######## sudoku_board_streamer ########
$ cat src/rtl/sudoku_board_streamer.sv
// Streams the 81 board cells in row-major order over valid/ready.
// Ports: start/abort control, rd_* board-store read port, out_* stream, busy/done/bad_cell status.
module sudoku_board_streamer #(
  parameter int N      = 9,
  parameter int CELL_W = 4,
  parameter int ADDR_W = 7
) (
  input  logic              clk,
  input  logic              rst_n,
  input  logic              start,
  input  logic              abort,
  output logic              rd_en,
  output logic [ADDR_W-1:0] rd_addr,
  input  logic [CELL_W-1:0] rd_data,
  output logic              out_valid,
  input  logic              out_ready,
  output logic [CELL_W-1:0] out_data,
  output logic [3:0]        out_row,
  output logic [3:0]        out_col,
  output logic              out_first,
  output logic              out_last,
  output logic              busy,
  output logic              done,
  output logic              bad_cell
);

  localparam logic [1:0] S_IDLE   = 2'd0;
  localparam logic [1:0] S_STREAM = 2'd1;
  localparam logic [1:0] S_DRAIN  = 2'd2;

  localparam logic [ADDR_W-1:0] LAST_ADDR = ADDR_W'(N*N-1);
  localparam logic [3:0]        LAST_RC   = 4'(N-1);
  localparam logic [CELL_W-1:0] MAX_DIG   = CELL_W'(9);

  logic [1:0]        state;
  logic [3:0]        rd_row;
  logic [3:0]        rd_col;
  logic [3:0]        fl_row;
  logic [3:0]        fl_col;
  logic              in_flight;
  logic [CELL_W-1:0] f_data [2];
  logic [3:0]        f_row  [2];
  logic [3:0]        f_col  [2];
  logic              wptr;
  logic              rptr;
  logic [1:0]        count;
  logic              pop;
  logic [2:0]        need;

  assign out_valid = (count != 2'd0);
  assign out_data  = f_data[rptr];
  assign out_row   = f_row[rptr];
  assign out_col   = f_col[rptr];
  assign out_first = out_valid && out_row == 4'd0
                     && out_col == 4'd0;
  assign out_last  = out_valid && out_row == LAST_RC
                     && out_col == LAST_RC;
  assign busy      = (state != S_IDLE);
  assign pop       = out_valid && out_ready;

  // Slots needed if we issue now: held + pending + this one,
  // less the cell leaving this cycle.
  assign need = {1'b0, count} + {2'b0, in_flight}
              + 3'd1 - {2'b0, pop};

  assign rd_en = (state == S_STREAM) && !abort
                 && (need <= 3'd2);

  always_ff @(posedge clk or negedge rst_n) begin
    if (!rst_n) begin
      state     <= S_IDLE;
      rd_addr   <= '0;
      rd_row    <= '0;
      rd_col    <= '0;
      fl_row    <= '0;
      fl_col    <= '0;
      in_flight <= 1'b0;
      wptr      <= 1'b0;
      rptr      <= 1'b0;
      count     <= '0;
      done      <= 1'b0;
      bad_cell  <= 1'b0;
      for (int i = 0; i < 2; i++) begin
        f_data[i] <= '0;
        f_row[i]  <= '0;
        f_col[i]  <= '0;
      end
    end else begin
      done <= 1'b0;
      if (state == S_IDLE) begin
        if (start && !abort) begin
          state     <= S_STREAM;
          rd_addr   <= '0;
          rd_row    <= '0;
          rd_col    <= '0;
          in_flight <= 1'b0;
          wptr      <= 1'b0;
          rptr      <= 1'b0;
          count     <= '0;
          bad_cell  <= 1'b0;
        end
      end else if (abort) begin
        // Flush; any read still returning is ignored
        // because in_flight is dropped here.
        state     <= S_IDLE;
        in_flight <= 1'b0;
        wptr      <= 1'b0;
        rptr      <= 1'b0;
        count     <= '0;
      end else begin
        in_flight <= rd_en;
        if (rd_en) begin
          fl_row <= rd_row;
          fl_col <= rd_col;
          if (rd_addr == LAST_ADDR) begin
            state <= S_DRAIN;
          end else begin
            rd_addr <= rd_addr + 1'b1;
            if (rd_col == LAST_RC) begin
              rd_col <= '0;
              rd_row <= rd_row + 4'd1;
            end else begin
              rd_col <= rd_col + 4'd1;
            end
          end
        end
        if (in_flight) begin
          f_data[wptr] <= rd_data;
          f_row[wptr]  <= fl_row;
          f_col[wptr]  <= fl_col;
          wptr         <= ~wptr;
          if (rd_data > MAX_DIG) bad_cell <= 1'b1;
        end
        if (pop) rptr <= ~rptr;
        count <= count + {1'b0, in_flight}
                       - {1'b0, pop};
        if (pop && out_last && state == S_DRAIN) begin
          state <= S_IDLE;
          done  <= 1'b1;
        end
      end
    end
  end

endmodule
$ cat config.mk
export PLATFORM = sky130hd
export DESIGN_NAME = sudoku_board_streamer
export DESIGN_NICKNAME = d
export VERILOG_FILES = /design/src/rtl/sudoku_board_streamer.sv
export SDC_FILE = /design/constraint.sdc
export NUM_CORES = 1
export LEC_CHECK = 0
export CORE_MARGIN = 5
export CORE_UTILIZATION = 40
export CTS_CLUSTER_SIZE = 24
export DETAILED_ROUTE_END_ITERATION = 6
export PLACE_DENSITY = 0.64
export SYNTH_ARGS = -nofsm -noshare
export SYNTH_HDL_FRONTEND = slang
export SYNTH_SLANG_ARGS = --single-unit
$ cat constraint.sdc
create_clock -name clk -period 2.9 [get_ports clk]
set_input_delay 0.435 -clock clk [delete_from_list [all_inputs] [get_ports clk]]
set_output_delay 0.435 -clock clk [all_outputs]
set_load 0.01 [all_outputs]
sudoku_board_streamer, sequential cells colored by netlist name:
Scale bar: 20 um. Other sequential cells in the stronger gray, the rest of the logic in the fainter gray.
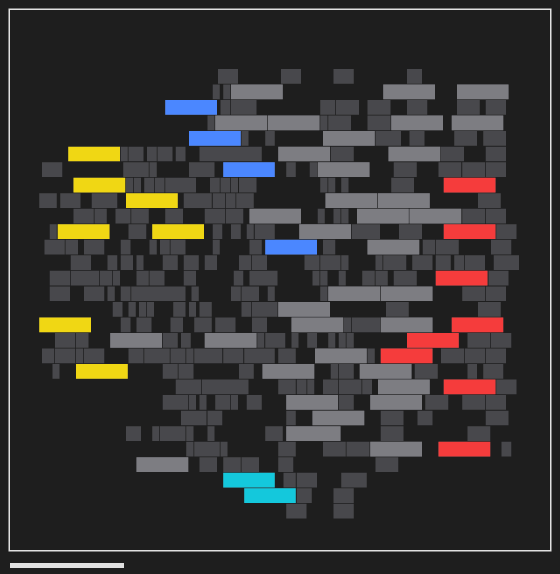
Key: rd_addr = yellow [flops 7]; count = cyan [flops 2]; rd_col = blue [flops 4, where top middle]; f_data = red [flops 8]
power of the sequential group: 0.00107 W
Seq/total area: 39.4%
fin util: 51.8%
sequential cell area: 1400 sq um

==> impl_metrics.env <==
# flow metrics
export IMPL_outcome="finished clean"
export IMPL_antenna_cells=0
export IMPL_grt_setup_unrepaired="true"
export IMPL_overflow=0
export IMPL_synth_top_area_share_pct=49.0
export IMPL_crit_cells=9
export IMPL_totalPowerFinal_w=0.00253
export IMPL_drt_iter0_drc=92
export IMPL_layout_drive_gt1_share_pct=26.1
export IMPL_post_route_period_util_pct=96.5
export IMPL_worst_pin_slew_ns=0.793
export IMPL_warnings=31
export IMPL_r2r_start="count[0]"
export IMPL_track_usage_pct=15.1
export IMPL_slowest_delay_ns=0.46
export IMPL_setup_violations_final=0
export IMPL_maxSlewViolCount=0
export IMPL_ff2ff_path_depth=8
sudoku_board_streamer, routed clock nets over the placement:
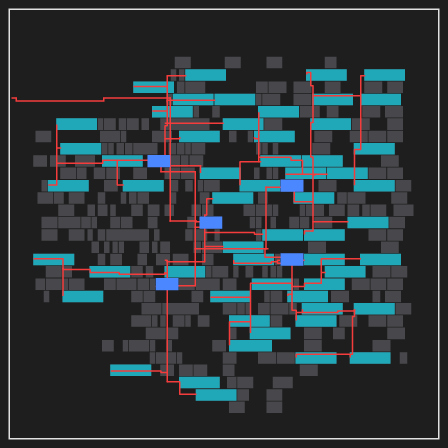
Key: clock-net drivers = blue [count 5]; clock wires = red [length 687 um]; flip-flops = cyan [count 56]
There are 6 routed clock nets.
clock network power: 0.000523 W
clock share of power: 20.7%
clock latency on the worst-skew pair: 0.31 ns
clock skew: 0.00574 ns

## cell type report
class,count,area [sq um],share of cell area (%)
multi-input combinational,176,1380,38.7
clock inverter,2,38.8,1.09
timing repair buffer,54,487,13.7
sequential,56,1400,39.4
clock buffer,6,72.6,2.04
inverter,16,61.3,1.72
tap,96,120,3.38
## sequential cells by signal, indices dropped and copies added, names as in the netlist
signal / cells
fl_col: 4
fl_row: 4
rptr: 1
wptr: 1
done: 1
rd_col: 4
state: 2
rd_addr: 7
f_row: 8
f_col: 8
bad_cell: 1
in_flight: 1
count: 2
rd_row: 4
f_data: 8
## where the power goes
part	total [W]	switching [W]	internal, W
Combinational	0.000936	0.000412	0.000524
Clock	0.000523	0.000261	0.000261
Sequential	0.00107	0.000128	0.000941
## cell usage in the layout, fill, tap and decap left out, types with 7 or more instances in the layout
cell,count
ha_1,9
dfrtp_1,55
nor2_1,7
nand2_1,33
inv_1,15
o21ai_0,9
mux2_2,35
nand3_1,7
buf_4,20
clkdlybuf4s50_1,31
## layer usage
| metal | part of all wire (%) | track usage (%) |
|---|---|---|
| met5 | 0 | 0 |
| met4 | 1.0 | 3.97 |
| met3 | 4.2 | 3.11 |
| met2 | 48 | 24.9 |
| met1 | 47 | 20.1 |

######## alu_arbiter ########
alu_arbiter, signal metal coverage by tile:
24 x 24 tiles, from dark blue (low) to red (high), scaled to the fullest tile. Values are wire area over tile area, all layers added.
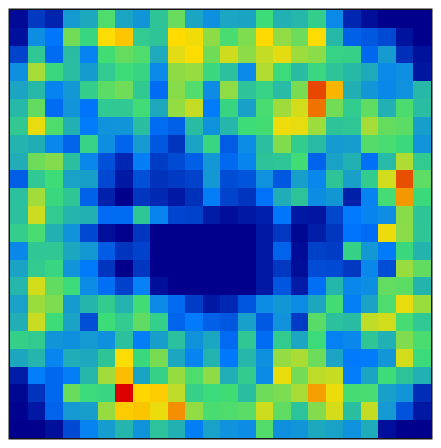
alu_arbiter, routed clock nets over the placement:
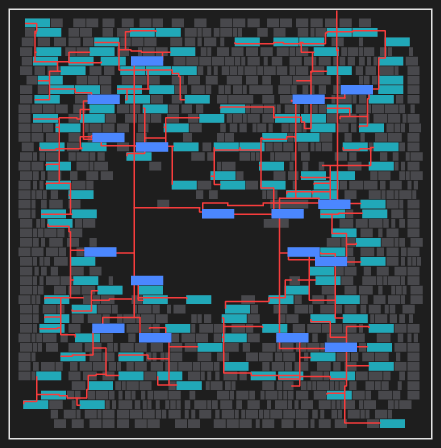
[src/rtl/alu_arbiter.sv]
// Round-robin arbiter that shares one combinational ALU between two requesters.
// Each operation is granted, sent to the ALU, captured, then acknowledged with a DONE pulse.
module alu_arbiter #(
    parameter int DATA_WIDTH = 32,
    parameter int OPRN_WIDTH = 6,
    parameter int CNT_WIDTH  = 16
) (
    input  logic                  CLK,
    input  logic                  RST,
    input  logic                  REQ0,
    input  logic [OPRN_WIDTH-1:0] OPRN0,
    input  logic [DATA_WIDTH-1:0] OP1_0,
    input  logic [DATA_WIDTH-1:0] OP2_0,
    input  logic                  REQ1,
    input  logic [OPRN_WIDTH-1:0] OPRN1,
    input  logic [DATA_WIDTH-1:0] OP1_1,
    input  logic [DATA_WIDTH-1:0] OP2_1,
    output logic [DATA_WIDTH-1:0] ALU_OP1,
    output logic [DATA_WIDTH-1:0] ALU_OP2,
    output logic [OPRN_WIDTH-1:0] ALU_OPRN,
    input  logic [DATA_WIDTH-1:0] ALU_OUT,
    input  logic                  ALU_ZERO,
    output logic [DATA_WIDTH-1:0] RES,
    output logic                  RES_ZERO,
    output logic                  ERR,
    output logic                  DONE0,
    output logic                  DONE1,
    output logic                  BUSY,
    output logic [CNT_WIDTH-1:0]  OP_CNT,
    output logic [1:0]            DBG_STATE
);

    typedef enum logic [1:0] {
        S_IDLE = 2'd0,
        S_EXEC = 2'd1,
        S_RESP = 2'd2
    } state_t;

    state_t                r_state;
    state_t                w_next;
    logic                  r_last;
    logic                  r_gnt;
    logic [DATA_WIDTH-1:0] r_alu_op1;
    logic [DATA_WIDTH-1:0] r_alu_op2;
    logic [OPRN_WIDTH-1:0] r_alu_oprn;
    logic [DATA_WIDTH-1:0] r_res;
    logic                  r_res_zero;
    logic                  r_err;
    logic                  r_done0;
    logic                  r_done1;
    logic [CNT_WIDTH-1:0]  r_op_cnt;

    logic                  w_grant;
    logic                  w_win;
    logic                  w_valid;
    logic [OPRN_WIDTH-1:0] w_oprn;
    logic [DATA_WIDTH-1:0] w_op1;
    logic [DATA_WIDTH-1:0] w_op2;

    // With both requesting, the one that did not finish last wins.
    always_comb begin
        w_grant = REQ0 | REQ1;
        w_win   = (REQ0 && REQ1) ? ~r_last : REQ1;
        w_oprn  = w_win ? OPRN1 : OPRN0;
        w_op1   = w_win ? OP1_1 : OP1_0;
        w_op2   = w_win ? OP2_1 : OP2_0;
        w_valid = (w_oprn >= OPRN_WIDTH'(1)) && (w_oprn <= OPRN_WIDTH'(9));
    end

    always_comb begin
        w_next = r_state;
        case (r_state)
            S_IDLE: begin
                if (w_grant) begin
                    w_next = w_valid ? S_EXEC : S_RESP;
                end
            end
            S_EXEC:  w_next = S_RESP;
            S_RESP:  w_next = S_IDLE;
            default: w_next = S_IDLE;
        endcase
    end

    always_ff @(posedge CLK) begin
        if (RST) begin
            r_state    <= S_IDLE;
            r_last     <= 1'b1;
            r_gnt      <= 1'b0;
            r_alu_op1  <= '0;
            r_alu_op2  <= '0;
            r_alu_oprn <= '0;
            r_res      <= '0;
            r_res_zero <= 1'b0;
            r_err      <= 1'b0;
            r_done0    <= 1'b0;
            r_done1    <= 1'b0;
            r_op_cnt   <= '0;
        end else begin
            r_state <= w_next;
            r_done0 <= 1'b0;
            r_done1 <= 1'b0;
            case (r_state)
                S_IDLE: begin
                    if (w_grant) begin
                        r_gnt <= w_win;
                        if (w_valid) begin
                            r_alu_op1  <= w_op1;
                            r_alu_op2  <= w_op2;
                            r_alu_oprn <= w_oprn;
                        end else begin
                            // Rejected opcode: ALU inputs keep their old values.
                            r_res      <= '0;
                            r_res_zero <= 1'b0;
                            r_err      <= 1'b1;
                        end
                    end
                end
                S_EXEC: begin
                    r_res      <= ALU_OUT;
                    r_res_zero <= ALU_ZERO;
                    r_err      <= 1'b0;
                end
                S_RESP: begin
                    r_done0  <= ~r_gnt;
                    r_done1  <= r_gnt;
                    r_last   <= r_gnt;
                    r_op_cnt <= r_op_cnt + CNT_WIDTH'(1);
                end
                default: ;
            endcase
        end
    end

    assign ALU_OP1   = r_alu_op1;
    assign ALU_OP2   = r_alu_op2;
    assign ALU_OPRN  = r_alu_oprn;
    assign RES       = r_res;
    assign RES_ZERO  = r_res_zero;
    assign ERR       = r_err;
    assign DONE0     = r_done0;
    assign DONE1     = r_done1;
    assign BUSY      = (r_state != S_IDLE);
    assign OP_CNT    = r_op_cnt;
    assign DBG_STATE = r_state;

endmodule

[config.mk]
export PLATFORM = sky130hd
export DESIGN_NAME = alu_arbiter
export DESIGN_NICKNAME = d
export VERILOG_FILES = /design/src/rtl/alu_arbiter.sv
export SDC_FILE = /design/constraint.sdc
export NUM_CORES = 1
export LEC_CHECK = 0
export CAP_MARGIN = 5
export CORE_AREA = 2 2 118 120
export CTS_CLUSTER_DIAMETER = 80
export CTS_CLUSTER_SIZE = 25
export DETAILED_ROUTE_END_ITERATION = 10
export DIE_AREA = 0 0 120 122
export PLACE_DENSITY = 0.89
export REMOVE_ABC_BUFFERS = 1
export SYNTH_ARGS = -nofsm -noshare
export SYNTH_HDL_FRONTEND = slang
export SYNTH_SLANG_ARGS = --single-unit
[constraint.sdc]
create_clock -name CLK -period 3.8 [get_ports CLK]
set_input_delay 0.76 -clock CLK [delete_from_list [all_inputs] [get_ports CLK]]
set_output_delay 0.76 -clock CLK [all_outputs]
set_load 0.02 [all_outputs]
==> impl_metrics.env <==
# flow metrics
export IMPL_coreArea_sq_um=13500
export IMPL_cp_data_required_time_ns=4.09
export IMPL_ys_seq_share_pct=44.6
export IMPL_setup_tns_ns=0
export IMPL_top_area_cell="dfxtp_1"
export IMPL_hold_path_end="ERR"
export IMPL_outcome="finished clean"
export IMPL_dp_hpwl_mm=12.1
export IMPL_ys_sh_xor_pct=1.70
export IMPL_htreeDepth=4
export IMPL_path_max_fanout=68
export IMPL_clk_pin_slew_ns=0.06
export IMPL_antenna_found_initial=0
export IMPL_area_leaders="dfxtp_1 45%, mux2_2 9.8%, nand2_1 9.2%"
export IMPL_hold_buffers=0
export IMPL_edf_count=0
export IMPL_final_core_util_pct=69.5
export IMPL_worst_slack_ns=1.23
export IMPL_pg_comb_w=0.000565
About 'signal metal coverage by tile' of alu_arbiter:
The emptiest ninth of the die: middle. The densest ninth of the die: top middle. 25% of the tiles are over half the peak. The mean over all tiles is 0.19. The fullest tile reaches 0.54. 6.4% of the tiles are nearly empty.
DRT Wirelength: 17.4 mm
DR WL/cell: 15.5 um
GRT Total Usage: 23.1%

About 'routed clock nets over the placement' of alu_arbiter:
Key: clock wires = red [length 1600 um]; flip-flops = cyan [count 126]; clock-net drivers = blue [count 17]
There are 18 routed clock nets.
clock network power: 0.00166 W
clock skew: 0.00471 ns
clock latency on the worst-skew pair: 0.41 ns
clock share of power: 46.0%

==> cell type report <==
| type | instances | area (sq um) | share of cell area, % |
|---|---|---|---|
| multi-input cells | 466 | 2910 | 31.0 |
| well taps | 180 | 225 | 2.40 |
| clock buffers | 20 | 447 | 4.76 |
| clock inverters | 12 | 161 | 1.72 |
| inverters | 8 | 30.0 | 0.320 |
| flip-flops and latches | 126 | 2520 | 26.9 |
| repair buffers | 308 | 3090 | 32.9 |
==> routing by layer <==
metal  up-vias  track usage, %  routed length (um)
li1       2742               -                   -
met1      2550            26.0                6970
met2       204            39.6                8640
met3        43            7.40                1210
met4         0            11.5                 558
met5         -               0                   0
==> layout by cell type (no fill, tap or decap), drive strengths merged <==
cell type,count
a21oi,74
nor2b,69
nand3b,1
mux2i,1
or4,2
clkbuf,20
clkdlybuf4s50,300
nor4,4
inv,10
nand3,5
o21ai,5
nand4,4
a31o,1
nor3b,3
or3,2
nor3,5
dfxtp,126
a211o,1
nand2b,4
clkinvlp,3
ha,1
nor2,26
clkinv,4
nand2,139
a21boi,1
xor2,1
mux2,69
nand4b,1
a21bo,1
xnor2,10
a21o,1
buf,8
bufinv,3
a22oi,1
a31oi,1
a22o,33

######## spi_slave_tx_rx ########
spi_slave_tx_rx, sequential cells colored by netlist name:
Scale bar: 20 um. Other sequential cells in the stronger gray, the rest of the logic in the fainter gray.
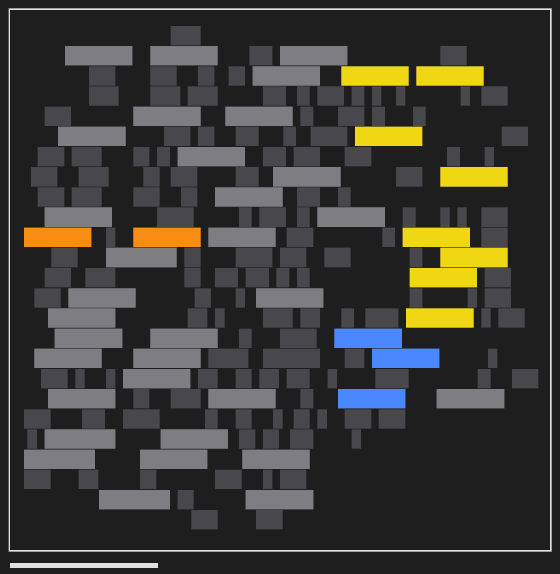
<file path="config.mk">
export PLATFORM = sky130hd
export DESIGN_NAME = spi_slave_tx_rx
export DESIGN_NICKNAME = d
export VERILOG_FILES = /design/src/rtl/spi_slave_tx_rx.sv
export SDC_FILE = /design/constraint.sdc
export NUM_CORES = 1
export LEC_CHECK = 0
export CAP_MARGIN = 20
export CELL_PAD_IN_SITES_DETAIL_PLACEMENT = 1
export CELL_PAD_IN_SITES_GLOBAL_PLACEMENT = 2
export CORE_UTILIZATION = 37
export CTS_CLUSTER_DIAMETER = 200
export DETAILED_ROUTE_END_ITERATION = 8
export HOLD_SLACK_MARGIN = 0.02
export PLACE_DENSITY = 0.85
export SLEW_MARGIN = 20
export SYNTH_ARGS = -nofsm -noshare
export SYNTH_HDL_FRONTEND = slang
export SYNTH_SLANG_ARGS = --single-unit
</file>
<file path="constraint.sdc">
create_clock -name clk -period 2.75 [get_ports clk]
set_input_delay 0.55 -clock clk [delete_from_list [all_inputs] [get_ports clk]]
set_output_delay 0.55 -clock clk [all_outputs]
set_load 0.05 [all_outputs]
</file>
<file path="src/rtl/spi_slave_tx_rx.sv">
// spi_slave_tx_rx: SPI responder for a single external master.
// sck/cs/mosi are oversampled in the clk domain through sync_d flops. The
// block shifts 8-bit frames in both directions in any cpol/cpha mode, with
// MSB- or LSB-first order.
//
// Ports
//   clk, rstn            system clock; asynchronous active-low reset
//   cpol, cpha, msb_lsb  SPI mode and bit order (static while cs is low)
//   tx_data/tx_vld/tx_rdy    one-byte TX buffer with a valid/ready handshake
//   rx_data/rx_vld/rx_ack    last received byte; valid until acknowledged
//   rx_ovr, ovr_clr      sticky overrun flag and its clear
//   spi_sck/spi_cs/spi_mosi  SPI pins from the master
//   spi_miso/spi_miso_oe     SPI data out and its tri-state enable
//
// Optional feature: define SPI_SLV_OVR_EN to enable the sticky rx_ovr flag.
// Without it, rx_ovr is tied low and ovr_clr is ignored.
module spi_slave_tx_rx #(
  parameter int sync_d = 2
) (
  input  logic       clk,
  input  logic       rstn,
  input  logic       cpol,
  input  logic       cpha,
  input  logic       msb_lsb,
  input  logic [7:0] tx_data,
  input  logic       tx_vld,
  output logic       tx_rdy,
  output logic [7:0] rx_data,
  output logic       rx_vld,
  input  logic       rx_ack,
  output logic       rx_ovr,
  input  logic       ovr_clr,
  input  logic       spi_sck,
  input  logic       spi_cs,
  input  logic       spi_mosi,
  output logic       spi_miso,
  output logic       spi_miso_oe
);

  typedef enum logic {IDLE, ACTIVE} state_t;
  state_t r_state, w_state_nxt;

  logic [sync_d-1:0] r_sck_s, r_cs_s, r_mosi_s;
  logic       r_sckn_q, r_cs_q;
  logic       r_lead, r_trail, r_cs_fall, r_cs_rise, r_mosi;
  logic [7:0] r_shreg, r_tx_buf;
  logic [2:0] r_bit_c;
  logic       w_sckn, w_sample, w_shift, w_done, w_start, w_end, w_load, w_ovr;
  logic [7:0] w_load_byte, w_rx_byte;

  // Synchronizers, previous-value registers, and registered pin events.
  // The event register adds one cycle, so a completed byte shows up
  // sync_d+2 cycles after the pin edge.
  assign w_sckn = r_sck_s[sync_d-1] ^ cpol;

  always_ff @(posedge clk or negedge rstn) begin
    if (!rstn) begin
      r_sck_s   <= '0;
      r_cs_s    <= '1;
      r_mosi_s  <= '0;
      r_sckn_q  <= 1'b0;
      r_cs_q    <= 1'b1;
      r_lead    <= 1'b0;
      r_trail   <= 1'b0;
      r_cs_fall <= 1'b0;
      r_cs_rise <= 1'b0;
      r_mosi    <= 1'b0;
    end else begin
      r_sck_s   <= {r_sck_s[sync_d-2:0], spi_sck};
      r_cs_s    <= {r_cs_s[sync_d-2:0], spi_cs};
      r_mosi_s  <= {r_mosi_s[sync_d-2:0], spi_mosi};
      r_sckn_q  <= w_sckn;
      r_cs_q    <= r_cs_s[sync_d-1];
      r_lead    <= w_sckn & ~r_sckn_q;
      r_trail   <= ~w_sckn & r_sckn_q;
      r_cs_fall <= r_cs_q & ~r_cs_s[sync_d-1];
      r_cs_rise <= ~r_cs_q & r_cs_s[sync_d-1];
      r_mosi    <= r_mosi_s[sync_d-1];
    end
  end

  // A cs release overrides any sck event that arrives in the same cycle.
  assign w_start  = (r_state == IDLE) & r_cs_fall;
  assign w_end    = (r_state == ACTIVE) & r_cs_rise;
  assign w_sample = (r_state == ACTIVE) & ~r_cs_rise & (cpha ? r_trail : r_lead);
  assign w_shift  = (r_state == ACTIVE) & ~r_cs_rise & (cpha ? r_lead : r_trail);
  assign w_done   = w_sample & (r_bit_c == 3'd7);
  assign w_load   = w_start | w_done;

  // Underrun sends all ones. A handshake in the same cycle as a load is not
  // seen here; that byte waits in the buffer for the next frame.
  assign w_load_byte = tx_rdy ? 8'hFF : r_tx_buf;
  assign w_rx_byte   = msb_lsb ? {r_shreg[6:0], r_mosi} : {r_mosi, r_shreg[7:1]};
  assign w_ovr       = w_done & rx_vld & ~rx_ack;

  always_ff @(posedge clk or negedge rstn) begin
    if (!rstn) r_state <= IDLE;
    else       r_state <= w_state_nxt;
  end

  always_comb begin
    w_state_nxt = r_state;
    case (r_state)
      IDLE:    if (r_cs_fall) w_state_nxt = ACTIVE;
      ACTIVE:  if (r_cs_rise) w_state_nxt = IDLE;
      default: w_state_nxt = IDLE;
    endcase
  end

  always_ff @(posedge clk or negedge rstn) begin
    if (!rstn) begin
      r_shreg     <= 8'h00;
      r_bit_c     <= 3'd0;
      r_tx_buf    <= 8'h00;
      tx_rdy      <= 1'b1;
      rx_data     <= 8'h00;
      rx_vld      <= 1'b0;
      spi_miso    <= 1'b0;
      spi_miso_oe <= 1'b0;
    end else begin
      // Handshake and load never coincide with tx_rdy=0, so they cannot conflict.
      if (tx_vld && tx_rdy) begin
        r_tx_buf <= tx_data;
        tx_rdy   <= 1'b0;
      end else if (w_load && !tx_rdy) begin
        tx_rdy   <= 1'b1;
      end

      if (w_load)        r_shreg <= w_load_byte;
      else if (w_sample) r_shreg <= w_rx_byte;

      if (w_start || w_end || w_done) r_bit_c <= 3'd0;
      else if (w_sample)              r_bit_c <= r_bit_c + 3'd1;

      // With cpha=0 the first bit must be on miso before the first leading
      // edge. On later bytes, the trailing-edge shift presents the new
      // first bit.
      if (w_start && !cpha) spi_miso <= msb_lsb ? w_load_byte[7] : w_load_byte[0];
      else if (w_shift)     spi_miso <= msb_lsb ? r_shreg[7] : r_shreg[0];
      else if (w_end)       spi_miso <= 1'b0;

      if (w_start)    spi_miso_oe <= 1'b1;
      else if (w_end) spi_miso_oe <= 1'b0;

      if (w_done) begin
        rx_data <= w_rx_byte;
        rx_vld  <= 1'b1;
      end else if (rx_ack) begin
        rx_vld  <= 1'b0;
      end
    end
  end

`ifdef SPI_SLV_OVR_EN
  // Set has priority over clear.
  always_ff @(posedge clk or negedge rstn) begin
    if (!rstn)        rx_ovr <= 1'b0;
    else if (w_ovr)   rx_ovr <= 1'b1;
    else if (ovr_clr) rx_ovr <= 1'b0;
  end
`else
  logic w_unused_ovr;
  assign w_unused_ovr = w_ovr | ovr_clr;
  assign rx_ovr       = 1'b0;
`endif

endmodule

</file>
==> impl_metrics.env <==
# flow metrics
export IMPL_track_usage_pct=15.9
export IMPL_area_leaders="dfrtp_1 55%, mux2_2 6.1%, dfstp_2 5.7%"
export IMPL_grtUsageMet1_pct=19.8
export IMPL_cts_max_path_buffers=2
export IMPL_clock_sinks=45
export IMPL_compound_area_share_pct=13.2
export IMPL_synth_cell_types=32
export IMPL_overflow=0
export IMPL_synth_top_area_share_pct=55.3
export IMPL_cp_slowest_cell="clkdlybuf4s50_1"
export IMPL_antenna_found_initial=0
export IMPL_hp_class="in2async"
export IMPL_ys_sh_xor_pct=0.472
export IMPL_outcome="finished clean"
export IMPL_timing_critical_path_to="tx_rdy"
export IMPL_flop_cell="dfrtp_1"
export IMPL_dr_max_layer_used="met4"
export IMPL_row_count=25
Notes on 'sequential cells colored by netlist name' of spi_slave_tx_rx above:
Key: rx_data = yellow [flops 8]; r_bit_c = blue [flops 3]; r_mosi_s = orange [flops 2]
fin util: 47.7%
Seq/total area: 49.6%
power of the sequential group: 0.000898 W
sequential cell area: 1130 sq um

==> power by group <==
group          leakage [nW]  switching, W  internal [W]
logic                 0.382      0.000185      0.000188
registers             0.561      0.000102      0.000796
clock network        0.0439      0.000222      0.000175
==> layout make-up <==
class / count / area, sq um
clock buffers: 5 / 68.8
fillers: 512 / 2500
flip-flops and latches: 45 / 1130
repair buffers: 30 / 295
clock inverters: 3 / 17.5
multi-input cells: 93 / 673
inverters: 3 / 11.3
well taps: 67 / 83.8
==> cells in the final DEF (no fill, tap or decap), types with 3 or more instances in the layout <==
master / netlist / routed
mux2_2: 10 / 10
nor2_1: 4 / 4
clkdlybuf4s50_1: 0 / 28
or3_1: 8 / 8
o21ai_0: 10 / 10
clkbuf_8: 0 / 5
nor2b_1: 4 / 4
a22o_1: 8 / 8
dfstp_2: 4 / 4
a21oi_1: 8 / 8
mux2i_1: 9 / 9
dfrtp_1: 41 / 41
nand2_1: 12 / 12
inv_1: 3 / 3
==> registers in the layout (all words and copies together) (netlist names), 2 cells and up <==
register / count
r_bit_c: 3
r_cs_s: 2
r_mosi_s: 2
r_sck_s: 2
r_shreg: 8
r_tx_buf: 8
rx_data: 8

######## sara_dar_corrector_flat ########
sara_dar_corrector_flat, cells by drive strength:
Scale bar: 20 um.
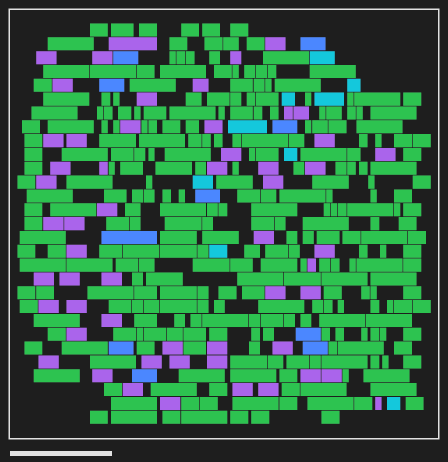
sara_dar_corrector_flat, signal metal coverage by tile:
17 x 17 tiles, from dark blue (low) to red (high), scaled to the fullest tile. Values are wire area over tile area, all layers added.
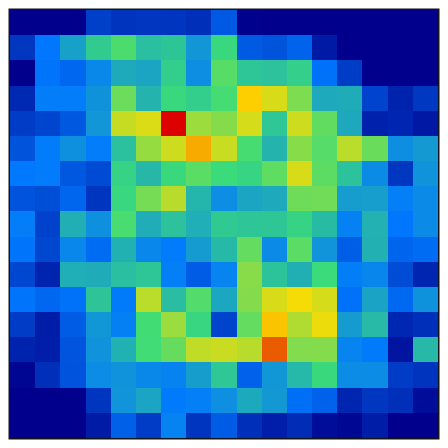
sara_dar_corrector_flat, sequential cells colored by netlist name:
Scale bar: 20 um. Other sequential cells in the stronger gray, the rest of the logic in the fainter gray.
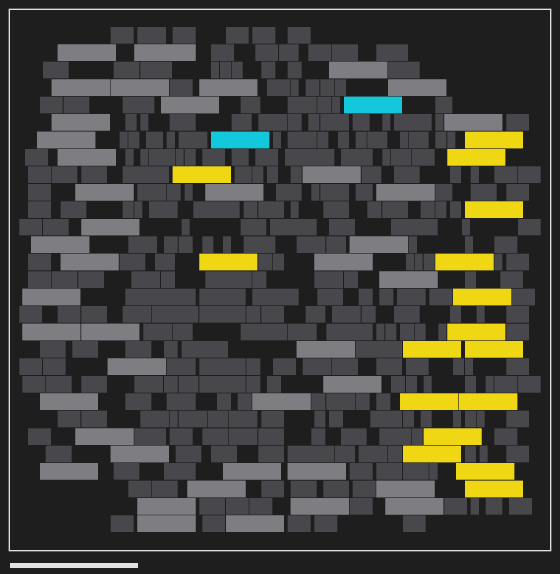
`config.mk`:
```
export PLATFORM = sky130hd
export DESIGN_NAME = sara_dar_corrector_flat
export DESIGN_NICKNAME = d
export VERILOG_FILES = /design/src/rtl/sara_pkg.sv /design/src/rtl/sara_dar_corrector_if.sv /design/src/rtl/sara_dar_corrector_group_add.sv /design/src/rtl/sara_dar_corrector.sv /design/src/flat_wrapper.sv
export SDC_FILE = /design/constraint.sdc
export NUM_CORES = 1
export LEC_CHECK = 0
export CORE_MARGIN = 1
export CORE_UTILIZATION = 53
export DETAILED_ROUTE_END_ITERATION = 10
export GPL_ROUTABILITY_DRIVEN = 0
export PLACE_DENSITY_LB_ADDON = 0.25
export SYNTH_ARGS = -nofsm -noshare
export SYNTH_HDL_FRONTEND = slang
export SYNTH_SLANG_ARGS = --single-unit
```
`constraint.sdc`:
```
create_clock -name clk -period 8.8 [get_ports clk]
set_clock_uncertainty 0.05 [all_clocks]
set_input_delay 2.2 -clock clk [delete_from_list [all_inputs] [get_ports clk]]
set_output_delay 2.2 -clock clk [all_outputs]
set_load 0.05 [all_outputs]
```
`src/rtl/sara_pkg.sv`:
```
// Shared types and elaboration helpers for the SARA/DAR corrector.
package sara_pkg;

  typedef enum logic [1:0] {
    IDLE = 2'd0,
    SPEC = 2'd1,
    WALK = 2'd2,
    HOLD = 2'd3
  } state_t;

  localparam int MIN_GROUPS = 2;
  localparam int MIN_WINDOW = 2;

  function automatic int num_groups(input int size, input int groupsize);
    return size / groupsize;
  endfunction

  function automatic bit config_ok(input int size, input int groupsize, input int window);
    return (groupsize > 0) && (size % groupsize == 0) &&
           (size / groupsize >= MIN_GROUPS) &&
           (window >= MIN_WINDOW) && (window <= groupsize);
  endfunction

endpackage

```
`src/rtl/sara_dar_corrector_if.sv`:
```
// Producer/consumer handshake bundle for the SARA/DAR corrector.
interface sara_dar_corrector_if #(
  parameter int SIZE = 16
);
  import sara_pkg::*;

  logic            in_valid;
  logic            in_ready;
  logic [SIZE:1]   a;
  logic [SIZE:1]   b;
  logic            cin;
  logic            mode;
  logic            out_valid;
  logic            out_ready;
  logic [SIZE:1]   sum;
  logic            cout;
  logic            errflag;

  modport master (
    output in_valid, a, b, cin, mode, out_ready,
    input  in_ready, out_valid, sum, cout, errflag
  );

  modport slave (
    input  in_valid, a, b, cin, mode, out_ready,
    output in_ready, out_valid, sum, cout, errflag
  );

endinterface

```
`src/rtl/sara_dar_corrector_group_add.sv`:
```
// One group of the adder: ripple sum from generate/propagate bits plus the
// low-end propagate-chain flag used by the speculation.
module sara_group_add
  import sara_pkg::*;
#(
  parameter int GROUPSIZE = 8,
  parameter int WINDOW    = 2
) (
  input  logic [GROUPSIZE-1:0] i_g,
  input  logic [GROUPSIZE-1:0] i_p,
  input  logic                 i_cin,
  output logic [GROUPSIZE-1:0] o_sum,
  output logic                 o_cout,
  output logic                 o_chain
);

  logic w_carry;

  // Bit-serial ripple through the group, starting from the supplied carry-in.
  always_comb begin
    o_sum   = '0;
    w_carry = i_cin;
    for (int i = 0; i < GROUPSIZE; i++) begin
      o_sum[i] = i_p[i] ^ w_carry;
      w_carry  = i_g[i] | (i_p[i] & w_carry);
    end
    o_cout  = w_carry;
    o_chain = &i_p[WINDOW-1:0];
  end

endmodule

```
`src/rtl/sara_dar_corrector.sv`:
```
// SARA/DAR speculative adder front end with optional group-by-group repair.
module sara_dar_corrector
  import sara_pkg::*;
#(
  parameter int SIZE      = 16,
  parameter int GROUPSIZE = 8,
  parameter int WINDOW    = 2
) (
  input  logic                 clk,
  input  logic                 rst,
  sara_dar_corrector_if.slave  bus
);

  localparam int NG = num_groups(SIZE, GROUPSIZE);
  localparam int KW = (NG > 2) ? $clog2(NG) : 1;
  localparam logic [KW-1:0] LAST_K = KW'(NG - 1);

  if (!config_ok(SIZE, GROUPSIZE, WINDOW)) begin : g_bad_cfg
    $error("sara_dar_corrector: illegal SIZE/GROUPSIZE/WINDOW combination");
  end

  state_t          r_state;
  logic            r_in_ready;
  logic            r_out_valid;
  logic [SIZE:1]   r_a;
  logic [SIZE:1]   r_b;
  logic [SIZE:1]   r_sum;
  logic            r_cin;
  logic            r_mode;
  logic            r_cout;
  logic            r_err;
  logic            r_c;
  logic [NG-1:0]   r_sc;
  logic [NG-1:0]   r_ch;
  logic [KW-1:0]   r_k;

  logic [SIZE-1:0]      w_p;
  logic [SIZE-1:0]      w_g;
  logic [SIZE-1:0]      w_spec_sum;
  logic [NG-1:0]        w_sc;
  logic [NG-1:0]        w_ch;
  logic                 w_spec_cout;
  logic                 w_c0;
  logic [GROUPSIZE-1:0] w_walk_p;
  logic [GROUPSIZE-1:0] w_walk_g;
  logic [GROUPSIZE-1:0] w_walk_sum;
  logic                 w_walk_cout;
  logic                 w_walk_chain_unused;
  logic                 w_hi_clear;
  logic                 w_next_sc;
  logic                 w_walk_done;

  assign w_p = r_a ^ r_b;
  assign w_g = r_a & r_b;

  // Speculative pass: every group gets its own adder; a group whose low
  // WINDOW bits all propagate guesses its carry-in from the bit just below.
  for (genvar k = 0; k < NG; k++) begin : g_spec
    logic                 w_cin;
    logic                 w_cout;
    logic                 w_chain;
    logic [GROUPSIZE-1:0] w_sum;

    if (k == 0) begin : g_first
      assign w_cin = r_cin;
    end else begin : g_rest
      assign w_cin = w_chain ? w_g[k*GROUPSIZE-1] : g_spec[k-1].w_cout;
    end

    sara_group_add #(.GROUPSIZE(GROUPSIZE), .WINDOW(WINDOW)) u_add (
      .i_g     (w_g[k*GROUPSIZE +: GROUPSIZE]),
      .i_p     (w_p[k*GROUPSIZE +: GROUPSIZE]),
      .i_cin   (w_cin),
      .o_sum   (w_sum),
      .o_cout  (w_cout),
      .o_chain (w_chain)
    );

    assign w_spec_sum[k*GROUPSIZE +: GROUPSIZE] = w_sum;
    assign w_sc[k] = w_cin;
    assign w_ch[k] = w_chain;
  end

  assign w_spec_cout = g_spec[NG-1].w_cout;
  assign w_c0        = g_spec[0].w_cout;

  assign w_walk_p = w_p[int'(r_k)*GROUPSIZE +: GROUPSIZE];
  assign w_walk_g = w_g[int'(r_k)*GROUPSIZE +: GROUPSIZE];

  sara_group_add #(.GROUPSIZE(GROUPSIZE), .WINDOW(WINDOW)) u_walk_add (
    .i_g     (w_walk_g),
    .i_p     (w_walk_p),
    .i_cin   (r_c),
    .o_sum   (w_walk_sum),
    .o_cout  (w_walk_cout),
    .o_chain (w_walk_chain_unused)
  );

  // The walk can stop once the true carry agrees with the next guess and no
  // later group speculated off a chain.
  always_comb begin
    w_hi_clear = 1'b1;
    w_next_sc  = 1'b0;
    for (int j = 0; j < NG; j++) begin
      if (j > int'(r_k) + 1 && r_ch[j]) w_hi_clear = 1'b0;
      if (j == int'(r_k) + 1) w_next_sc = r_sc[j];
    end
    w_walk_done = (r_k == LAST_K) || ((w_walk_cout == w_next_sc) && w_hi_clear);
  end

  // Transaction FSM: accept, speculate, optionally repair, then hold result.
  always_ff @(posedge clk or posedge rst) begin
    if (rst) begin
      r_state     <= IDLE;
      r_in_ready  <= 1'b1;
      r_out_valid <= 1'b0;
      r_a         <= '0;
      r_b         <= '0;
      r_sum       <= '0;
      r_cin       <= 1'b0;
      r_mode      <= 1'b0;
      r_cout      <= 1'b0;
      r_err       <= 1'b0;
      r_c         <= 1'b0;
      r_sc        <= '0;
      r_ch        <= '0;
      r_k         <= '0;
    end else begin
      case (r_state)
        IDLE: begin
          if (bus.in_valid) begin
            r_a        <= bus.a;
            r_b        <= bus.b;
            r_cin      <= bus.cin;
            r_mode     <= bus.mode;
            r_in_ready <= 1'b0;
            r_state    <= SPEC;
          end
        end
        SPEC: begin
          r_sum  <= w_spec_sum;
          r_cout <= w_spec_cout;
          r_sc   <= w_sc;
          r_ch   <= w_ch;
          r_c    <= w_c0;
          r_k    <= KW'(1);
          r_err  <= 1'b0;
          if (!r_mode || (w_ch[NG-1:1] == '0)) begin
            r_out_valid <= 1'b1;
            r_state     <= HOLD;
          end else begin
            r_state <= WALK;
          end
        end
        WALK: begin
          if (r_c != r_sc[r_k]) begin
            r_sum[int'(r_k)*GROUPSIZE+1 +: GROUPSIZE] <= w_walk_sum;
            r_err <= 1'b1;
          end
          r_c <= w_walk_cout;
          if (r_k == LAST_K) r_cout <= w_walk_cout;
          if (w_walk_done) begin
            r_out_valid <= 1'b1;
            r_state     <= HOLD;
          end else begin
            r_k <= r_k + 1'b1;
          end
        end
        HOLD: begin
          if (bus.out_ready) begin
            r_out_valid <= 1'b0;
            r_in_ready  <= 1'b1;
            r_state     <= IDLE;
          end
        end
        default: r_state <= IDLE;
      endcase
    end
  end

  assign bus.in_ready  = r_in_ready;
  assign bus.out_valid = r_out_valid;
  assign bus.sum       = r_sum;
  assign bus.cout      = r_cout;
  assign bus.errflag   = r_err;

endmodule

```
`src/flat_wrapper.sv`:
```
// flat-port wrapper written by rule: the top's interface ports become plain ports
module sara_dar_corrector_flat import sara_pkg::*;
#(
  parameter int SIZE      = 16,
  parameter int GROUPSIZE = 8,
  parameter int WINDOW    = 2
)
  (clk, rst, bus_in_valid, bus_a, bus_b, bus_cin, bus_mode, bus_out_ready, bus_in_ready, bus_out_valid, bus_sum, bus_cout, bus_errflag);
  sara_dar_corrector_if #(.SIZE(SIZE)) bus_i ();
  input  logic clk;
  input  logic rst;
  input wire logic [$bits(bus_i.in_valid)-1:0] bus_in_valid;
  input wire logic [$bits(bus_i.a)-1:0] bus_a;
  input wire logic [$bits(bus_i.b)-1:0] bus_b;
  input wire logic [$bits(bus_i.cin)-1:0] bus_cin;
  input wire logic [$bits(bus_i.mode)-1:0] bus_mode;
  input wire logic [$bits(bus_i.out_ready)-1:0] bus_out_ready;
  output wire logic [$bits(bus_i.in_ready)-1:0] bus_in_ready;
  output wire logic [$bits(bus_i.out_valid)-1:0] bus_out_valid;
  output wire logic [$bits(bus_i.sum)-1:0] bus_sum;
  output wire logic [$bits(bus_i.cout)-1:0] bus_cout;
  output wire logic [$bits(bus_i.errflag)-1:0] bus_errflag;
  assign bus_i.in_valid = bus_in_valid;
  assign bus_i.a = bus_a;
  assign bus_i.b = bus_b;
  assign bus_i.cin = bus_cin;
  assign bus_i.mode = bus_mode;
  assign bus_i.out_ready = bus_out_ready;
  assign bus_in_ready = bus_i.in_ready;
  assign bus_out_valid = bus_i.out_valid;
  assign bus_sum = bus_i.sum;
  assign bus_cout = bus_i.cout;
  assign bus_errflag = bus_i.errflag;
  sara_dar_corrector #(.SIZE(SIZE), .GROUPSIZE(GROUPSIZE), .WINDOW(WINDOW)) u_core (.clk(clk), .rst(rst), .bus(bus_i));
endmodule
```
==> impl_metrics.env <==
# flow metrics
export IMPL_final_layout_top_logic_cells="59 x dfrtp_1, 57 x clkdlybuf4s50_1, 46 x mux2_2, 28 x ha_1, 22 x nor2b_1"
export IMPL_outcome="complete, but fails checks"
export IMPL_setup_tns_ns=0
export IMPL_failed_checks="DRC"
export IMPL_viasPerCell=5.51
export IMPL_yosys_area_sq_um=3580
export IMPL_fp_dieH_um=84.2
export IMPL_slowest_delay_ns=0.42
export IMPL_hold_viol_final=0
export IMPL_drc_errors=8
export IMPL_nFillCells=493
export IMPL_edf_count=0
export IMPL_htreeDepth=3
export IMPL_io_buffers=57
export IMPL_cts_tree="done"
export IMPL_cap_violations=0
Notes on 'cells by drive strength' of sara_dar_corrector_flat above:
Key: x3 and x4 = cyan [cells 9, share 2.5%, most used buf_4]; x1 and smaller = green [cells 286, share 79%, most used dfrtp_1]; x6 and larger = blue [cells 10, share 2.8%, most used clkbuf_8]; x2 = purple [cells 55, share 15%, most used mux2_2]
Non-clk bufs: 60
final setup margin: 1.27 ns

Notes on 'signal metal coverage by tile' of sara_dar_corrector_flat above:
The mean over all tiles is 0.16. 19% of the tiles are over half the peak. 10% of the tiles are nearly empty. The fullest tile reaches 0.50.
via count: 2406
GRT Total Usage: 23.0%
DRT Wirelength: 7.17 mm
DR WL/cell: 16.4 um

Notes on 'sequential cells colored by netlist name' of sara_dar_corrector_flat above:
Key: u_core.bus.sum = yellow [flops 16]; u_core.r_state = cyan [flops 2]
Another 42 sequential cells are not colored.
sequential cell area: 1500 sq um
Seq/total area: 34.3%
fin util: 68.1%

==> how the worst min path moves through the flow <==
stage	from	to	slack (ns)	cells after the start
after detailed placement	u_core.bus.sum[5]	u_core.bus.sum[5]	0.42	2
final	u_core.bus.sum[5]	u_core.bus.sum[5]	0.43	2
after global placement	u_core.bus.sum[7]	u_core.bus.sum[7]	0.41	2
after global routing	u_core.bus.sum[5]	u_core.bus.sum[5]	0.45	2
after floorplan	u_core.g_spec[0].w_cin	u_core.g_spec[0].w_cin	0.45	1
after CTS	u_core.bus.sum[7]	u_core.bus.sum[7]	0.44	2
==> through the flow <==
step                      cell area, sq um  setup slack, ns
after global placement                4190             1.54
after floorplan                       3580             1.76
final                                 4380             1.27
after detailed placement              4190             1.33
after CTS                             4380             1.26
after global routing                  4380            0.951
==> area by class of cell <==
type	count	area [sq um]	share of cell area, %
multi-input cells	212	1960	44.7
well taps	77	96.3	2.20
clock inverters	5	52.6	1.20
inverters	12	45.0	1.03
repair buffers	60	593	13.6
clock buffers	11	131	3.00
flip-flops and latches	60	1500	34.3

######## add_pipe ########
===== config.mk =====
export PLATFORM = sky130hd
export DESIGN_NAME = add_pipe
export DESIGN_NICKNAME = d
export VERILOG_FILES = /design/src/rtl/add_pipe_pkg.sv /design/src/rtl/add_pipe_slice.sv /design/src/rtl/add_pipe.sv
export SDC_FILE = /design/constraint.sdc
export NUM_CORES = 1
export LEC_CHECK = 0
export ABC_AREA = 1
export CORE_AREA = 2 2 61 63
export CTS_CLUSTER_DIAMETER = 100
export DETAILED_ROUTE_END_ITERATION = 10
export DIE_AREA = 0 0 63 65
export PLACE_DENSITY = 0.81
export SLEW_MARGIN = 20
export SYNTH_ARGS = -nofsm -noshare
export SYNTH_HDL_FRONTEND = slang
export SYNTH_SLANG_ARGS = --single-unit

===== constraint.sdc =====
create_clock -name clk -period 2.47 [get_ports clk]
set_input_delay 0.247 -clock clk [delete_from_list [all_inputs] [get_ports clk]]
set_output_delay 0.247 -clock clk [all_outputs]
set_load 0.1 [all_outputs]

===== src/rtl/add_pipe_pkg.sv =====
// Shared types for the add_pipe block: operation encoding and the stage-2 result record.
package add_pipe_pkg;

  // Widest operand the block supports; the result record is sized for it.
  localparam int unsigned MaxWidth = 64;

  typedef enum logic {
    OP_ADD = 1'b0,
    OP_SUB = 1'b1
  } op_e;

  // Only the low WIDTH bits of result are meaningful; the upper bits stay zero.
  typedef struct packed {
    logic [MaxWidth-1:0] result;
    logic                carry;
    logic                ovf;
  } res_t;

endpackage


===== src/rtl/add_pipe_slice.sv =====
// One valid/ready register slice: a single-entry pipeline register with full throughput.
// A slice holds its data while stalled.
// Reset clears the slice asynchronously.
// in_ready stays low until the first clock after reset release.
module add_pipe_slice #(
  parameter int unsigned Width = 8
) (
  input  logic             clk,
  input  logic             rst,
  input  logic             in_valid,
  output logic             in_ready,
  input  logic [Width-1:0] in_data,
  output logic             out_valid,
  input  logic             out_ready,
  output logic [Width-1:0] out_data
);

  logic             en_q;
  logic             valid_q;
  logic [Width-1:0] data_q;

  // Ready depends only on local state and downstream ready, never on in_valid.
  assign in_ready  = en_q & (~valid_q | out_ready);
  assign out_valid = valid_q;
  assign out_data  = data_q;

  // Slice register: load on accept, empty on drain, hold otherwise.
  always_ff @(posedge clk or negedge rst) begin
    if (!rst) begin
      en_q    <= 1'b0;
      valid_q <= 1'b0;
      data_q  <= '0;
    end else begin
      en_q <= 1'b1;
      if (in_ready) begin
        valid_q <= in_valid;
        if (in_valid) begin
          data_q <= in_data;
        end
      end
    end
  end

endmodule


===== src/rtl/add_pipe.sv =====
// Two-stage pipelined adder/subtractor with valid/ready handshakes on both sides.
// Stage 1 registers the operands and op; stage 2 registers result, carry and ovf.
// Optional macro ADD_PIPE_SAT_EN clamps the result on signed overflow.
// carry and ovf always report the true condition.
module add_pipe
  import add_pipe_pkg::*;
#(
  parameter int unsigned WIDTH = 8
) (
  input  logic             clk,
  input  logic             rst,
  input  logic             in_valid,
  output logic             in_ready,
  input  logic [WIDTH-1:0] a,
  input  logic [WIDTH-1:0] b,
  input  logic             op,
  output logic             out_valid,
  input  logic             out_ready,
  output logic [WIDTH-1:0] result,
  output logic             carry,
  output logic             ovf,
  output logic             flag
);

  localparam int unsigned S1Width  = 2 * WIDTH + 1;
  localparam int unsigned ResWidth = $bits(res_t);

  logic [S1Width-1:0] s1_in;
  logic [S1Width-1:0] s1_out;
  logic               s1_valid;
  logic               s2_ready;

  logic [WIDTH-1:0]   s1_a;
  logic [WIDTH-1:0]   s1_b;
  op_e                s1_op;
  logic               is_sub;
  logic [WIDTH-1:0]   b_eff;
  logic [WIDTH:0]     sum;
  res_t               res_d;
  res_t               res_q;
  logic               unused_res;

  assign s1_in = {op, a, b};

  add_pipe_slice #(
    .Width (S1Width)
  ) u_stage1 (
    .clk       (clk),
    .rst       (rst),
    .in_valid  (in_valid),
    .in_ready  (in_ready),
    .in_data   (s1_in),
    .out_valid (s1_valid),
    .out_ready (s2_ready),
    .out_data  (s1_out)
  );

  assign s1_op  = op_e'(s1_out[2*WIDTH]);
  assign s1_a   = s1_out[2*WIDTH-1:WIDTH];
  assign s1_b   = s1_out[WIDTH-1:0];
  assign is_sub = (s1_op == OP_SUB);

  // Subtract as a + ~b + 1 in WIDTH+1 bits; borrow is the inverted carry-out.
  always_comb begin
    b_eff = is_sub ? ~s1_b : s1_b;
    sum   = {1'b0, s1_a} + {1'b0, b_eff} + {{WIDTH{1'b0}}, is_sub};
    res_d = '0;
    res_d.carry = sum[WIDTH] ^ is_sub;
    res_d.ovf   = (s1_a[WIDTH-1] == b_eff[WIDTH-1]) && (sum[WIDTH-1] != s1_a[WIDTH-1]);
    res_d.result[WIDTH-1:0] = sum[WIDTH-1:0];
`ifdef ADD_PIPE_SAT_EN
    // Overflow direction follows the sign of a: negative a can only overflow downward.
    if (res_d.ovf) begin
      res_d.result[WIDTH-1:0] = s1_a[WIDTH-1] ? {1'b1, {(WIDTH-1){1'b0}}}
                                              : {1'b0, {(WIDTH-1){1'b1}}};
    end
`endif
  end

  add_pipe_slice #(
    .Width (ResWidth)
  ) u_stage2 (
    .clk       (clk),
    .rst       (rst),
    .in_valid  (s1_valid),
    .in_ready  (s2_ready),
    .in_data   (res_d),
    .out_valid (out_valid),
    .out_ready (out_ready),
    .out_data  (res_q)
  );

  assign result = res_q.result[WIDTH-1:0];
  assign carry  = res_q.carry;
  assign ovf    = res_q.ovf;
  assign flag   = res_q.carry | res_q.ovf;

  // Upper result bits are constant zero for WIDTH < MaxWidth.
  assign unused_res = ^res_q.result;

endmodule

add_pipe, signal metal coverage by tile:
13 x 13 tiles, from dark blue (low) to red (high), scaled to the fullest tile. Values are wire area over tile area, all layers added.
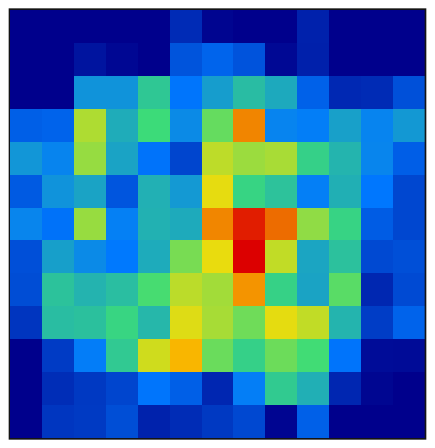
The emptiest ninth of the die: top right. 18% of the tiles are nearly empty. The densest ninth of the die: middle.

==> impl_metrics.env <==
# flow metrics
export IMPL_num_vias=1367
export IMPL_setup_tns_ns=0
export IMPL_pre_cts_slack_ns=0.441
export IMPL_outcome="finished clean"
export IMPL_fp_dieH_um=65
export IMPL_antenna_cells=0
export IMPL_critical_path_class="reg2reg"
export IMPL_wirelength_met1_mm=1.43
export IMPL_antenna_found_initial=0
export IMPL_top_level_ports=34
export IMPL_max_freq_ghz=0.479
export IMPL_path_max_fanout=9
export IMPL_nFillCells=335
export IMPL_route_met2_wl_mm=1.41
export IMPL_avgSynthCellArea_sq_um=8.47
export IMPL_p_switching_w=0.00143
export IMPL_synth_cell_types=30
-- layer usage --
| layer | vias to the layer above | track usage (%) |
|---|---|---|
| met5 | - | 0 |
| met4 | 0 | 8.33 |
| met3 | 6 | 5.90 |
| met2 | 30 | 28.9 |
| met1 | 624 | 20.2 |
| li1 | 707 | - |
-- flip-flops by register name (all words and copies together), names as in the netlist --
| register | count |
|---|---|
| u_stage2.out_valid | 1 |
| u_stage2.out_data | 10 |
| u_stage1.out_data | 17 |
| u_stage1.out_valid | 1 |
| u_stage2.en_q | 1 |
-- area by class of cell --
class | instances | area (sq um) | share of cell area, %
multi-input combinational | 146 | 823 | 39.1
sequential | 30 | 751 | 35.7
timing repair buffer | 36 | 333 | 15.8
inverter | 16 | 60.1 | 2.85
tap | 48 | 60.1 | 2.85
clock inverter | 3 | 40.0 | 1.90
clock buffer | 5 | 37.5 | 1.78
-- worst max-delay path, cell delays in order, from the launching register on --
cell     delay, ns
dfrtp_1       0.61
inv_2         0.09
nand2_1       0.10
and2_1        0.16
inv_1         0.06
fa_1          0.39
inv_1         0.09
nand3_1       0.06
nand2_1       0.11
nand2_1       0.08
nand2_1       0.07
nand2_1       0.04
nand3_1       0.08
nand2_1       0.05

######## conv1_stream_ctrl ########
conv1_stream_ctrl, placed standard cells:
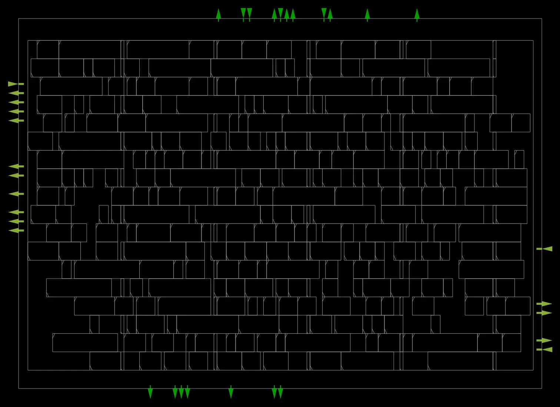
conv1_stream_ctrl, signal metal coverage by tile:
16 x 11 tiles, from dark blue (low) to red (high), scaled to the fullest tile. Values are wire area over tile area, all layers added.
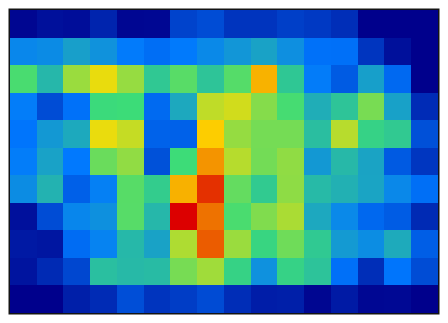
## src/rtl/conv1_pkg.sv

```systemverilog
// Shared definitions for the conv1 front end: image geometry, window count
// and the stream controller state encoding.
package conv1_pkg;

  localparam int IMG_W = 28;
  localparam int IMG_H = 28;
  localparam int N_PIX = IMG_W * IMG_H;
  localparam int N_WIN = (IMG_W - 2) * (IMG_H - 2);

  typedef enum logic [2:0] {
    ST_IDLE   = 3'd0,
    ST_STREAM = 3'd1,
    ST_FLUSH  = 3'd2,
    ST_DRAIN  = 3'd3,
    ST_FINISH = 3'd4
  } stream_state_e;

endpackage

```

## src/rtl/conv1_stream_ctrl_read_pipe.sv

```systemverilog
// One-deep read-valid delay between the frame RAM and the line buffer;
// zero-fill slots carry flush pixels, kill drops a read still in flight.
module stream_read_pipe (
  input  logic clk,
  input  logic rst_n,
  input  logic rd_en,
  input  logic zero_fill,
  input  logic kill,
  input  logic rdata,
  output logic valid_out,
  output logic pixel_out
);

  logic vld_q;
  logic zero_q;

  always_ff @(posedge clk or negedge rst_n) begin
    if (!rst_n) begin
      vld_q  <= 1'b0;
      zero_q <= 1'b0;
    end else begin
      vld_q  <= rd_en && !kill;
      zero_q <= zero_fill;
    end
  end

  // RAM data arrives one cycle after the strobe, aligned with vld_q
  assign valid_out = vld_q;
  assign pixel_out = vld_q && !zero_q && rdata;

endmodule

```

## src/rtl/conv1_stream_ctrl.sv

```systemverilog
// Frame sequencer: streams one binarised image from the frame RAM into the
// conv1 line buffer, appends flush pixels and waits for all windows.
module conv1_stream_ctrl
  import conv1_pkg::*;
#(
  parameter  int WIDTH        = IMG_W,
  parameter  int HEIGHT       = IMG_H,
  parameter  int KERNEL       = 3,
  parameter  int FLUSH_PIXELS = 1,
  parameter  int DRAIN_MAX    = 16,
  localparam int PIX_TOTAL    = WIDTH * HEIGHT,
  localparam int WIN_TOTAL    = (WIDTH - KERNEL + 1) * (HEIGHT - KERNEL + 1),
  localparam int ADDR_BITS    = $clog2(PIX_TOTAL),
  localparam int CNT_BITS     = $clog2(WIN_TOTAL + 1)
) (
  input  logic                 clk,
  input  logic                 rst_n,
  input  logic                 start,
  input  logic                 abort,
  input  logic                 pause,
  output logic                 mem_rd_en,
  output logic [ADDR_BITS-1:0] mem_addr,
  input  logic                 mem_rdata,
  output logic                 valid_out,
  output logic                 pixel_out,
  input  logic                 win_valid,
  output logic [CNT_BITS-1:0]  win_count,
  output logic                 busy,
  output logic                 done,
  output logic                 err,
  output logic                 lb_clear
);

  localparam int FL_BITS = (FLUSH_PIXELS > 0) ? $clog2(FLUSH_PIXELS + 1) : 1;
  localparam int DR_BITS = $clog2(DRAIN_MAX + 1);

  localparam logic [ADDR_BITS-1:0] LAST_ADDR = ADDR_BITS'(PIX_TOTAL - 1);
  localparam logic [CNT_BITS-1:0]  WIN_FULL  = CNT_BITS'(WIN_TOTAL);
  localparam logic [FL_BITS-1:0]   FL_LAST   = FL_BITS'(FLUSH_PIXELS);
  localparam logic [DR_BITS-1:0]   DR_LOAD   = DR_BITS'(DRAIN_MAX - 1);

  // state     | meaning
  // ST_IDLE   | waiting for start, counters held clear
  // ST_STREAM | raster reads from the frame RAM
  // ST_FLUSH  | last RAM pixel out, then zero flush pixels
  // ST_DRAIN  | waiting for the lagging windows, timer running
  // ST_FINISH | done or err pulse with lb_clear, back to idle
  stream_state_e state, state_nxt;

  logic [ADDR_BITS-1:0] addr;
  logic [FL_BITS-1:0]   flush_cnt;
  logic [DR_BITS-1:0]   drain_tmr;
  logic [CNT_BITS-1:0]  win_cnt, win_cnt_nxt;
  logic                 flush_rd;
  logic                 kill;
  logic                 in_frame;
  logic                 fin_done;
  logic                 fin_err;

  assign busy      = (state != ST_IDLE);
  assign in_frame  = (state == ST_STREAM) || (state == ST_FLUSH) || (state == ST_DRAIN);
  assign kill      = abort && busy;
  assign mem_rd_en = (state == ST_STREAM) && !pause && (addr <= LAST_ADDR);
  assign flush_rd  = (state == ST_FLUSH) && !pause && (flush_cnt != FL_LAST);
  assign mem_addr  = addr;
  assign win_count = win_cnt;

  // saturating; the DRAIN exit decision sees this cycle's window
  assign win_cnt_nxt = (in_frame && win_valid && (win_cnt != WIN_FULL)) ?
                       win_cnt + CNT_BITS'(1) : win_cnt;

  always_comb begin
    state_nxt = state;
    fin_done  = 1'b0;
    fin_err   = 1'b0;
    case (state)
      ST_IDLE:   if (start && !abort) state_nxt = ST_STREAM;
      ST_STREAM: if (mem_rd_en && (addr == LAST_ADDR)) state_nxt = ST_FLUSH;
      ST_FLUSH:  if (flush_cnt == FL_LAST) state_nxt = ST_DRAIN;
      ST_DRAIN: begin
        if (win_cnt_nxt == WIN_FULL) begin
          state_nxt = ST_FINISH;
          fin_done  = 1'b1;
        end else if (drain_tmr == '0) begin
          state_nxt = ST_FINISH;
          fin_err   = 1'b1;
        end
      end
      ST_FINISH: state_nxt = ST_IDLE;
      default:   state_nxt = ST_IDLE;
    endcase
    if (kill) begin
      state_nxt = ST_IDLE;
      fin_done  = 1'b0;
      fin_err   = 1'b0;
    end
  end

  always_ff @(posedge clk or negedge rst_n) begin
    if (!rst_n) begin
      state    <= ST_IDLE;
      done     <= 1'b0;
      err      <= 1'b0;
      lb_clear <= 1'b0;
    end else begin
      state    <= state_nxt;
      done     <= fin_done;
      err      <= fin_err;
      lb_clear <= fin_done || fin_err || kill;
    end
  end

  always_ff @(posedge clk or negedge rst_n) begin
    if (!rst_n) begin
      addr      <= '0;
      flush_cnt <= '0;
      drain_tmr <= '0;
      win_cnt   <= '0;
    end else if (state == ST_IDLE) begin
      addr      <= '0;
      flush_cnt <= '0;
      drain_tmr <= '0;
      win_cnt   <= '0;
    end else begin
      win_cnt <= win_cnt_nxt;
      if (mem_rd_en) addr <= addr + ADDR_BITS'(1);
      if (flush_rd) flush_cnt <= flush_cnt + FL_BITS'(1);
      // down-counter preloaded while flushing, terminal count at zero
      if (state == ST_FLUSH)
        drain_tmr <= DR_LOAD;
      else if ((state == ST_DRAIN) && (drain_tmr != '0))
        drain_tmr <= drain_tmr - DR_BITS'(1);
    end
  end

  stream_read_pipe u_read_pipe (
    .clk       (clk),
    .rst_n     (rst_n),
    .rd_en     (mem_rd_en || flush_rd),
    .zero_fill (flush_rd),
    .kill      (kill),
    .rdata     (mem_rdata),
    .valid_out (valid_out),
    .pixel_out (pixel_out)
  );

endmodule

```

## config.mk

```make
export PLATFORM = sky130hd
export DESIGN_NAME = conv1_stream_ctrl
export DESIGN_NICKNAME = d
export VERILOG_FILES = /design/src/rtl/conv1_pkg.sv /design/src/rtl/conv1_stream_ctrl_read_pipe.sv /design/src/rtl/conv1_stream_ctrl.sv
export SDC_FILE = /design/constraint.sdc
export NUM_CORES = 1
export LEC_CHECK = 0
export ABC_AREA = 0
export CORE_ASPECT_RATIO = 0.7
export CORE_UTILIZATION = 47
export CTS_CLUSTER_DIAMETER = 60
export CTS_CLUSTER_SIZE = 28
export DETAILED_ROUTE_END_ITERATION = 10
export PLACE_DENSITY = 0.76
export SLEW_MARGIN = 5
export SYNTH_ARGS = -nofsm -noshare
export SYNTH_HDL_FRONTEND = slang
export SYNTH_SLANG_ARGS = --single-unit
```

## constraint.sdc

```tcl
create_clock -name clk -period 2 [get_ports clk]
set_clock_uncertainty 0.1 [all_clocks]
set_input_delay 0.4 -clock clk [delete_from_list [all_inputs] [get_ports clk]]
set_output_delay 0.4 -clock clk [all_outputs]
set_load 0.03 [all_outputs]
```

==> impl_metrics.env <==
# flow metrics
export IMPL_worst_slack_ns=-0.186
export IMPL_grt_met3_usage_pct=6.39
export IMPL_p_seq_share_pct=30.4
export IMPL_first_global_vias=1643
export IMPL_edf_count=0
export IMPL_warnings=31
export IMPL_nFillCells=236
export IMPL_hold_buffers=0
export IMPL_setup_violations_final=9
export IMPL_fp_util_pct=51.3
export IMPL_crit_path_start="win_count[4]"
export IMPL_outcome="complete, but fails checks"
export IMPL_min_period_ns=2.19
export IMPL_drc_errors=0
export IMPL_failed_checks="setup timing"
## Picture notes: 'placed standard cells' of conv1_stream_ctrl
row cnt: 18
Finished Layout Cells: 338
n_taps: 50
total core area: 3670 sq um

## Picture notes: 'signal metal coverage by tile' of conv1_stream_ctrl
8.0% of the tiles are nearly empty. 25% of the tiles are over half the peak. The fullest tile reaches 0.56. The mean over all tiles is 0.19. The densest ninth of the die: middle.
GRT Total Usage: 24.8%
via count: 1824
DRT Wirelength: 5.13 mm
DR WL/cell: 15.2 um

## Yosys cell counts (all sizes together), types with 4 or more instances
cell	instances
dfrtp	34
nand3	5
nor4	4
xor2	11
nor3	4
inv	8
nor2	34
ha	5
xnor2	8
and3	5
o21ai	5
clkbuf	5
nand2	14
a21oi	12
nand4	10
## worst max-delay path, stage by stage, from the launching register on
cell,delay (ns)
dfrtp_2,0.40
or3b_4,0.43
nor4_4,0.35
o211ai_1,0.16
o41ai_2,0.09
nand4_2,0.23
a211o_1,0.30
## state kept, by name, summed over array words and instances (netlist names)
| register | flops |
|---|---|
| done | 1 |
| err | 1 |
| flush_cnt | 1 |
| u_read_pipe.valid_out | 1 |
| lb_clear | 1 |
| u_read_pipe.zero_q | 1 |
| win_count | 10 |
| drain_tmr | 5 |
| state | 3 |
| mem_addr | 10 |
## kinds of logic (layout without fill, tap and decap cells)
logic type | Yosys count | after routing | synth area share (%)
DFF | 34 | 34 | 45.2
muxes | 2 | 2 | 1.06
AOI/OAI and AO/OA | 31 | 31 | 10.4
adders and majority gates | 5 | 5 | 3.32
and+or+nand+nor | 96 | 96 | 28.0
buffers and inverters | 15 | 101 | 3.13
xor gates and xnor gates | 19 | 19 | 8.84

######## mem_unit ########
mem_unit, placed standard cells:
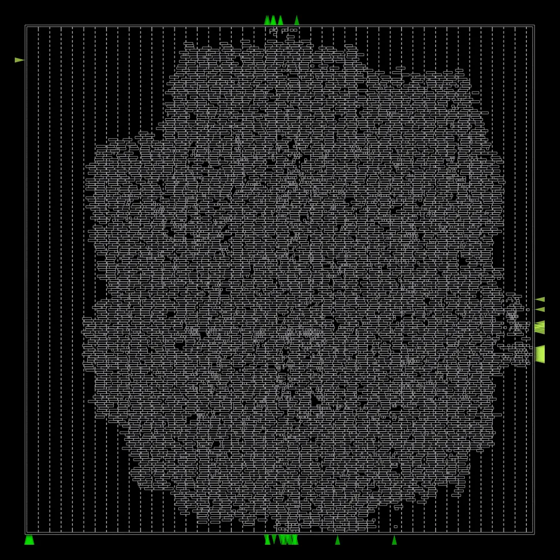
mem_unit, sequential cells colored by netlist name:
Scale bar: 200 um. Other sequential cells in the stronger gray, the rest of the logic in the fainter gray.
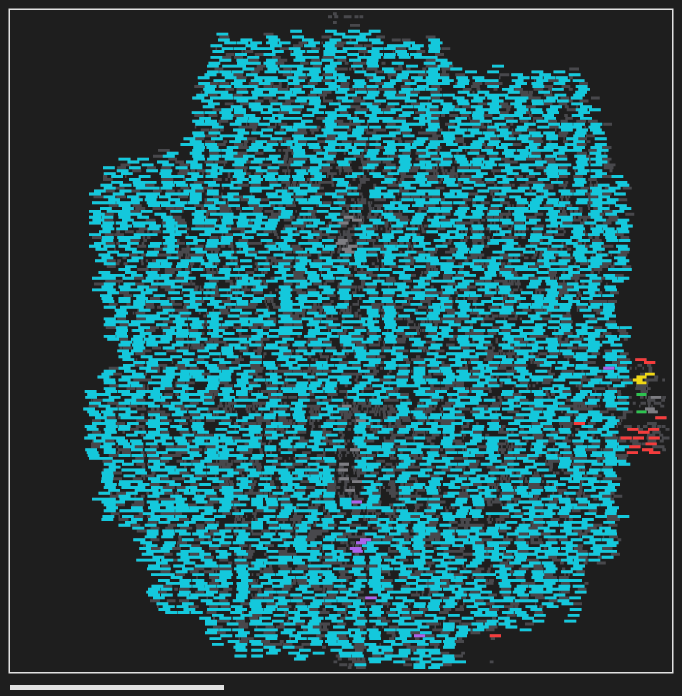
mem_unit, routed clock nets over the placement:
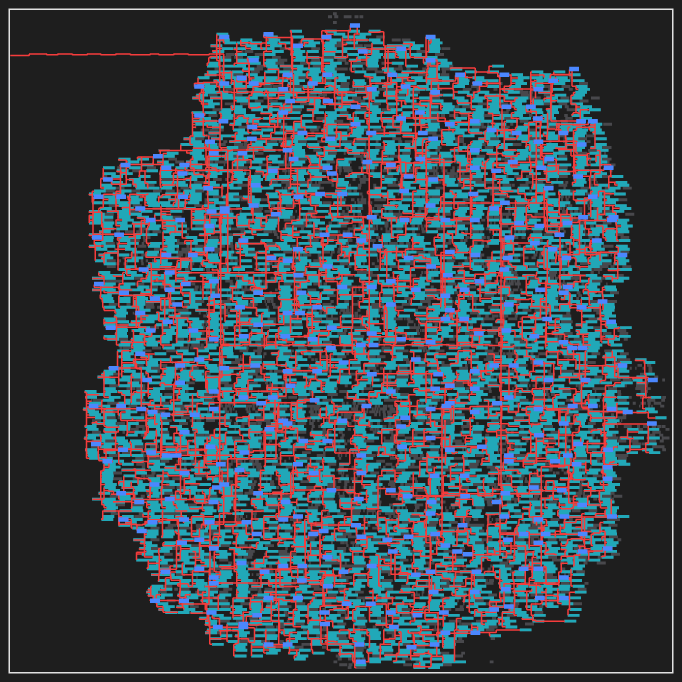
## src/rtl/ssm_mem_pkg.sv

```systemverilog
// Shared types and helpers for the wait-state main memory (mem_unit).
// Holds the sequencer state encoding, the wait counter width and the
// even-parity helper used when the parity build is enabled.
package ssm_mem_pkg;

  // Sequencer states; the unused code 2'd3 is treated as IDLE by the FSM.
  typedef enum logic [1:0] {
    IDLE = 2'd0,
    WAIT = 2'd1,
    DONE = 2'd2
  } state_t;

  // Wait counter width; covers the legal WAIT_CYCLES range 0..15.
  localparam int CNT_W = 4;

  // Even parity over a word of up to 64 bits; callers zero-extend,
  // which leaves the XOR unchanged.
  function automatic logic even_parity(input logic [63:0] word);
    return ^word;
  endfunction

endpackage

```

## src/rtl/mem_array.sv

```systemverilog
// Single-port synchronous RAM behind mem_unit.
// The storage itself is never reset; only the registered read port is,
// so the read data seen by the MDR starts at zero after reset.
module mem_array #(
  parameter int WIDTH  = 16,
  parameter int ADDR_W = 8
) (
  input  logic              clk,
  input  logic              rst_n,
  input  logic              we,
  input  logic              re,
  input  logic [ADDR_W-1:0] addr,
  input  logic [WIDTH-1:0]  din,
  output logic [WIDTH-1:0]  dout
);

  logic [WIDTH-1:0] mem [2**ADDR_W];

  // Storage write; contents survive reset on purpose.
  always_ff @(posedge clk) begin
    if (we) begin
      mem[addr] <= din;
    end
  end

  // Registered read port; holds its value until the next read access.
  always_ff @(posedge clk or negedge rst_n) begin
    if (!rst_n) begin
      dout <= '0;
    end else if (re) begin
      dout <= mem[addr];
    end
  end

endmodule

```

## src/rtl/mem_unit.sv

```systemverilog
// Word-addressed main memory with programmable wait states and a
// ready/done handshake toward the control sequencer.
// A request is latched in IDLE, held for WAIT_CYCLES counts, performed
// at the access edge and announced with a one-cycle done pulse.
// Optional build macro: MEM_PARITY_EN adds a stored even-parity bit,
// the MEM_parity_inject input and the MEM_parity_err output.
module mem_unit
  import ssm_mem_pkg::*;
#(
  parameter int DATA_W      = 16,
  parameter int ADDR_W      = 8,
  parameter int WAIT_CYCLES = 2
) (
  input  logic              MEM_clock,
  input  logic              MEM_reset_n,
  input  logic [15:0]       MEM_addr,
  input  logic [DATA_W-1:0] MEM_data_in,
  input  logic              MEM_read,
  input  logic              MEM_write,
`ifdef MEM_PARITY_EN
  input  logic              MEM_parity_inject,
  output logic              MEM_parity_err,
`endif
  output logic [DATA_W-1:0] MEM_data_out,
  output logic              MEM_ready,
  output logic              MEM_done
);

`ifdef MEM_PARITY_EN
  localparam int ARR_W = DATA_W + 1;
`else
  localparam int ARR_W = DATA_W;
`endif

  state_t             state;
  logic [CNT_W-1:0]   cnt;
  logic [ADDR_W-1:0]  addr_q;
  logic [DATA_W-1:0]  data_q;
  logic               op_write_q;
  logic               ready_q;
  logic               done_q;

  logic               access;
  logic               arr_we;
  logic               arr_re;
  logic [ARR_W-1:0]   arr_din;
  logic [ARR_W-1:0]   arr_dout;

  // Address bits above ADDR_W alias onto the implemented depth.
  generate
    if (ADDR_W < 16) begin : g_addr_hi
      logic unused_addr_hi;
      assign unused_addr_hi = ^MEM_addr[15:ADDR_W];
    end
  endgenerate

  // The access edge is the WAIT edge on which the counter has run out.
  assign access = (state == WAIT) && (cnt == '0);
  assign arr_we = access && op_write_q;
  assign arr_re = access && !op_write_q;

`ifdef MEM_PARITY_EN
  // Stored parity bit; inject flips it to model a corrupted word.
  assign arr_din = {even_parity(64'(data_q)) ^ MEM_parity_inject, data_q};
  assign MEM_data_out = arr_dout[DATA_W-1:0];
  // A clean word XORs to zero including its parity bit; only reads flag.
  assign MEM_parity_err = done_q && !op_write_q && (^arr_dout);
`else
  assign arr_din = data_q;
  assign MEM_data_out = arr_dout;
`endif

  assign MEM_ready = ready_q;
  assign MEM_done  = done_q;

  // Sequencer: latch a request in IDLE, count wait states, pulse done.
  always_ff @(posedge MEM_clock or negedge MEM_reset_n) begin
    if (!MEM_reset_n) begin
      state      <= IDLE;
      cnt        <= '0;
      addr_q     <= '0;
      data_q     <= '0;
      op_write_q <= 1'b0;
      ready_q    <= 1'b1;
      done_q     <= 1'b0;
    end else begin
      case (state)
        IDLE: begin
          done_q <= 1'b0;
          if (MEM_write || MEM_read) begin
            addr_q     <= MEM_addr[ADDR_W-1:0];
            data_q     <= MEM_data_in;
            op_write_q <= MEM_write;
            cnt        <= CNT_W'(WAIT_CYCLES);
            state      <= WAIT;
            ready_q    <= 1'b0;
          end
        end
        WAIT: begin
          if (cnt != '0) begin
            cnt <= cnt - CNT_W'(1);
          end else begin
            state  <= DONE;
            done_q <= 1'b1;
          end
        end
        DONE: begin
          state   <= IDLE;
          done_q  <= 1'b0;
          ready_q <= 1'b1;
        end
        default: begin
          state   <= IDLE;
          done_q  <= 1'b0;
          ready_q <= 1'b1;
        end
      endcase
    end
  end

  mem_array #(
    .WIDTH  (ARR_W),
    .ADDR_W (ADDR_W)
  ) u_array (
    .clk   (MEM_clock),
    .rst_n (MEM_reset_n),
    .we    (arr_we),
    .re    (arr_re),
    .addr  (addr_q),
    .din   (arr_din),
    .dout  (arr_dout)
  );

endmodule
```

## config.mk

```make
export PLATFORM = sky130hd
export DESIGN_NAME = mem_unit
export DESIGN_NICKNAME = d
export VERILOG_FILES = /design/src/rtl/ssm_mem_pkg.sv /design/src/rtl/mem_array.sv /design/src/rtl/mem_unit.sv
export SDC_FILE = /design/constraint.sdc
export NUM_CORES = 2
export LEC_CHECK = 0
export CAP_MARGIN = 20
export CORE_MARGIN = 2
export CORE_UTILIZATION = 42
export DETAILED_ROUTE_END_ITERATION = 7
export MAX_ROUTING_LAYER = met4
export PLACE_DENSITY = 0.64
export SLEW_MARGIN = 20
export SYNTH_ARGS = -nofsm -noshare
export SYNTH_HDL_FRONTEND = slang
export SYNTH_SLANG_ARGS = --single-unit
```

## constraint.sdc

```tcl
create_clock -name MEM_clock -period 7.1 [get_ports MEM_clock]
set_input_delay 1.065 -clock MEM_clock [delete_from_list [all_inputs] [get_ports MEM_clock]]
set_output_delay 1.065 -clock MEM_clock [all_outputs]
set_load 0.05 [all_outputs]
```

==> impl_metrics.env <==
# flow metrics
export IMPL_avgSynthCellArea_sq_um=22.0
export IMPL_hold_viol_final=0
export IMPL_post_route_period_util_pct=69.6
export IMPL_ys_cells=7219
export IMPL_p_int_w=0.0502
export IMPL_outcome="finished clean"
export IMPL_ys_sh_adder_pct=0.0157
export IMPL_num_vias=79621
export IMPL_ir_drop_uv=296
export IMPL_route_met2_wl_mm=205
export IMPL_largest_register_ffs=4096
export IMPL_worst_pin_slew_ns=1.22
export IMPL_cts_max_path_buffers=4
export IMPL_timing_critical_path_to="u_array.dout[6]"
export IMPL_track_usage_pct=23.2
export IMPL_top_register="u_array.mem"
export IMPL_timing_rr_end="u_array.dout[6]"
export IMPL_worst_path_buf_inv=2
export IMPL_first_global_vias=78149
export IMPL_detail_route_antenna_nets=0
Notes on 'placed standard cells' of mem_unit above:
n_taps: 5016
Seq/total area: 68.7%
# fillers: 30097
row cnt: 226
fin util: 47.8%

Notes on 'sequential cells colored by netlist name' of mem_unit above:
Key: arr_din = red [flops 16]; u_array.mem = cyan [flops 4096, where all over the die]; state = green [flops 2]; addr_q = purple [flops 8, where bottom middle]; cnt = yellow [flops 4, where right middle]
power of the sequential group: 0.0322 W
sequential cell area: 124000 sq um

Notes on 'routed clock nets over the placement' of mem_unit above:
Key: clock-net drivers = blue [count 404]; flip-flops = cyan [count 4145]; clock wires = red [length 45.1 mm]
There are 405 routed clock nets.
clock latency on the worst-skew pair: 1.00 ns
clock share of power: 28.0%
clock skew: 0.0914 ns
clock network power: 0.0212 W

stage by stage:
step | worst slack [ns] | util [%] | total power [W] | instances | hold WS (ns)
6_report | 2.16 | 47.8 | 0.0756 | 13047 | 0.169
5_1_grt | 2.14 | 47.8 | 0.0776 | 13037 | 0.229
4_1_cts | 2.28 | 47.7 | 0.0755 | 13019 | 0.174
3_5_place_dp | 2.29 | 44.3 | 0.0546 | 12279 | 0.476
3_3_place_gp | 2.34 | 44.3 | 0.0541 | 12278 | 0.499
2_1_floorplan | 3.12 | - | 0.0458 | 7219 | 0.508
layout make-up:
cell class | instances | area [sq um]
antenna | 16 | 40.0
clock inverter | 248 | 2490
clock buffer | 492 | 10500
inverter | 14 | 60.1
tap | 5016 | 6280
fill | 30097 | 197000
sequential | 4145 | 124000
multi-input combinational | 2645 | 32900
timing repair buffer | 471 | 4250
power by group through the flow:
stage	logic, W	clock network (W)	registers (W)
floorplan	0.0117	0	0.0341
global placement	0.0212	0	0.0329
detailed placement	0.0215	0	0.0331
CTS	0.0216	0.0214	0.0325
global route	0.0230	0.0223	0.0323
finish	0.0222	0.0212	0.0322

######## uart_tx_buf ########
uart_tx_buf, signal metal coverage by tile:
26 x 26 tiles, from dark blue (low) to red (high), scaled to the fullest tile. Values are wire area over tile area, all layers added.
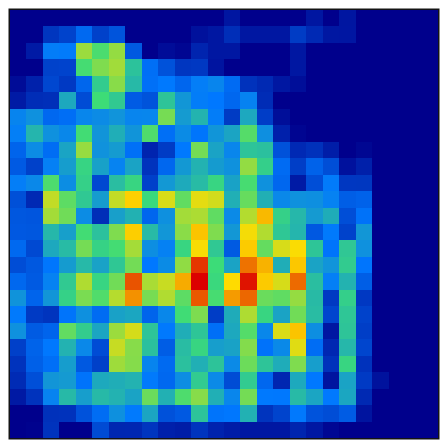
### src/rtl/uart_pkg.sv
// uart_pkg: shared UART definitions for the transmit and receive paths.
//   Holds the TX FSM state encoding, the default system clock / baud rate,
//   and the bit-period calculation (clock cycles per bit).
//   Optional macro UART_TX_PARITY_EN adds the PARITY state (even parity).
package uart_pkg;

  localparam int DEF_CLK_FREQ = 65_000_000;
  localparam int DEF_UART_BPS = 115_200;

  typedef enum logic [2:0] {
    IDLE   = 3'd0,
    START  = 3'd1,
    DATA   = 3'd2,
`ifdef UART_TX_PARITY_EN
    PARITY = 3'd3,
`endif
    STOP   = 3'd4
  } tx_state_e;

  function automatic int bps_cnt(input int clk_freq, input int uart_bps);
    return clk_freq / uart_bps;
  endfunction

endpackage

### src/rtl/uart_tx_fifo.sv
// uart_tx_fifo: synchronous byte FIFO with occupancy output.
//   i_clk     : clock, rising edge
//   i_rst_n   : asynchronous active-low reset (clears pointers and level)
//   i_wr_en   : write request, ignored while full
//   i_wr_data : byte to write
//   i_rd_en   : read request, ignored while empty
//   o_rd_data : byte at the head of the FIFO (valid while not empty)
//   o_level   : number of stored bytes, 0..DEPTH
//   o_full    : level == DEPTH
//   o_empty   : level == 0
module uart_tx_fifo #(
  parameter int DEPTH = 16
) (
  input  logic                     i_clk,
  input  logic                     i_rst_n,
  input  logic                     i_wr_en,
  input  logic [7:0]               i_wr_data,
  input  logic                     i_rd_en,
  output logic [7:0]               o_rd_data,
  output logic [$clog2(DEPTH):0]   o_level,
  output logic                     o_full,
  output logic                     o_empty
);

  localparam int AW = $clog2(DEPTH);
  localparam int LW = AW + 1;

  logic [7:0]    r_mem [DEPTH];
  logic [AW-1:0] r_wptr;
  logic [AW-1:0] r_rptr;
  logic [LW-1:0] r_level;
  logic          w_push;
  logic          w_pop;

  // full/empty come from the level, so a wrapped pointer pair is never ambiguous
  assign o_full    = r_level == LW'(DEPTH);
  assign o_empty   = r_level == '0;
  assign w_push    = i_wr_en && !o_full;
  assign w_pop     = i_rd_en && !o_empty;
  assign o_level   = r_level;
  assign o_rd_data = r_mem[r_rptr];

  always_ff @(posedge i_clk or negedge i_rst_n) begin
    if (!i_rst_n) begin
      r_wptr  <= '0;
      r_rptr  <= '0;
      r_level <= '0;
    end else begin
      if (w_push) r_wptr <= r_wptr + AW'(1);
      if (w_pop) r_rptr <= r_rptr + AW'(1);
      r_level <= r_level + LW'(w_push) - LW'(w_pop);
    end
  end

  always_ff @(posedge i_clk) begin
    if (w_push) r_mem[r_wptr] <= i_wr_data;
  end

endmodule

### src/rtl/uart_tx_buf.sv
// uart_tx_buf: buffered UART transmitter (8 data bits, LSB first, 1 stop bit).
//   sys_clk    : clock, rising edge
//   sys_rst_n  : asynchronous active-low reset; aborts any frame, drops the buffer
//   tx_valid   : tx_data offered; accepted when tx_ready is high
//   tx_data    : byte to send
//   tx_ready   : buffer not full
//   uart_txd   : registered serial output, idle high
//   tx_busy    : frame on the line or bytes still buffered
//   fifo_level : buffered byte count
//   Macro UART_TX_PARITY_EN inserts an even-parity bit after D7 (11-bit frame).
module uart_tx_buf
  import uart_pkg::*;
#(
  parameter int CLK_FREQ   = DEF_CLK_FREQ,
  parameter int UART_BPS   = DEF_UART_BPS,
  parameter int FIFO_DEPTH = 16
) (
  input  logic                        sys_clk,
  input  logic                        sys_rst_n,
  input  logic                        tx_valid,
  input  logic [7:0]                  tx_data,
  output logic                        tx_ready,
  output logic                        uart_txd,
  output logic                        tx_busy,
  output logic [$clog2(FIFO_DEPTH):0] fifo_level
);

  localparam int BPS_CNT = bps_cnt(CLK_FREQ, UART_BPS);
  localparam int BW = BPS_CNT > 1 ? $clog2(BPS_CNT) : 1;
  localparam logic [BW-1:0] BAUD_LAST = BW'(BPS_CNT - 1);

  tx_state_e  r_state;
  logic [BW-1:0] r_baud;
  logic [2:0] r_bit;
  logic [7:0] r_shift;
  logic       r_txd;
`ifdef UART_TX_PARITY_EN
  logic       r_par;
`endif
  logic       w_full;
  logic       w_empty;
  logic       w_pop;
  logic       w_bit_end;
  logic [7:0] w_fifo_data;

  uart_tx_fifo #(
    .DEPTH(FIFO_DEPTH)
  ) u_fifo (
    .i_clk     (sys_clk),
    .i_rst_n   (sys_rst_n),
    .i_wr_en   (tx_valid),
    .i_wr_data (tx_data),
    .i_rd_en   (w_pop),
    .o_rd_data (w_fifo_data),
    .o_level   (fifo_level),
    .o_full    (w_full),
    .o_empty   (w_empty)
  );

  assign w_bit_end = r_baud == BAUD_LAST;
  // load a new byte when idle, or back-to-back at the end of the stop bit
  assign w_pop     = !w_empty && (r_state == IDLE || (r_state == STOP && w_bit_end));
  assign tx_ready  = !w_full;
  assign tx_busy   = r_state != IDLE || !w_empty;
  assign uart_txd  = r_txd;

  // the line value for each state is registered on entry, so uart_txd
  // changes on the same edge as the state
  always_ff @(posedge sys_clk or negedge sys_rst_n) begin
    if (!sys_rst_n) begin
      r_state <= IDLE;
      r_baud  <= '0;
      r_bit   <= '0;
      r_shift <= '0;
      r_txd   <= 1'b1;
`ifdef UART_TX_PARITY_EN
      r_par   <= 1'b0;
`endif
    end else begin
      r_baud <= (r_state == IDLE || w_bit_end) ? '0 : r_baud + BW'(1);
      if (w_pop) begin
        r_state <= START;
        r_shift <= w_fifo_data;
        r_txd   <= 1'b0;
`ifdef UART_TX_PARITY_EN
        r_par   <= ^w_fifo_data;
`endif
      end else if (w_bit_end) begin
        case (r_state)
          START: begin
            r_state <= DATA;
            r_txd   <= r_shift[0];
          end
          DATA: begin
            r_shift <= r_shift >> 1;
            r_bit   <= r_bit + 3'd1;
            if (r_bit == 3'd7) begin
`ifdef UART_TX_PARITY_EN
              r_state <= PARITY;
              r_txd   <= r_par;
`else
              r_state <= STOP;
              r_txd   <= 1'b1;
`endif
            end else begin
              r_txd <= r_shift[1];
            end
          end
`ifdef UART_TX_PARITY_EN
          PARITY: begin
            r_state <= STOP;
            r_txd   <= 1'b1;
          end
`endif
          STOP: r_state <= IDLE;
          default: r_state <= IDLE;
        endcase
      end
    end
  end

endmodule

### config.mk
export PLATFORM = sky130hd
export DESIGN_NAME = uart_tx_buf
export DESIGN_NICKNAME = d
export VERILOG_FILES = /design/src/rtl/uart_pkg.sv /design/src/rtl/uart_tx_fifo.sv /design/src/rtl/uart_tx_buf.sv
export SDC_FILE = /design/constraint.sdc
export NUM_CORES = 1
export LEC_CHECK = 0
export ABC_AREA = 1
export CORE_MARGIN = 2
export CORE_UTILIZATION = 45
export CTS_BUF_LIST = sky130_fd_sc_hd__clkbuf_8
export CTS_CLUSTER_SIZE = 28
export DETAILED_ROUTE_END_ITERATION = 8
export PLACE_DENSITY = 0.73
export SYNTH_ARGS = -nofsm -noshare
export SYNTH_HDL_FRONTEND = slang
export SYNTH_SLANG_ARGS = --single-unit
### constraint.sdc
create_clock -name sys_clk -period 2.3 [get_ports sys_clk]
set_input_delay 0.46 -clock sys_clk [delete_from_list [all_inputs] [get_ports sys_clk]]
set_output_delay 0.46 -clock sys_clk [all_outputs]
set_load 0.1 [all_outputs]
==> impl_metrics.env <==
# flow metrics
export IMPL_insertion_delay_ns=0.46
export IMPL_top_register="u_fifo.r_mem"
export IMPL_synth_area_sq_um=7410
export IMPL_failed_checks="setup timing"
export IMPL_post_dp_cell_area_sq_um=8130
export IMPL_timing_rr_end="u_fifo.o_level[4]"
export IMPL_post_route_period_util_pct=101
export IMPL_worst_pin_slew_ns=0.730
export IMPL_synthToLayoutAreaGrowth_pct=15.3
export IMPL_ff2ff_path_depth=13
export IMPL_numCtsBuffers=17
export IMPL_cpLargestDelayFamily="flip-flops"
export IMPL_dp_cells=988
export IMPL_worst_slack_ns=-0.0131
export IMPL_cts_root_buf="clkbuf_8"
export IMPL_setup_violations_final=1
export IMPL_fp_dieH_um=132
export IMPL_viasPerCell=4.96
export IMPL_fin_skew_ns=0.0122
export IMPL_nets=820
export IMPL_dieArea_sq_um=17500
export IMPL_r2r_start="u_fifo.o_level[2]"
export IMPL_inverters=96
export IMPL_outcome="complete, but fails checks"
export IMPL_antenna_cells=0
export IMPL_comb_share_pct=25.8
export IMPL_htreeDepth=4
About 'signal metal coverage by tile' of uart_tx_buf:
27% of the tiles are nearly empty. The mean over all tiles is 0.14. The densest ninth of the die: middle.
DRT Wirelength: 15.5 mm
via count: 5074
DR WL/cell: 15.1 um
GRT Total Usage: 18.4%

==> what timing repair did <==
action,in CTS,in global routing
setup buffers,2,1
setup endpoints to repair,2,2
pin swaps,2,1
gates resized,4,2
==> cell usage after synthesis (2+ instances only) <==
| library cell | number | area share (%) |
|---|---|---|
| a21oi_1 | 8 | 0.54 |
| buf_1 | 2 | 0.10 |
| buf_2 | 17 | 1.1 |
| buf_6 | 2 | 0.30 |
| clkbuf_1 | 7 | 0.35 |
| dfrtp_1 | 37 | 12 |
| edfxtp_1 | 128 | 52 |
| ha_1 | 14 | 2.4 |
| inv_1 | 95 | 4.8 |
| nand2_1 | 244 | 12 |
| nand2_2 | 2 | 0.17 |
| nand3_1 | 100 | 6.8 |
| nand4_1 | 7 | 0.59 |
| nor2_1 | 32 | 1.6 |
| nor2_2 | 2 | 0.17 |
| nor3_1 | 8 | 0.54 |
| o21ai_0 | 9 | 0.61 |
| o21ai_1 | 3 | 0.20 |
| xor2_1 | 12 | 1.4 |
==> where the power goes <==
part	leakage, nW	internal (W)	switching (W)
registers	1.62	0.00358	0.000120
logic	1.87	0.000493	0.00108
clock network	0.178	0.000788	0.00115

######## alu_multiciclo ########
### config.mk
export PLATFORM = sky130hd
export DESIGN_NAME = alu_multiciclo
export DESIGN_NICKNAME = d
export VERILOG_FILES = /design/src/rtl/alu_pkg.sv /design/src/rtl/muldiv_seq.sv /design/src/rtl/alu_multiciclo.sv
export SDC_FILE = /design/constraint.sdc
export NUM_CORES = 2
export LEC_CHECK = 0
export CORE_ASPECT_RATIO = 1.2
export CORE_MARGIN = 2
export CORE_UTILIZATION = 55
export DETAILED_ROUTE_END_ITERATION = 10
export HOLD_SLACK_MARGIN = 0.08
export MAX_ROUTING_LAYER = met4
export PLACE_DENSITY = 0.77
export REMOVE_ABC_BUFFERS = 1
export SYNTH_ARGS = -nofsm -noshare
export SYNTH_HDL_FRONTEND = slang
export SYNTH_SLANG_ARGS = --single-unit
### constraint.sdc
create_clock -name clock -period 6.2 [get_ports clock]
set_input_delay 1.24 -clock clock [delete_from_list [all_inputs] [get_ports clock]]
set_output_delay 1.24 -clock clock [all_outputs]
set_load 0.05 [all_outputs]
### src/rtl/alu_pkg.sv
// Shared opcode constants and FSM state encoding for the multi-cycle ALU.
package alu_pkg;

    // 5-bit opcodes; the original 4-bit ALU codes appear zero-extended.
    localparam logic [4:0] OP_ADD   = 5'b00000;
    localparam logic [4:0] OP_SUB   = 5'b00010;
    localparam logic [4:0] OP_AND   = 5'b00100;
    localparam logic [4:0] OP_OR    = 5'b00101;
    localparam logic [4:0] OP_NOR   = 5'b00110;
    localparam logic [4:0] OP_XOR   = 5'b00111;
    localparam logic [4:0] OP_SLT   = 5'b01000;
    localparam logic [4:0] OP_SLTU  = 5'b01001;
    localparam logic [4:0] OP_SLL   = 5'b01010;
    localparam logic [4:0] OP_SRL   = 5'b01011;
    localparam logic [4:0] OP_SRA   = 5'b01100;
    localparam logic [4:0] OP_MULT  = 5'b10000;
    localparam logic [4:0] OP_MULTU = 5'b10001;
    localparam logic [4:0] OP_DIV   = 5'b10010;
    localparam logic [4:0] OP_DIVU  = 5'b10011;
    localparam logic [4:0] OP_MFHI  = 5'b10100;
    localparam logic [4:0] OP_MFLO  = 5'b10101;

    typedef enum logic [1:0] {
        OCIOSO  = 2'd0,
        MULDIV  = 2'd1,
        CONCLUI = 2'd2
    } estado_t;

    // MULT, MULTU, DIV and DIVU occupy codes 100xx.
    function automatic logic eh_muldiv(input logic [4:0] op);
        return (op[4:2] == 3'b100);
    endfunction

endpackage

### src/rtl/muldiv_seq.sv
// Iterative radix-2 multiply (shift-add) / divide (restoring) engine.
// Works on magnitudes; the sign fix-up is applied on the final iteration edge
// together with the HI/LO write.
module muldiv_seq
    import alu_pkg::*;
#(
    parameter int LARGURA = 32
) (
    input  logic               clock,
    input  logic               reset,
    input  logic               start,
    input  logic               com_sinal,
    input  logic               divisao,
    input  logic [LARGURA-1:0] a,
    input  logic [LARGURA-1:0] b,
    output logic               ultimo,
    output logic               done,
    output logic [LARGURA-1:0] hi,
    output logic [LARGURA-1:0] lo
);

    localparam int CW = $clog2(LARGURA) + 1;

    logic               busy_q;
    logic [CW-1:0]      cnt_q;
    logic               div_q;
    logic               neg_q;
    logic               neg_rem_q;
    logic               dz_q;
    logic [LARGURA-1:0] a_q;
    logic [LARGURA-1:0] opb_q;
    logic [LARGURA-1:0] acc_q;
    logic [LARGURA-1:0] low_q;
    logic [LARGURA-1:0] hi_q;
    logic [LARGURA-1:0] lo_q;
    logic               done_q;

    logic [LARGURA-1:0]   a_mag;
    logic [LARGURA-1:0]   b_mag;
    logic [LARGURA-1:0]   acc_d;
    logic [LARGURA-1:0]   low_d;
    logic [LARGURA-1:0]   hi_d;
    logic [LARGURA-1:0]   lo_d;
    logic [LARGURA:0]     soma;
    logic [LARGURA:0]     desl;
    logic [LARGURA:0]     dif;
    logic [2*LARGURA-1:0] prod;

    assign a_mag  = (com_sinal && a[LARGURA-1]) ? -a : a;
    assign b_mag  = (com_sinal && b[LARGURA-1]) ? -b : b;
    assign ultimo = busy_q && (cnt_q == CW'(1));
    assign done   = done_q;
    assign hi     = hi_q;
    assign lo     = lo_q;

    // One iteration of the active operation plus the signed/zero-divisor fix-up
    always_comb begin
        acc_d = acc_q;
        low_d = low_q;
        soma  = '0;
        desl  = '0;
        dif   = '0;
        prod  = '0;
        hi_d  = hi_q;
        lo_d  = lo_q;
        if (div_q) begin
            // Shift the next dividend bit into the partial remainder and try to subtract.
            desl = {acc_q, low_q[LARGURA-1]};
            dif  = desl - {1'b0, opb_q};
            if (!dif[LARGURA]) begin
                acc_d = dif[LARGURA-1:0];
                low_d = {low_q[LARGURA-2:0], 1'b1};
            end else begin
                acc_d = desl[LARGURA-1:0];
                low_d = {low_q[LARGURA-2:0], 1'b0};
            end
            if (dz_q) begin
                lo_d = '1;
                hi_d = a_q;
            end else begin
                lo_d = neg_q     ? -low_d : low_d;
                hi_d = neg_rem_q ? -acc_d : acc_d;
            end
        end else begin
            // Add the multiplicand when the multiplier LSB is set, then shift right.
            soma  = {1'b0, acc_q} + (low_q[0] ? {1'b0, opb_q} : '0);
            acc_d = soma[LARGURA:1];
            low_d = {soma[0], low_q[LARGURA-1:1]};
            prod  = {acc_d, low_d};
            if (neg_q) begin
                prod = -prod;
            end
            hi_d = prod[2*LARGURA-1:LARGURA];
            lo_d = prod[LARGURA-1:0];
        end
    end

    // Operand capture on start, iteration while busy, HI/LO write on the last step
    always_ff @(posedge clock) begin
        if (reset) begin
            busy_q    <= 1'b0;
            cnt_q     <= '0;
            div_q     <= 1'b0;
            neg_q     <= 1'b0;
            neg_rem_q <= 1'b0;
            dz_q      <= 1'b0;
            a_q       <= '0;
            opb_q     <= '0;
            acc_q     <= '0;
            low_q     <= '0;
            hi_q      <= '0;
            lo_q      <= '0;
            done_q    <= 1'b0;
        end else begin
            done_q <= ultimo;
            if (start && !busy_q) begin
                busy_q    <= 1'b1;
                cnt_q     <= CW'(LARGURA);
                div_q     <= divisao;
                neg_q     <= com_sinal && (a[LARGURA-1] ^ b[LARGURA-1]);
                neg_rem_q <= com_sinal && a[LARGURA-1];
                dz_q      <= divisao && (b == '0);
                a_q       <= a;
                opb_q     <= b_mag;
                acc_q     <= '0;
                low_q     <= a_mag;
            end else if (busy_q) begin
                acc_q <= acc_d;
                low_q <= low_d;
                cnt_q <= cnt_q - CW'(1);
                if (ultimo) begin
                    busy_q <= 1'b0;
                    hi_q   <= hi_d;
                    lo_q   <= lo_d;
                end
            end
        end
    end

endmodule

### src/rtl/alu_multiciclo.sv
// Execute-stage ALU: single-cycle logic/arithmetic/shift ops plus iterative
// MULT/DIV with HI/LO behind an inicio/ocupado/pronto handshake.
module alu_multiciclo
    import alu_pkg::*;
#(
    parameter int LARGURA = 32
) (
    input  logic               clock,
    input  logic               reset,
    input  logic               inicio,
    input  logic [4:0]         controle,
    input  logic [LARGURA-1:0] a,
    input  logic [LARGURA-1:0] b,
    output logic [LARGURA-1:0] saida,
    output logic               zero,
    output logic               overflow,
    output logic [LARGURA-1:0] hi,
    output logic [LARGURA-1:0] lo,
    output logic               ocupado,
    output logic               pronto
);

    localparam int SH = $clog2(LARGURA);
    localparam int M  = LARGURA - 1;

    estado_t estado_q;
    estado_t estado_d;

    logic [LARGURA-1:0] saida_q;
    logic               zero_q;
    logic               ovf_q;
    logic               pronto_sc_q;

    logic               emite;
    logic               op_md;
    logic               seq_ultimo;
    logic               seq_done;
    logic [LARGURA-1:0] hi_w;
    logic [LARGURA-1:0] lo_w;
    logic [LARGURA-1:0] res_d;
    logic               ovf_d;
    logic [LARGURA-1:0] soma;
    logic [LARGURA-1:0] dif;
    logic [SH-1:0]      shamt;

    assign op_md = eh_muldiv(controle);
    assign emite = inicio && (estado_q == OCIOSO);
    assign soma  = a + b;
    assign dif   = a - b;
    assign shamt = b[SH-1:0];

    muldiv_seq #(
        .LARGURA (LARGURA)
    ) u_seq (
        .clock     (clock),
        .reset     (reset),
        .start     (emite && op_md),
        .com_sinal (!controle[0]),
        .divisao   (controle[1]),
        .a         (a),
        .b         (b),
        .ultimo    (seq_ultimo),
        .done      (seq_done),
        .hi        (hi_w),
        .lo        (lo_w)
    );

    // Single-cycle result and signed overflow for the current opcode
    always_comb begin
        res_d = '0;
        ovf_d = 1'b0;
        case (controle)
            OP_ADD: begin
                res_d = soma;
                ovf_d = (a[M] == b[M]) && (soma[M] != a[M]);
            end
            OP_SUB: begin
                res_d = dif;
                ovf_d = (a[M] != b[M]) && (dif[M] != a[M]);
            end
            OP_AND:  res_d = a & b;
            OP_OR:   res_d = a | b;
            OP_NOR:  res_d = ~(a | b);
            OP_XOR:  res_d = a ^ b;
            OP_SLT:  res_d = {{(LARGURA-1){1'b0}}, ($signed(a) < $signed(b))};
            OP_SLTU: res_d = {{(LARGURA-1){1'b0}}, (a < b)};
            OP_SLL:  res_d = a << shamt;
            OP_SRL:  res_d = a >> shamt;
            OP_SRA:  res_d = $signed(a) >>> shamt;
            OP_MFHI: res_d = hi_w;
            OP_MFLO: res_d = lo_w;
            default: res_d = '0;
        endcase
    end

    // FSM next state: only MULT/DIV leave OCIOSO
    always_comb begin
        estado_d = estado_q;
        case (estado_q)
            OCIOSO:  if (emite && op_md) estado_d = MULDIV;
            MULDIV:  if (seq_ultimo) estado_d = CONCLUI;
            CONCLUI: estado_d = OCIOSO;
            default: estado_d = OCIOSO;
        endcase
    end

    // FSM state register
    always_ff @(posedge clock) begin
        if (reset) begin
            estado_q <= OCIOSO;
        end else begin
            estado_q <= estado_d;
        end
    end

    // Output registers for single-cycle ops; MULT/DIV leave them untouched
    always_ff @(posedge clock) begin
        if (reset) begin
            saida_q     <= '0;
            zero_q      <= 1'b1;
            ovf_q       <= 1'b0;
            pronto_sc_q <= 1'b0;
        end else begin
            pronto_sc_q <= emite && !op_md;
            if (emite && !op_md) begin
                saida_q <= res_d;
                zero_q  <= (res_d == '0);
                ovf_q   <= ovf_d;
            end
        end
    end

    assign saida    = saida_q;
    assign zero     = zero_q;
    assign overflow = ovf_q;
    assign hi       = hi_w;
    assign lo       = lo_w;
    assign ocupado  = (estado_q != OCIOSO);
    assign pronto   = pronto_sc_q | seq_done;

endmodule

alu_multiciclo, M3 wires:
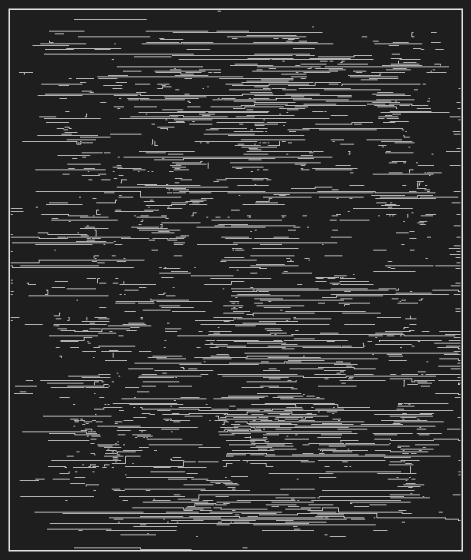
The longest straight run is 123 um. The layer holds 11% of the routed length.
GR Util met3: 11.5%
DRT Wirelength: 138 mm
via count: 34077

alu_multiciclo, cells by drive strength:
Scale bar: 50 um.
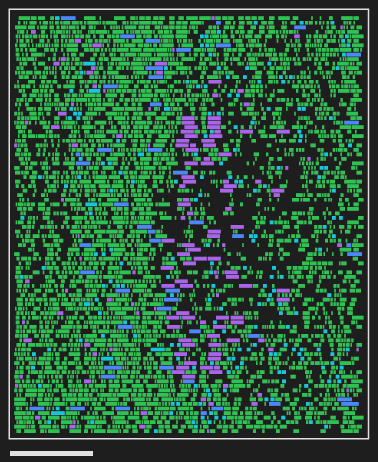
Key: x6 and larger = blue [cells 47, share 1.1%, most used clkbuf_16]; x3 and x4 = cyan [cells 205, share 5.0%, most used buf_4]; x1 and smaller = green [cells 3736, share 90%, most used nor2_1]; x2 = purple [cells 148, share 3.6%, most used mux4_2]
Non-clk bufs: 370
post-layout instance area: 33100 sq um
Syn-to-layout area delta: 13.3%

==> impl_metrics.env <==
# flow metrics
export IMPL_outcome="finished clean"
export IMPL_antenna_found_initial=4
export IMPL_r2r_start="u_seq.low_q[0]"
export IMPL_drt_first_pass_iters=8
export IMPL_final_core_util_pct=63.1
export IMPL_area_leaders="dfxtp_1 17%, ha_1 7.7%, a21oi_1 5.9%"
export IMPL_dp_cells=4789
export IMPL_warnings=103
export IMPL_well_tap_count=705
export IMPL_fp_util_pct=55.7
export IMPL_coreArea_sq_um=52500
export IMPL_cp_slowest_cell="nor3_1"
export IMPL_track_usage_pct=49.7
export IMPL_top_area_cell="dfxtp_1"
export IMPL_fin_skew_ns=0.0168
export IMPL_io_buffers=171
export IMPL_maxSlewViolCount=0
export IMPL_worst_slack_ns=0.381
export IMPL_critical_path_class="in2reg"
export IMPL_antenna_cells=5
export IMPL_grt_pass1_wl_mm=203
export IMPL_power_leakage_nw=12.5
export IMPL_clock_cell_area_share_pct=2.85
export IMPL_n_clock_buffer=34
export IMPL_p_clk_w=0.00176
export IMPL_grtUsageMet1_pct=56.7
export IMPL_first_global_vias=31923
export IMPL_ys_cells=4052
export IMPL_simple_gate_share_pct=22.1
export IMPL_largestClassByArea="multi-input combinational cells"
alu_multiciclo, signal metal coverage by tile:
21 x 26 tiles, from dark blue (low) to red (high), scaled to the fullest tile. Values are wire area over tile area, all layers added.
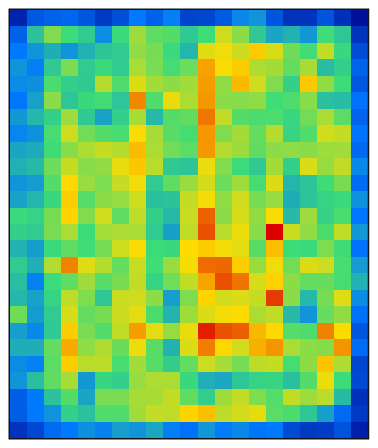
The mean over all tiles is 0.45. 61% of the tiles are over half the peak. The fullest tile reaches 0.85. The emptiest ninth of the die: top left.

==> routing by layer <==
layer / wire [um] / up-vias / part of all wire (%)
li1: - / 15052 / -
met1: 49800 / 16085 / 36
met2: 61300 / 2336 / 44
met3: 15100 / 604 / 11
met4: 12100 / 0 / 8.7
met5: 0 / - / 0
==> cells in the final DEF (no fill, tap or decap), types with 30 or more instances in the layout <==
cell type / synthesis / routed
nor2_1: 446 / 444
nand2_1: 407 / 407
a21oi_1: 342 / 342
dfxtp_1: 241 / 238
o21ai_0: 213 / 213
buf_4: 1 / 192
ha_1: 180 / 180
inv_1: 175 / 175
xnor2_1: 168 / 168
clkdlybuf4s50_1: 0 / 164
mux2i_1: 144 / 144
a211oi_1: 140 / 140
nor3_1: 132 / 131
nand3_1: 73 / 72
o211ai_1: 70 / 70
mux4_2: 67 / 67
a21o_1: 58 / 58
a31oi_1: 52 / 52
o31ai_1: 49 / 49
o221ai_1: 48 / 48
or3_1: 46 / 46
xor2_1: 39 / 39
nand4_1: 35 / 35
nor4_1: 35 / 35
nand2b_1: 35 / 34
o21a_1: 30 / 30

######## instr_sequencer_flat ########
instr_sequencer_flat, routed clock nets over the placement:
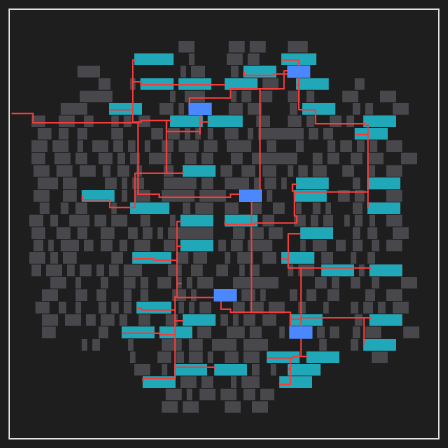
instr_sequencer_flat, signal metal coverage by tile:
19 x 19 tiles, from dark blue (low) to red (high), scaled to the fullest tile. Values are wire area over tile area, all layers added.
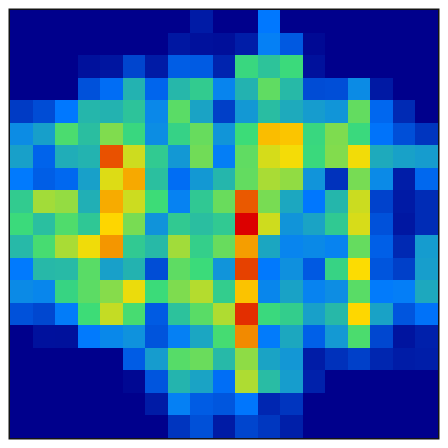
===== config.mk =====
export PLATFORM = sky130hd
export DESIGN_NAME = instr_sequencer_flat
export DESIGN_NICKNAME = d
export VERILOG_FILES = /design/src/rtl/cpu_ctrl_pkg.sv /design/src/rtl/instr_sequencer_if.sv /design/src/rtl/mem_timeout_ctr.sv /design/src/rtl/instr_sequencer.sv /design/src/flat_wrapper.sv
export SDC_FILE = /design/constraint.sdc
export NUM_CORES = 1
export LEC_CHECK = 0
export ABC_CLOCK_PERIOD_IN_PS = 2000
export CELL_PAD_IN_SITES_DETAIL_PLACEMENT = 1
export CELL_PAD_IN_SITES_GLOBAL_PLACEMENT = 1
export CORE_MARGIN = 4
export CORE_UTILIZATION = 32
export DETAILED_ROUTE_END_ITERATION = 7
export PLACE_DENSITY = 0.86
export SLEW_MARGIN = 20
export SYNTH_ARGS = -nofsm -noshare
export SYNTH_HDL_FRONTEND = slang
export SYNTH_SLANG_ARGS = --single-unit

===== constraint.sdc =====
create_clock -name clk -period 2 [get_ports clk]
set_input_delay 0.4 -clock clk [delete_from_list [all_inputs] [get_ports clk]]
set_output_delay 0.4 -clock clk [all_outputs]
set_load 0.005 [all_outputs]

===== src/rtl/cpu_ctrl_pkg.sv =====
// rtl/cpu_ctrl_pkg.sv - shared control encodings for fetch, sequencer and datapath
package cpu_ctrl_pkg;

  typedef enum logic [3:0] {
    ST_FETCH0   = 4'd0,
    ST_FETCH1   = 4'd1,
    ST_DECODE   = 4'd2,
    ST_EXEC     = 4'd3,
    ST_WB       = 4'd4,
    ST_BRANCH   = 4'd5,
    ST_MEM_ADDR = 4'd6,
    ST_MEM_RD   = 4'd7,
    ST_MEM_WR   = 4'd8,
    ST_TRAP     = 4'd9
  } state_t;

  localparam logic [2:0] OP_DATA   = 3'b000;
  localparam logic [2:0] OP_BRANCH = 3'b001;
  localparam logic [2:0] OP_LOAD   = 3'b010;
  localparam logic [2:0] OP_STORE  = 3'b011;

  localparam logic [1:0] PC_SEQ    = 2'b00;
  localparam logic [1:0] PC_BRANCH = 2'b01;
  localparam logic [1:0] PC_FAULT  = 2'b10;

  localparam logic [1:0] WSEL_ALU  = 2'b00;
  localparam logic [1:0] WSEL_MEM  = 2'b01;
  localparam logic [1:0] WSEL_LINK = 2'b10;

  // true while a data-memory request is outstanding
  function automatic logic is_mem_wait(state_t s);
    return (s == ST_MEM_RD) || (s == ST_MEM_WR);
  endfunction

endpackage


===== src/rtl/instr_sequencer_if.sv =====
// rtl/instr_sequencer_if.sv - control bundle between sequencer, fetch stage and datapath
interface instr_sequencer_if #(
  parameter int RETIRE_W = 32
);
  logic                run;
  logic                w_ir_valid;
  logic [2:0]          op_class;
  logic                s_bit;
  logic                l_bit;
  logic                mem_ready;
  logic                write_ir;
  logic                write_pc;
  logic [1:0]          pc_s;
  logic                alu_en;
  logic                write_reg;
  logic                write_flags;
  logic [1:0]          rf_wsel;
  logic                mem_req;
  logic                mem_we;
  logic                illegal;
  logic                bus_err;
  logic [RETIRE_W-1:0] retire_cnt;
  logic [3:0]          state;

  modport master (
    input  run, w_ir_valid, op_class, s_bit, l_bit, mem_ready,
    output write_ir, write_pc, pc_s, alu_en, write_reg, write_flags, rf_wsel,
    output mem_req, mem_we, illegal, bus_err, retire_cnt, state
  );

  modport slave (
    output run, w_ir_valid, op_class, s_bit, l_bit, mem_ready,
    input  write_ir, write_pc, pc_s, alu_en, write_reg, write_flags, rf_wsel,
    input  mem_req, mem_we, illegal, bus_err, retire_cnt, state
  );
endinterface


===== src/rtl/mem_timeout_ctr.sv =====
// rtl/mem_timeout_ctr.sv - counts consecutive data-memory wait cycles and flags the limit
module mem_timeout_ctr #(
  parameter int W = 4
) (
  input  logic         clk,
  input  logic         rst,
  input  logic         clear,
  input  logic         enable,
  input  logic [W-1:0] limit,
  output logic         expired
);

  logic [W-1:0] count;

  // expired fires on the limit-th consecutive cycle spent waiting
  assign expired = enable && (count >= (limit - W'(1)));

  // wait-cycle counter, cleared whenever no request is outstanding
  always_ff @(posedge clk) begin
    if (rst || clear) begin
      count <= '0;
    end else if (enable && !expired) begin
      count <= count + W'(1);
    end
  end

endmodule


===== src/rtl/instr_sequencer.sv =====
// rtl/instr_sequencer.sv - multi-cycle instruction control sequencer
module instr_sequencer
  import cpu_ctrl_pkg::*;
#(
  parameter int MEM_TIMEOUT = 15,
  parameter int RETIRE_W    = 32
) (
  input logic                clk,
  input logic                rst,
  instr_sequencer_if.master  bus
);

  localparam int              CNT_W = $clog2(MEM_TIMEOUT + 1);
  localparam logic [CNT_W-1:0] LIMIT = CNT_W'(MEM_TIMEOUT);

  state_t              state_q;
  state_t              state_d;
  logic                wb_from_mem_q;
  logic                trap_bus_q;
  logic [RETIRE_W-1:0] retire_q;
  logic                wait_clr;
  logic                wait_en;
  logic                wait_expired;
  logic                retire_inc;

  logic                write_ir;
  logic                write_pc;
  logic [1:0]          pc_s;
  logic                alu_en;
  logic                write_reg;
  logic                write_flags;
  logic [1:0]          rf_wsel;
  logic                mem_req;
  logic                mem_we;
  logic                illegal;
  logic                bus_err;

  assign wait_clr = !is_mem_wait(state_q);
  assign wait_en  = is_mem_wait(state_q) && !bus.mem_ready;

  mem_timeout_ctr #(
    .W(CNT_W)
  ) u_wait (
    .clk     (clk),
    .rst     (rst),
    .clear   (wait_clr),
    .enable  (wait_en),
    .limit   (LIMIT),
    .expired (wait_expired)
  );

  // state register
  always_ff @(posedge clk) begin
    if (rst) begin
      state_q <= ST_FETCH0;
    end else begin
      state_q <= state_d;
    end
  end

  // next-state decode; a late mem_ready on the limit cycle still completes normally
  always_comb begin
    state_d = ST_FETCH0;
    case (state_q)
      ST_FETCH0:   state_d = bus.run ? ST_FETCH1 : ST_FETCH0;
      ST_FETCH1:   state_d = bus.w_ir_valid ? ST_DECODE : ST_FETCH0;
      ST_DECODE: begin
        case (bus.op_class)
          OP_DATA:           state_d = ST_EXEC;
          OP_BRANCH:         state_d = ST_BRANCH;
          OP_LOAD, OP_STORE: state_d = ST_MEM_ADDR;
          default:           state_d = ST_TRAP;
        endcase
      end
      ST_EXEC:     state_d = ST_WB;
      ST_MEM_ADDR: state_d = (bus.op_class == OP_STORE) ? ST_MEM_WR : ST_MEM_RD;
      ST_MEM_RD: begin
        if (bus.mem_ready)      state_d = ST_WB;
        else if (wait_expired)  state_d = ST_TRAP;
        else                    state_d = ST_MEM_RD;
      end
      ST_MEM_WR: begin
        if (bus.mem_ready)      state_d = ST_FETCH0;
        else if (wait_expired)  state_d = ST_TRAP;
        else                    state_d = ST_MEM_WR;
      end
      default:     state_d = ST_FETCH0;
    endcase
  end

  assign retire_inc = (state_d == ST_FETCH0) &&
                      (state_q inside {ST_WB, ST_BRANCH, ST_MEM_WR, ST_FETCH1});

  // retired count, write-back source and trap cause tracking
  always_ff @(posedge clk) begin
    if (rst) begin
      retire_q      <= '0;
      wb_from_mem_q <= 1'b0;
      trap_bus_q    <= 1'b0;
    end else begin
      if (retire_inc) begin
        retire_q <= retire_q + RETIRE_W'(1);
      end
      if (state_q == ST_EXEC) begin
        wb_from_mem_q <= 1'b0;
      end else if (state_q == ST_MEM_RD) begin
        wb_from_mem_q <= 1'b1;
      end
      if (state_d == ST_TRAP) begin
        trap_bus_q <= is_mem_wait(state_q);
      end
    end
  end

  // Moore strobe decode from the current state
  always_comb begin
    write_ir    = 1'b0;
    write_pc    = 1'b0;
    pc_s        = PC_SEQ;
    alu_en      = 1'b0;
    write_reg   = 1'b0;
    write_flags = 1'b0;
    rf_wsel     = WSEL_ALU;
    mem_req     = 1'b0;
    mem_we      = 1'b0;
    illegal     = 1'b0;
    bus_err     = 1'b0;
    case (state_q)
      ST_FETCH1: begin
        write_ir = 1'b1;
        write_pc = 1'b1;
        pc_s     = PC_SEQ;
      end
      ST_EXEC:     alu_en = 1'b1;
      ST_WB: begin
        write_reg   = 1'b1;
        rf_wsel     = wb_from_mem_q ? WSEL_MEM : WSEL_ALU;
        write_flags = !wb_from_mem_q && bus.s_bit;
      end
      ST_BRANCH: begin
        write_pc  = 1'b1;
        pc_s      = PC_BRANCH;
        write_reg = bus.l_bit;
        rf_wsel   = WSEL_LINK;
      end
      ST_MEM_ADDR: alu_en = 1'b1;
      ST_MEM_RD:   mem_req = 1'b1;
      ST_MEM_WR: begin
        mem_req = 1'b1;
        mem_we  = 1'b1;
      end
      ST_TRAP: begin
        write_pc = 1'b1;
        pc_s     = PC_FAULT;
        illegal  = !trap_bus_q;
        bus_err  = trap_bus_q;
      end
      default: ;
    endcase
  end

  assign bus.write_ir    = write_ir;
  assign bus.write_pc    = write_pc;
  assign bus.pc_s        = pc_s;
  assign bus.alu_en      = alu_en;
  assign bus.write_reg   = write_reg;
  assign bus.write_flags = write_flags;
  assign bus.rf_wsel     = rf_wsel;
  assign bus.mem_req     = mem_req;
  assign bus.mem_we      = mem_we;
  assign bus.illegal     = illegal;
  assign bus.bus_err     = bus_err;
  assign bus.retire_cnt  = retire_q;
  assign bus.state       = state_q;

endmodule


===== src/flat_wrapper.sv =====
// flat-port wrapper written by rule: the top's interface ports become plain ports
module instr_sequencer_flat import cpu_ctrl_pkg::*;
#(
  parameter int MEM_TIMEOUT = 15,
  parameter int RETIRE_W    = 32
)
  (clk, rst, bus_run, bus_w_ir_valid, bus_op_class, bus_s_bit, bus_l_bit, bus_mem_ready, bus_write_ir, bus_write_pc, bus_pc_s, bus_alu_en, bus_write_reg, bus_write_flags, bus_rf_wsel, bus_mem_req, bus_mem_we, bus_illegal, bus_bus_err, bus_retire_cnt, bus_state);
  instr_sequencer_if #(.RETIRE_W(RETIRE_W)) bus_i ();
  input logic clk;
  input logic rst;
  input wire logic [$bits(bus_i.run)-1:0] bus_run;
  input wire logic [$bits(bus_i.w_ir_valid)-1:0] bus_w_ir_valid;
  input wire logic [$bits(bus_i.op_class)-1:0] bus_op_class;
  input wire logic [$bits(bus_i.s_bit)-1:0] bus_s_bit;
  input wire logic [$bits(bus_i.l_bit)-1:0] bus_l_bit;
  input wire logic [$bits(bus_i.mem_ready)-1:0] bus_mem_ready;
  output wire logic [$bits(bus_i.write_ir)-1:0] bus_write_ir;
  output wire logic [$bits(bus_i.write_pc)-1:0] bus_write_pc;
  output wire logic [$bits(bus_i.pc_s)-1:0] bus_pc_s;
  output wire logic [$bits(bus_i.alu_en)-1:0] bus_alu_en;
  output wire logic [$bits(bus_i.write_reg)-1:0] bus_write_reg;
  output wire logic [$bits(bus_i.write_flags)-1:0] bus_write_flags;
  output wire logic [$bits(bus_i.rf_wsel)-1:0] bus_rf_wsel;
  output wire logic [$bits(bus_i.mem_req)-1:0] bus_mem_req;
  output wire logic [$bits(bus_i.mem_we)-1:0] bus_mem_we;
  output wire logic [$bits(bus_i.illegal)-1:0] bus_illegal;
  output wire logic [$bits(bus_i.bus_err)-1:0] bus_bus_err;
  output wire logic [$bits(bus_i.retire_cnt)-1:0] bus_retire_cnt;
  output wire logic [$bits(bus_i.state)-1:0] bus_state;
  assign bus_i.run = bus_run;
  assign bus_i.w_ir_valid = bus_w_ir_valid;
  assign bus_i.op_class = bus_op_class;
  assign bus_i.s_bit = bus_s_bit;
  assign bus_i.l_bit = bus_l_bit;
  assign bus_i.mem_ready = bus_mem_ready;
  assign bus_write_ir = bus_i.write_ir;
  assign bus_write_pc = bus_i.write_pc;
  assign bus_pc_s = bus_i.pc_s;
  assign bus_alu_en = bus_i.alu_en;
  assign bus_write_reg = bus_i.write_reg;
  assign bus_write_flags = bus_i.write_flags;
  assign bus_rf_wsel = bus_i.rf_wsel;
  assign bus_mem_req = bus_i.mem_req;
  assign bus_mem_we = bus_i.mem_we;
  assign bus_illegal = bus_i.illegal;
  assign bus_bus_err = bus_i.bus_err;
  assign bus_retire_cnt = bus_i.retire_cnt;
  assign bus_state = bus_i.state;
  instr_sequencer #(.MEM_TIMEOUT(MEM_TIMEOUT), .RETIRE_W(RETIRE_W)) u_core (.clk(clk), .rst(rst), .bus(bus_i));
endmodule

==> impl_metrics.env <==
# flow metrics
export IMPL_cap_violations=0
export IMPL_compound_area_share_pct=21.6
export IMPL_grt_pass1_wl_mm=13.0
export IMPL_detail_route_antenna_nets=0
export IMPL_top_level_ports=59
export IMPL_buf_share_pct=26.3
export IMPL_edf_count=0
export IMPL_synth_nets=293
export IMPL_num_vias=2473
export IMPL_warnings=28
export IMPL_ys_sh_xor_pct=7.45
export IMPL_wl_met3_um=347
export IMPL_synthToLayoutAreaGrowth_pct=48.9
export IMPL_die_w_um=93.7
export IMPL_drt_first_pass_iters=4
export IMPL_cp_data_required_time_ns=1.60
export IMPL_ys_seq_share_pct=35.7
export IMPL_r2r_slack_ns=0.11
export IMPL_track_usage_pct=18.2
export IMPL_busiest_layer="met2"
export IMPL_dp_cells=451
export IMPL_outcome="finished clean"
export IMPL_antenna_found_initial=0
export IMPL_fp_dieH_um=93.7
export IMPL_power_leakage_nw=1.23
export IMPL_first_global_vias=2609
export IMPL_antenna_cells=0
export IMPL_numCtsBuffers=5
export IMPL_place_gp_congestion=0.800
export IMPL_max_slew_margin_pct=73.1
About 'routed clock nets over the placement' of instr_sequencer_flat:
Key: clock wires = red [length 590 um]; clock-net drivers = blue [count 5]; flip-flops = cyan [count 42]
There are 6 routed clock nets.
clock share of power: 33.9%
clock skew: 0.00707 ns
clock latency on the worst-skew pair: 0.30 ns

About 'signal metal coverage by tile' of instr_sequencer_flat:
24% of the tiles are nearly empty. The fullest tile reaches 0.49. The mean over all tiles is 0.14. The emptiest ninth of the die: bottom left.

## cell usage after synthesis, drive strengths merged (2+ instances only)
| master | n |
|---|---|
| or3b | 3 |
| a21oi | 23 |
| nand2b | 6 |
| xnor2 | 15 |
| and2 | 3 |
| o211ai | 3 |
| and4b | 3 |
| clkbuf | 12 |
| ha | 3 |
| xor2 | 5 |
| buf | 5 |
| nand3b | 2 |
| o2111ai | 4 |
| and3 | 3 |
| nand4 | 7 |
| a2111oi | 9 |
| inv | 8 |
| nor3 | 11 |
| and4 | 4 |
| o21ai | 16 |
| or3 | 14 |
| o31ai | 3 |
| nand2 | 15 |
| nor2b | 4 |
| dfxtp | 42 |
| a211oi | 3 |
| nand3 | 9 |
| nor2 | 31 |
| or4 | 2 |
## power by group
part | switching, W | total, W | internal, W | leakage [nW]
Combinational | 0.0000951 | 0.000190 | 0.0000947 | 0.845
Sequential | 0.00000947 | 0.000849 | 0.000839 | 0.342
Clock | 0.000293 | 0.000534 | 0.000241 | 0.0383
Total | 0.000397 | 0.00157 | 0.00117 | 1.23


## Gallery

Cells by drive strength.
picture 1
Scale bar: 20 um.
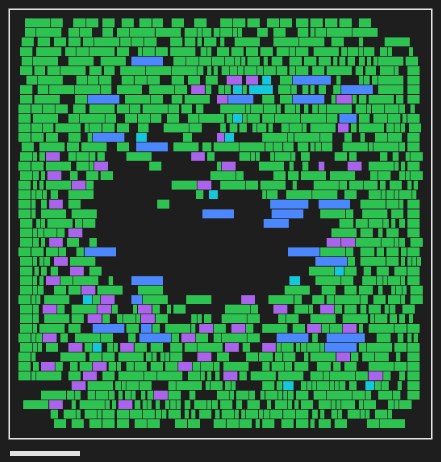
picture 2
Scale bar: 20 um.
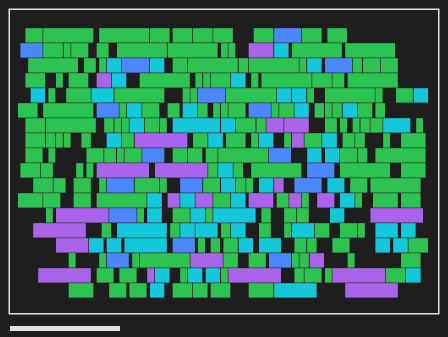
picture 3
Scale bar: 20 um.
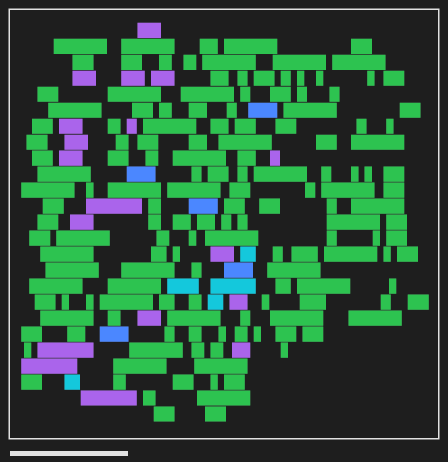
picture 4
Scale bar: 20 um.
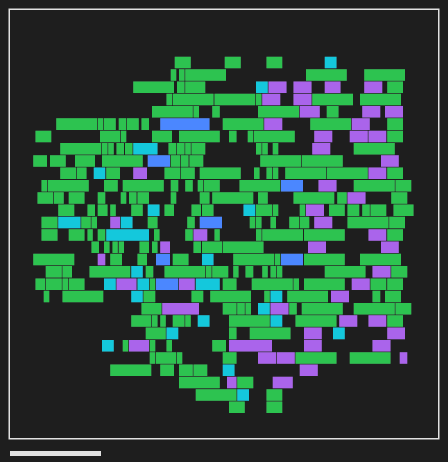
picture 5
Scale bar: 50 um.
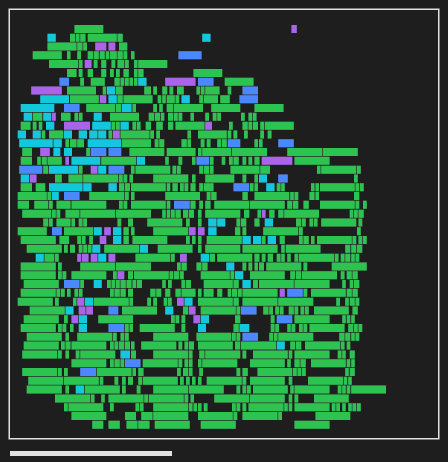
picture 6
Scale bar: 20 um.
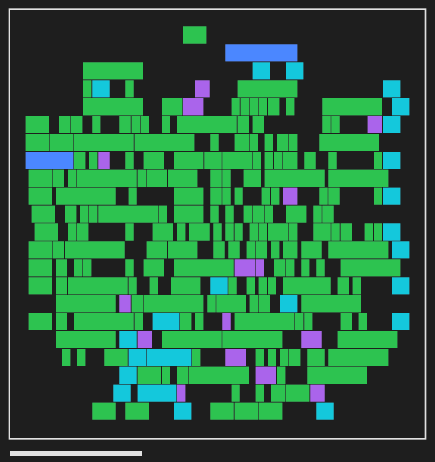
picture 6 -> add_pipe
picture 4 -> sudoku_board_streamer
picture 1 -> alu_arbiter
picture 3 -> spi_slave_tx_rx
picture 2 -> conv1_stream_ctrl
picture 5 -> uart_tx_buf
The one with the fewest cells is picture 3.
The one with the largest die is picture 5.


==> screenshots <==
Placed standard cells.
(a)
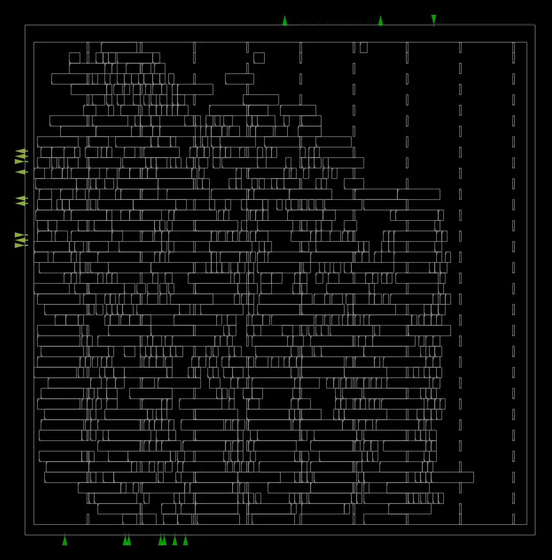
(b)
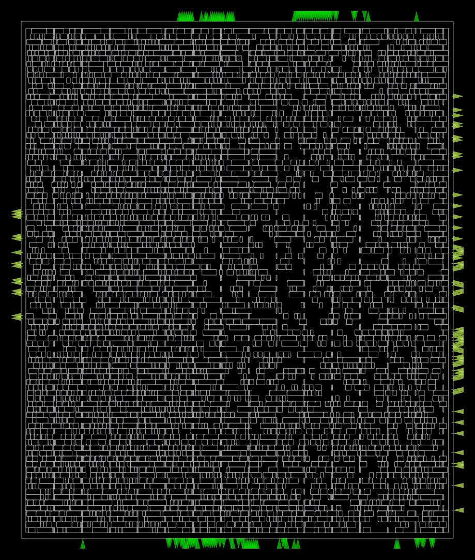
(c)
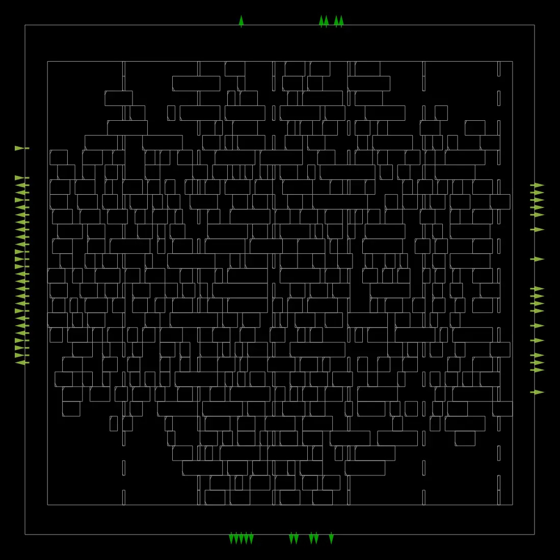
(d)
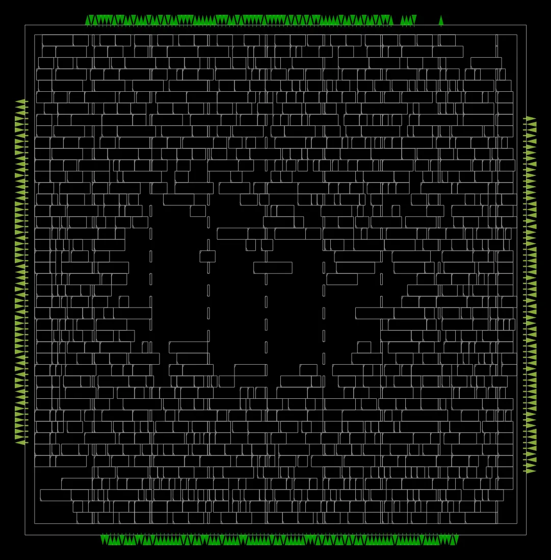
(e)
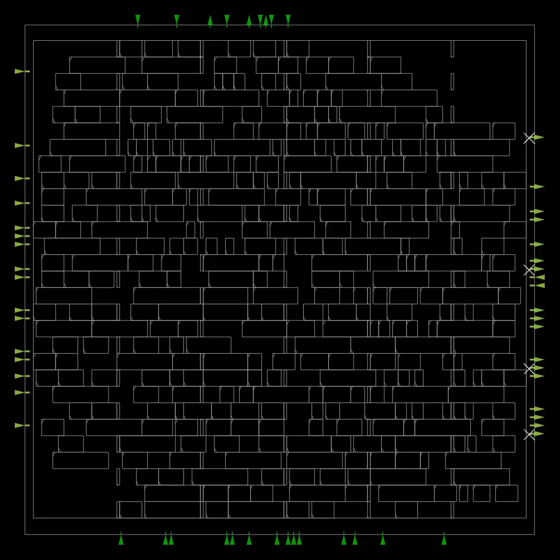
(f)
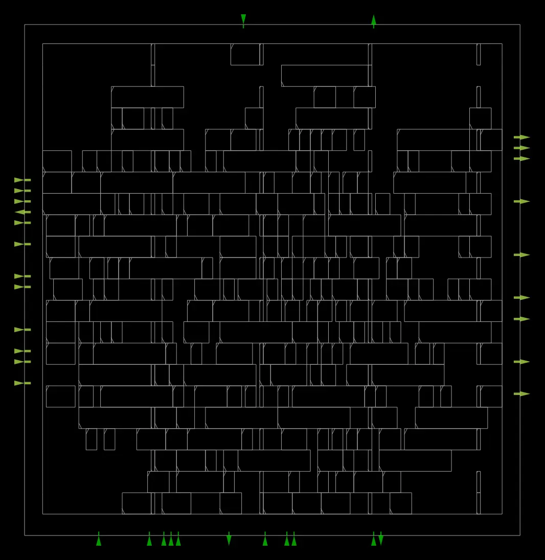
| from | picture |
|---|---|
| uart_tx_buf | (a) |
| alu_arbiter | (d) |
| alu_multiciclo | (b) |
| sara_dar_corrector_flat | (e) |
| instr_sequencer_flat | (c) |
| add_pipe | (f) |
The one with the most sequential cells is (b).

Power figures rest on the tool's default switching activity, not on a simulated workload.
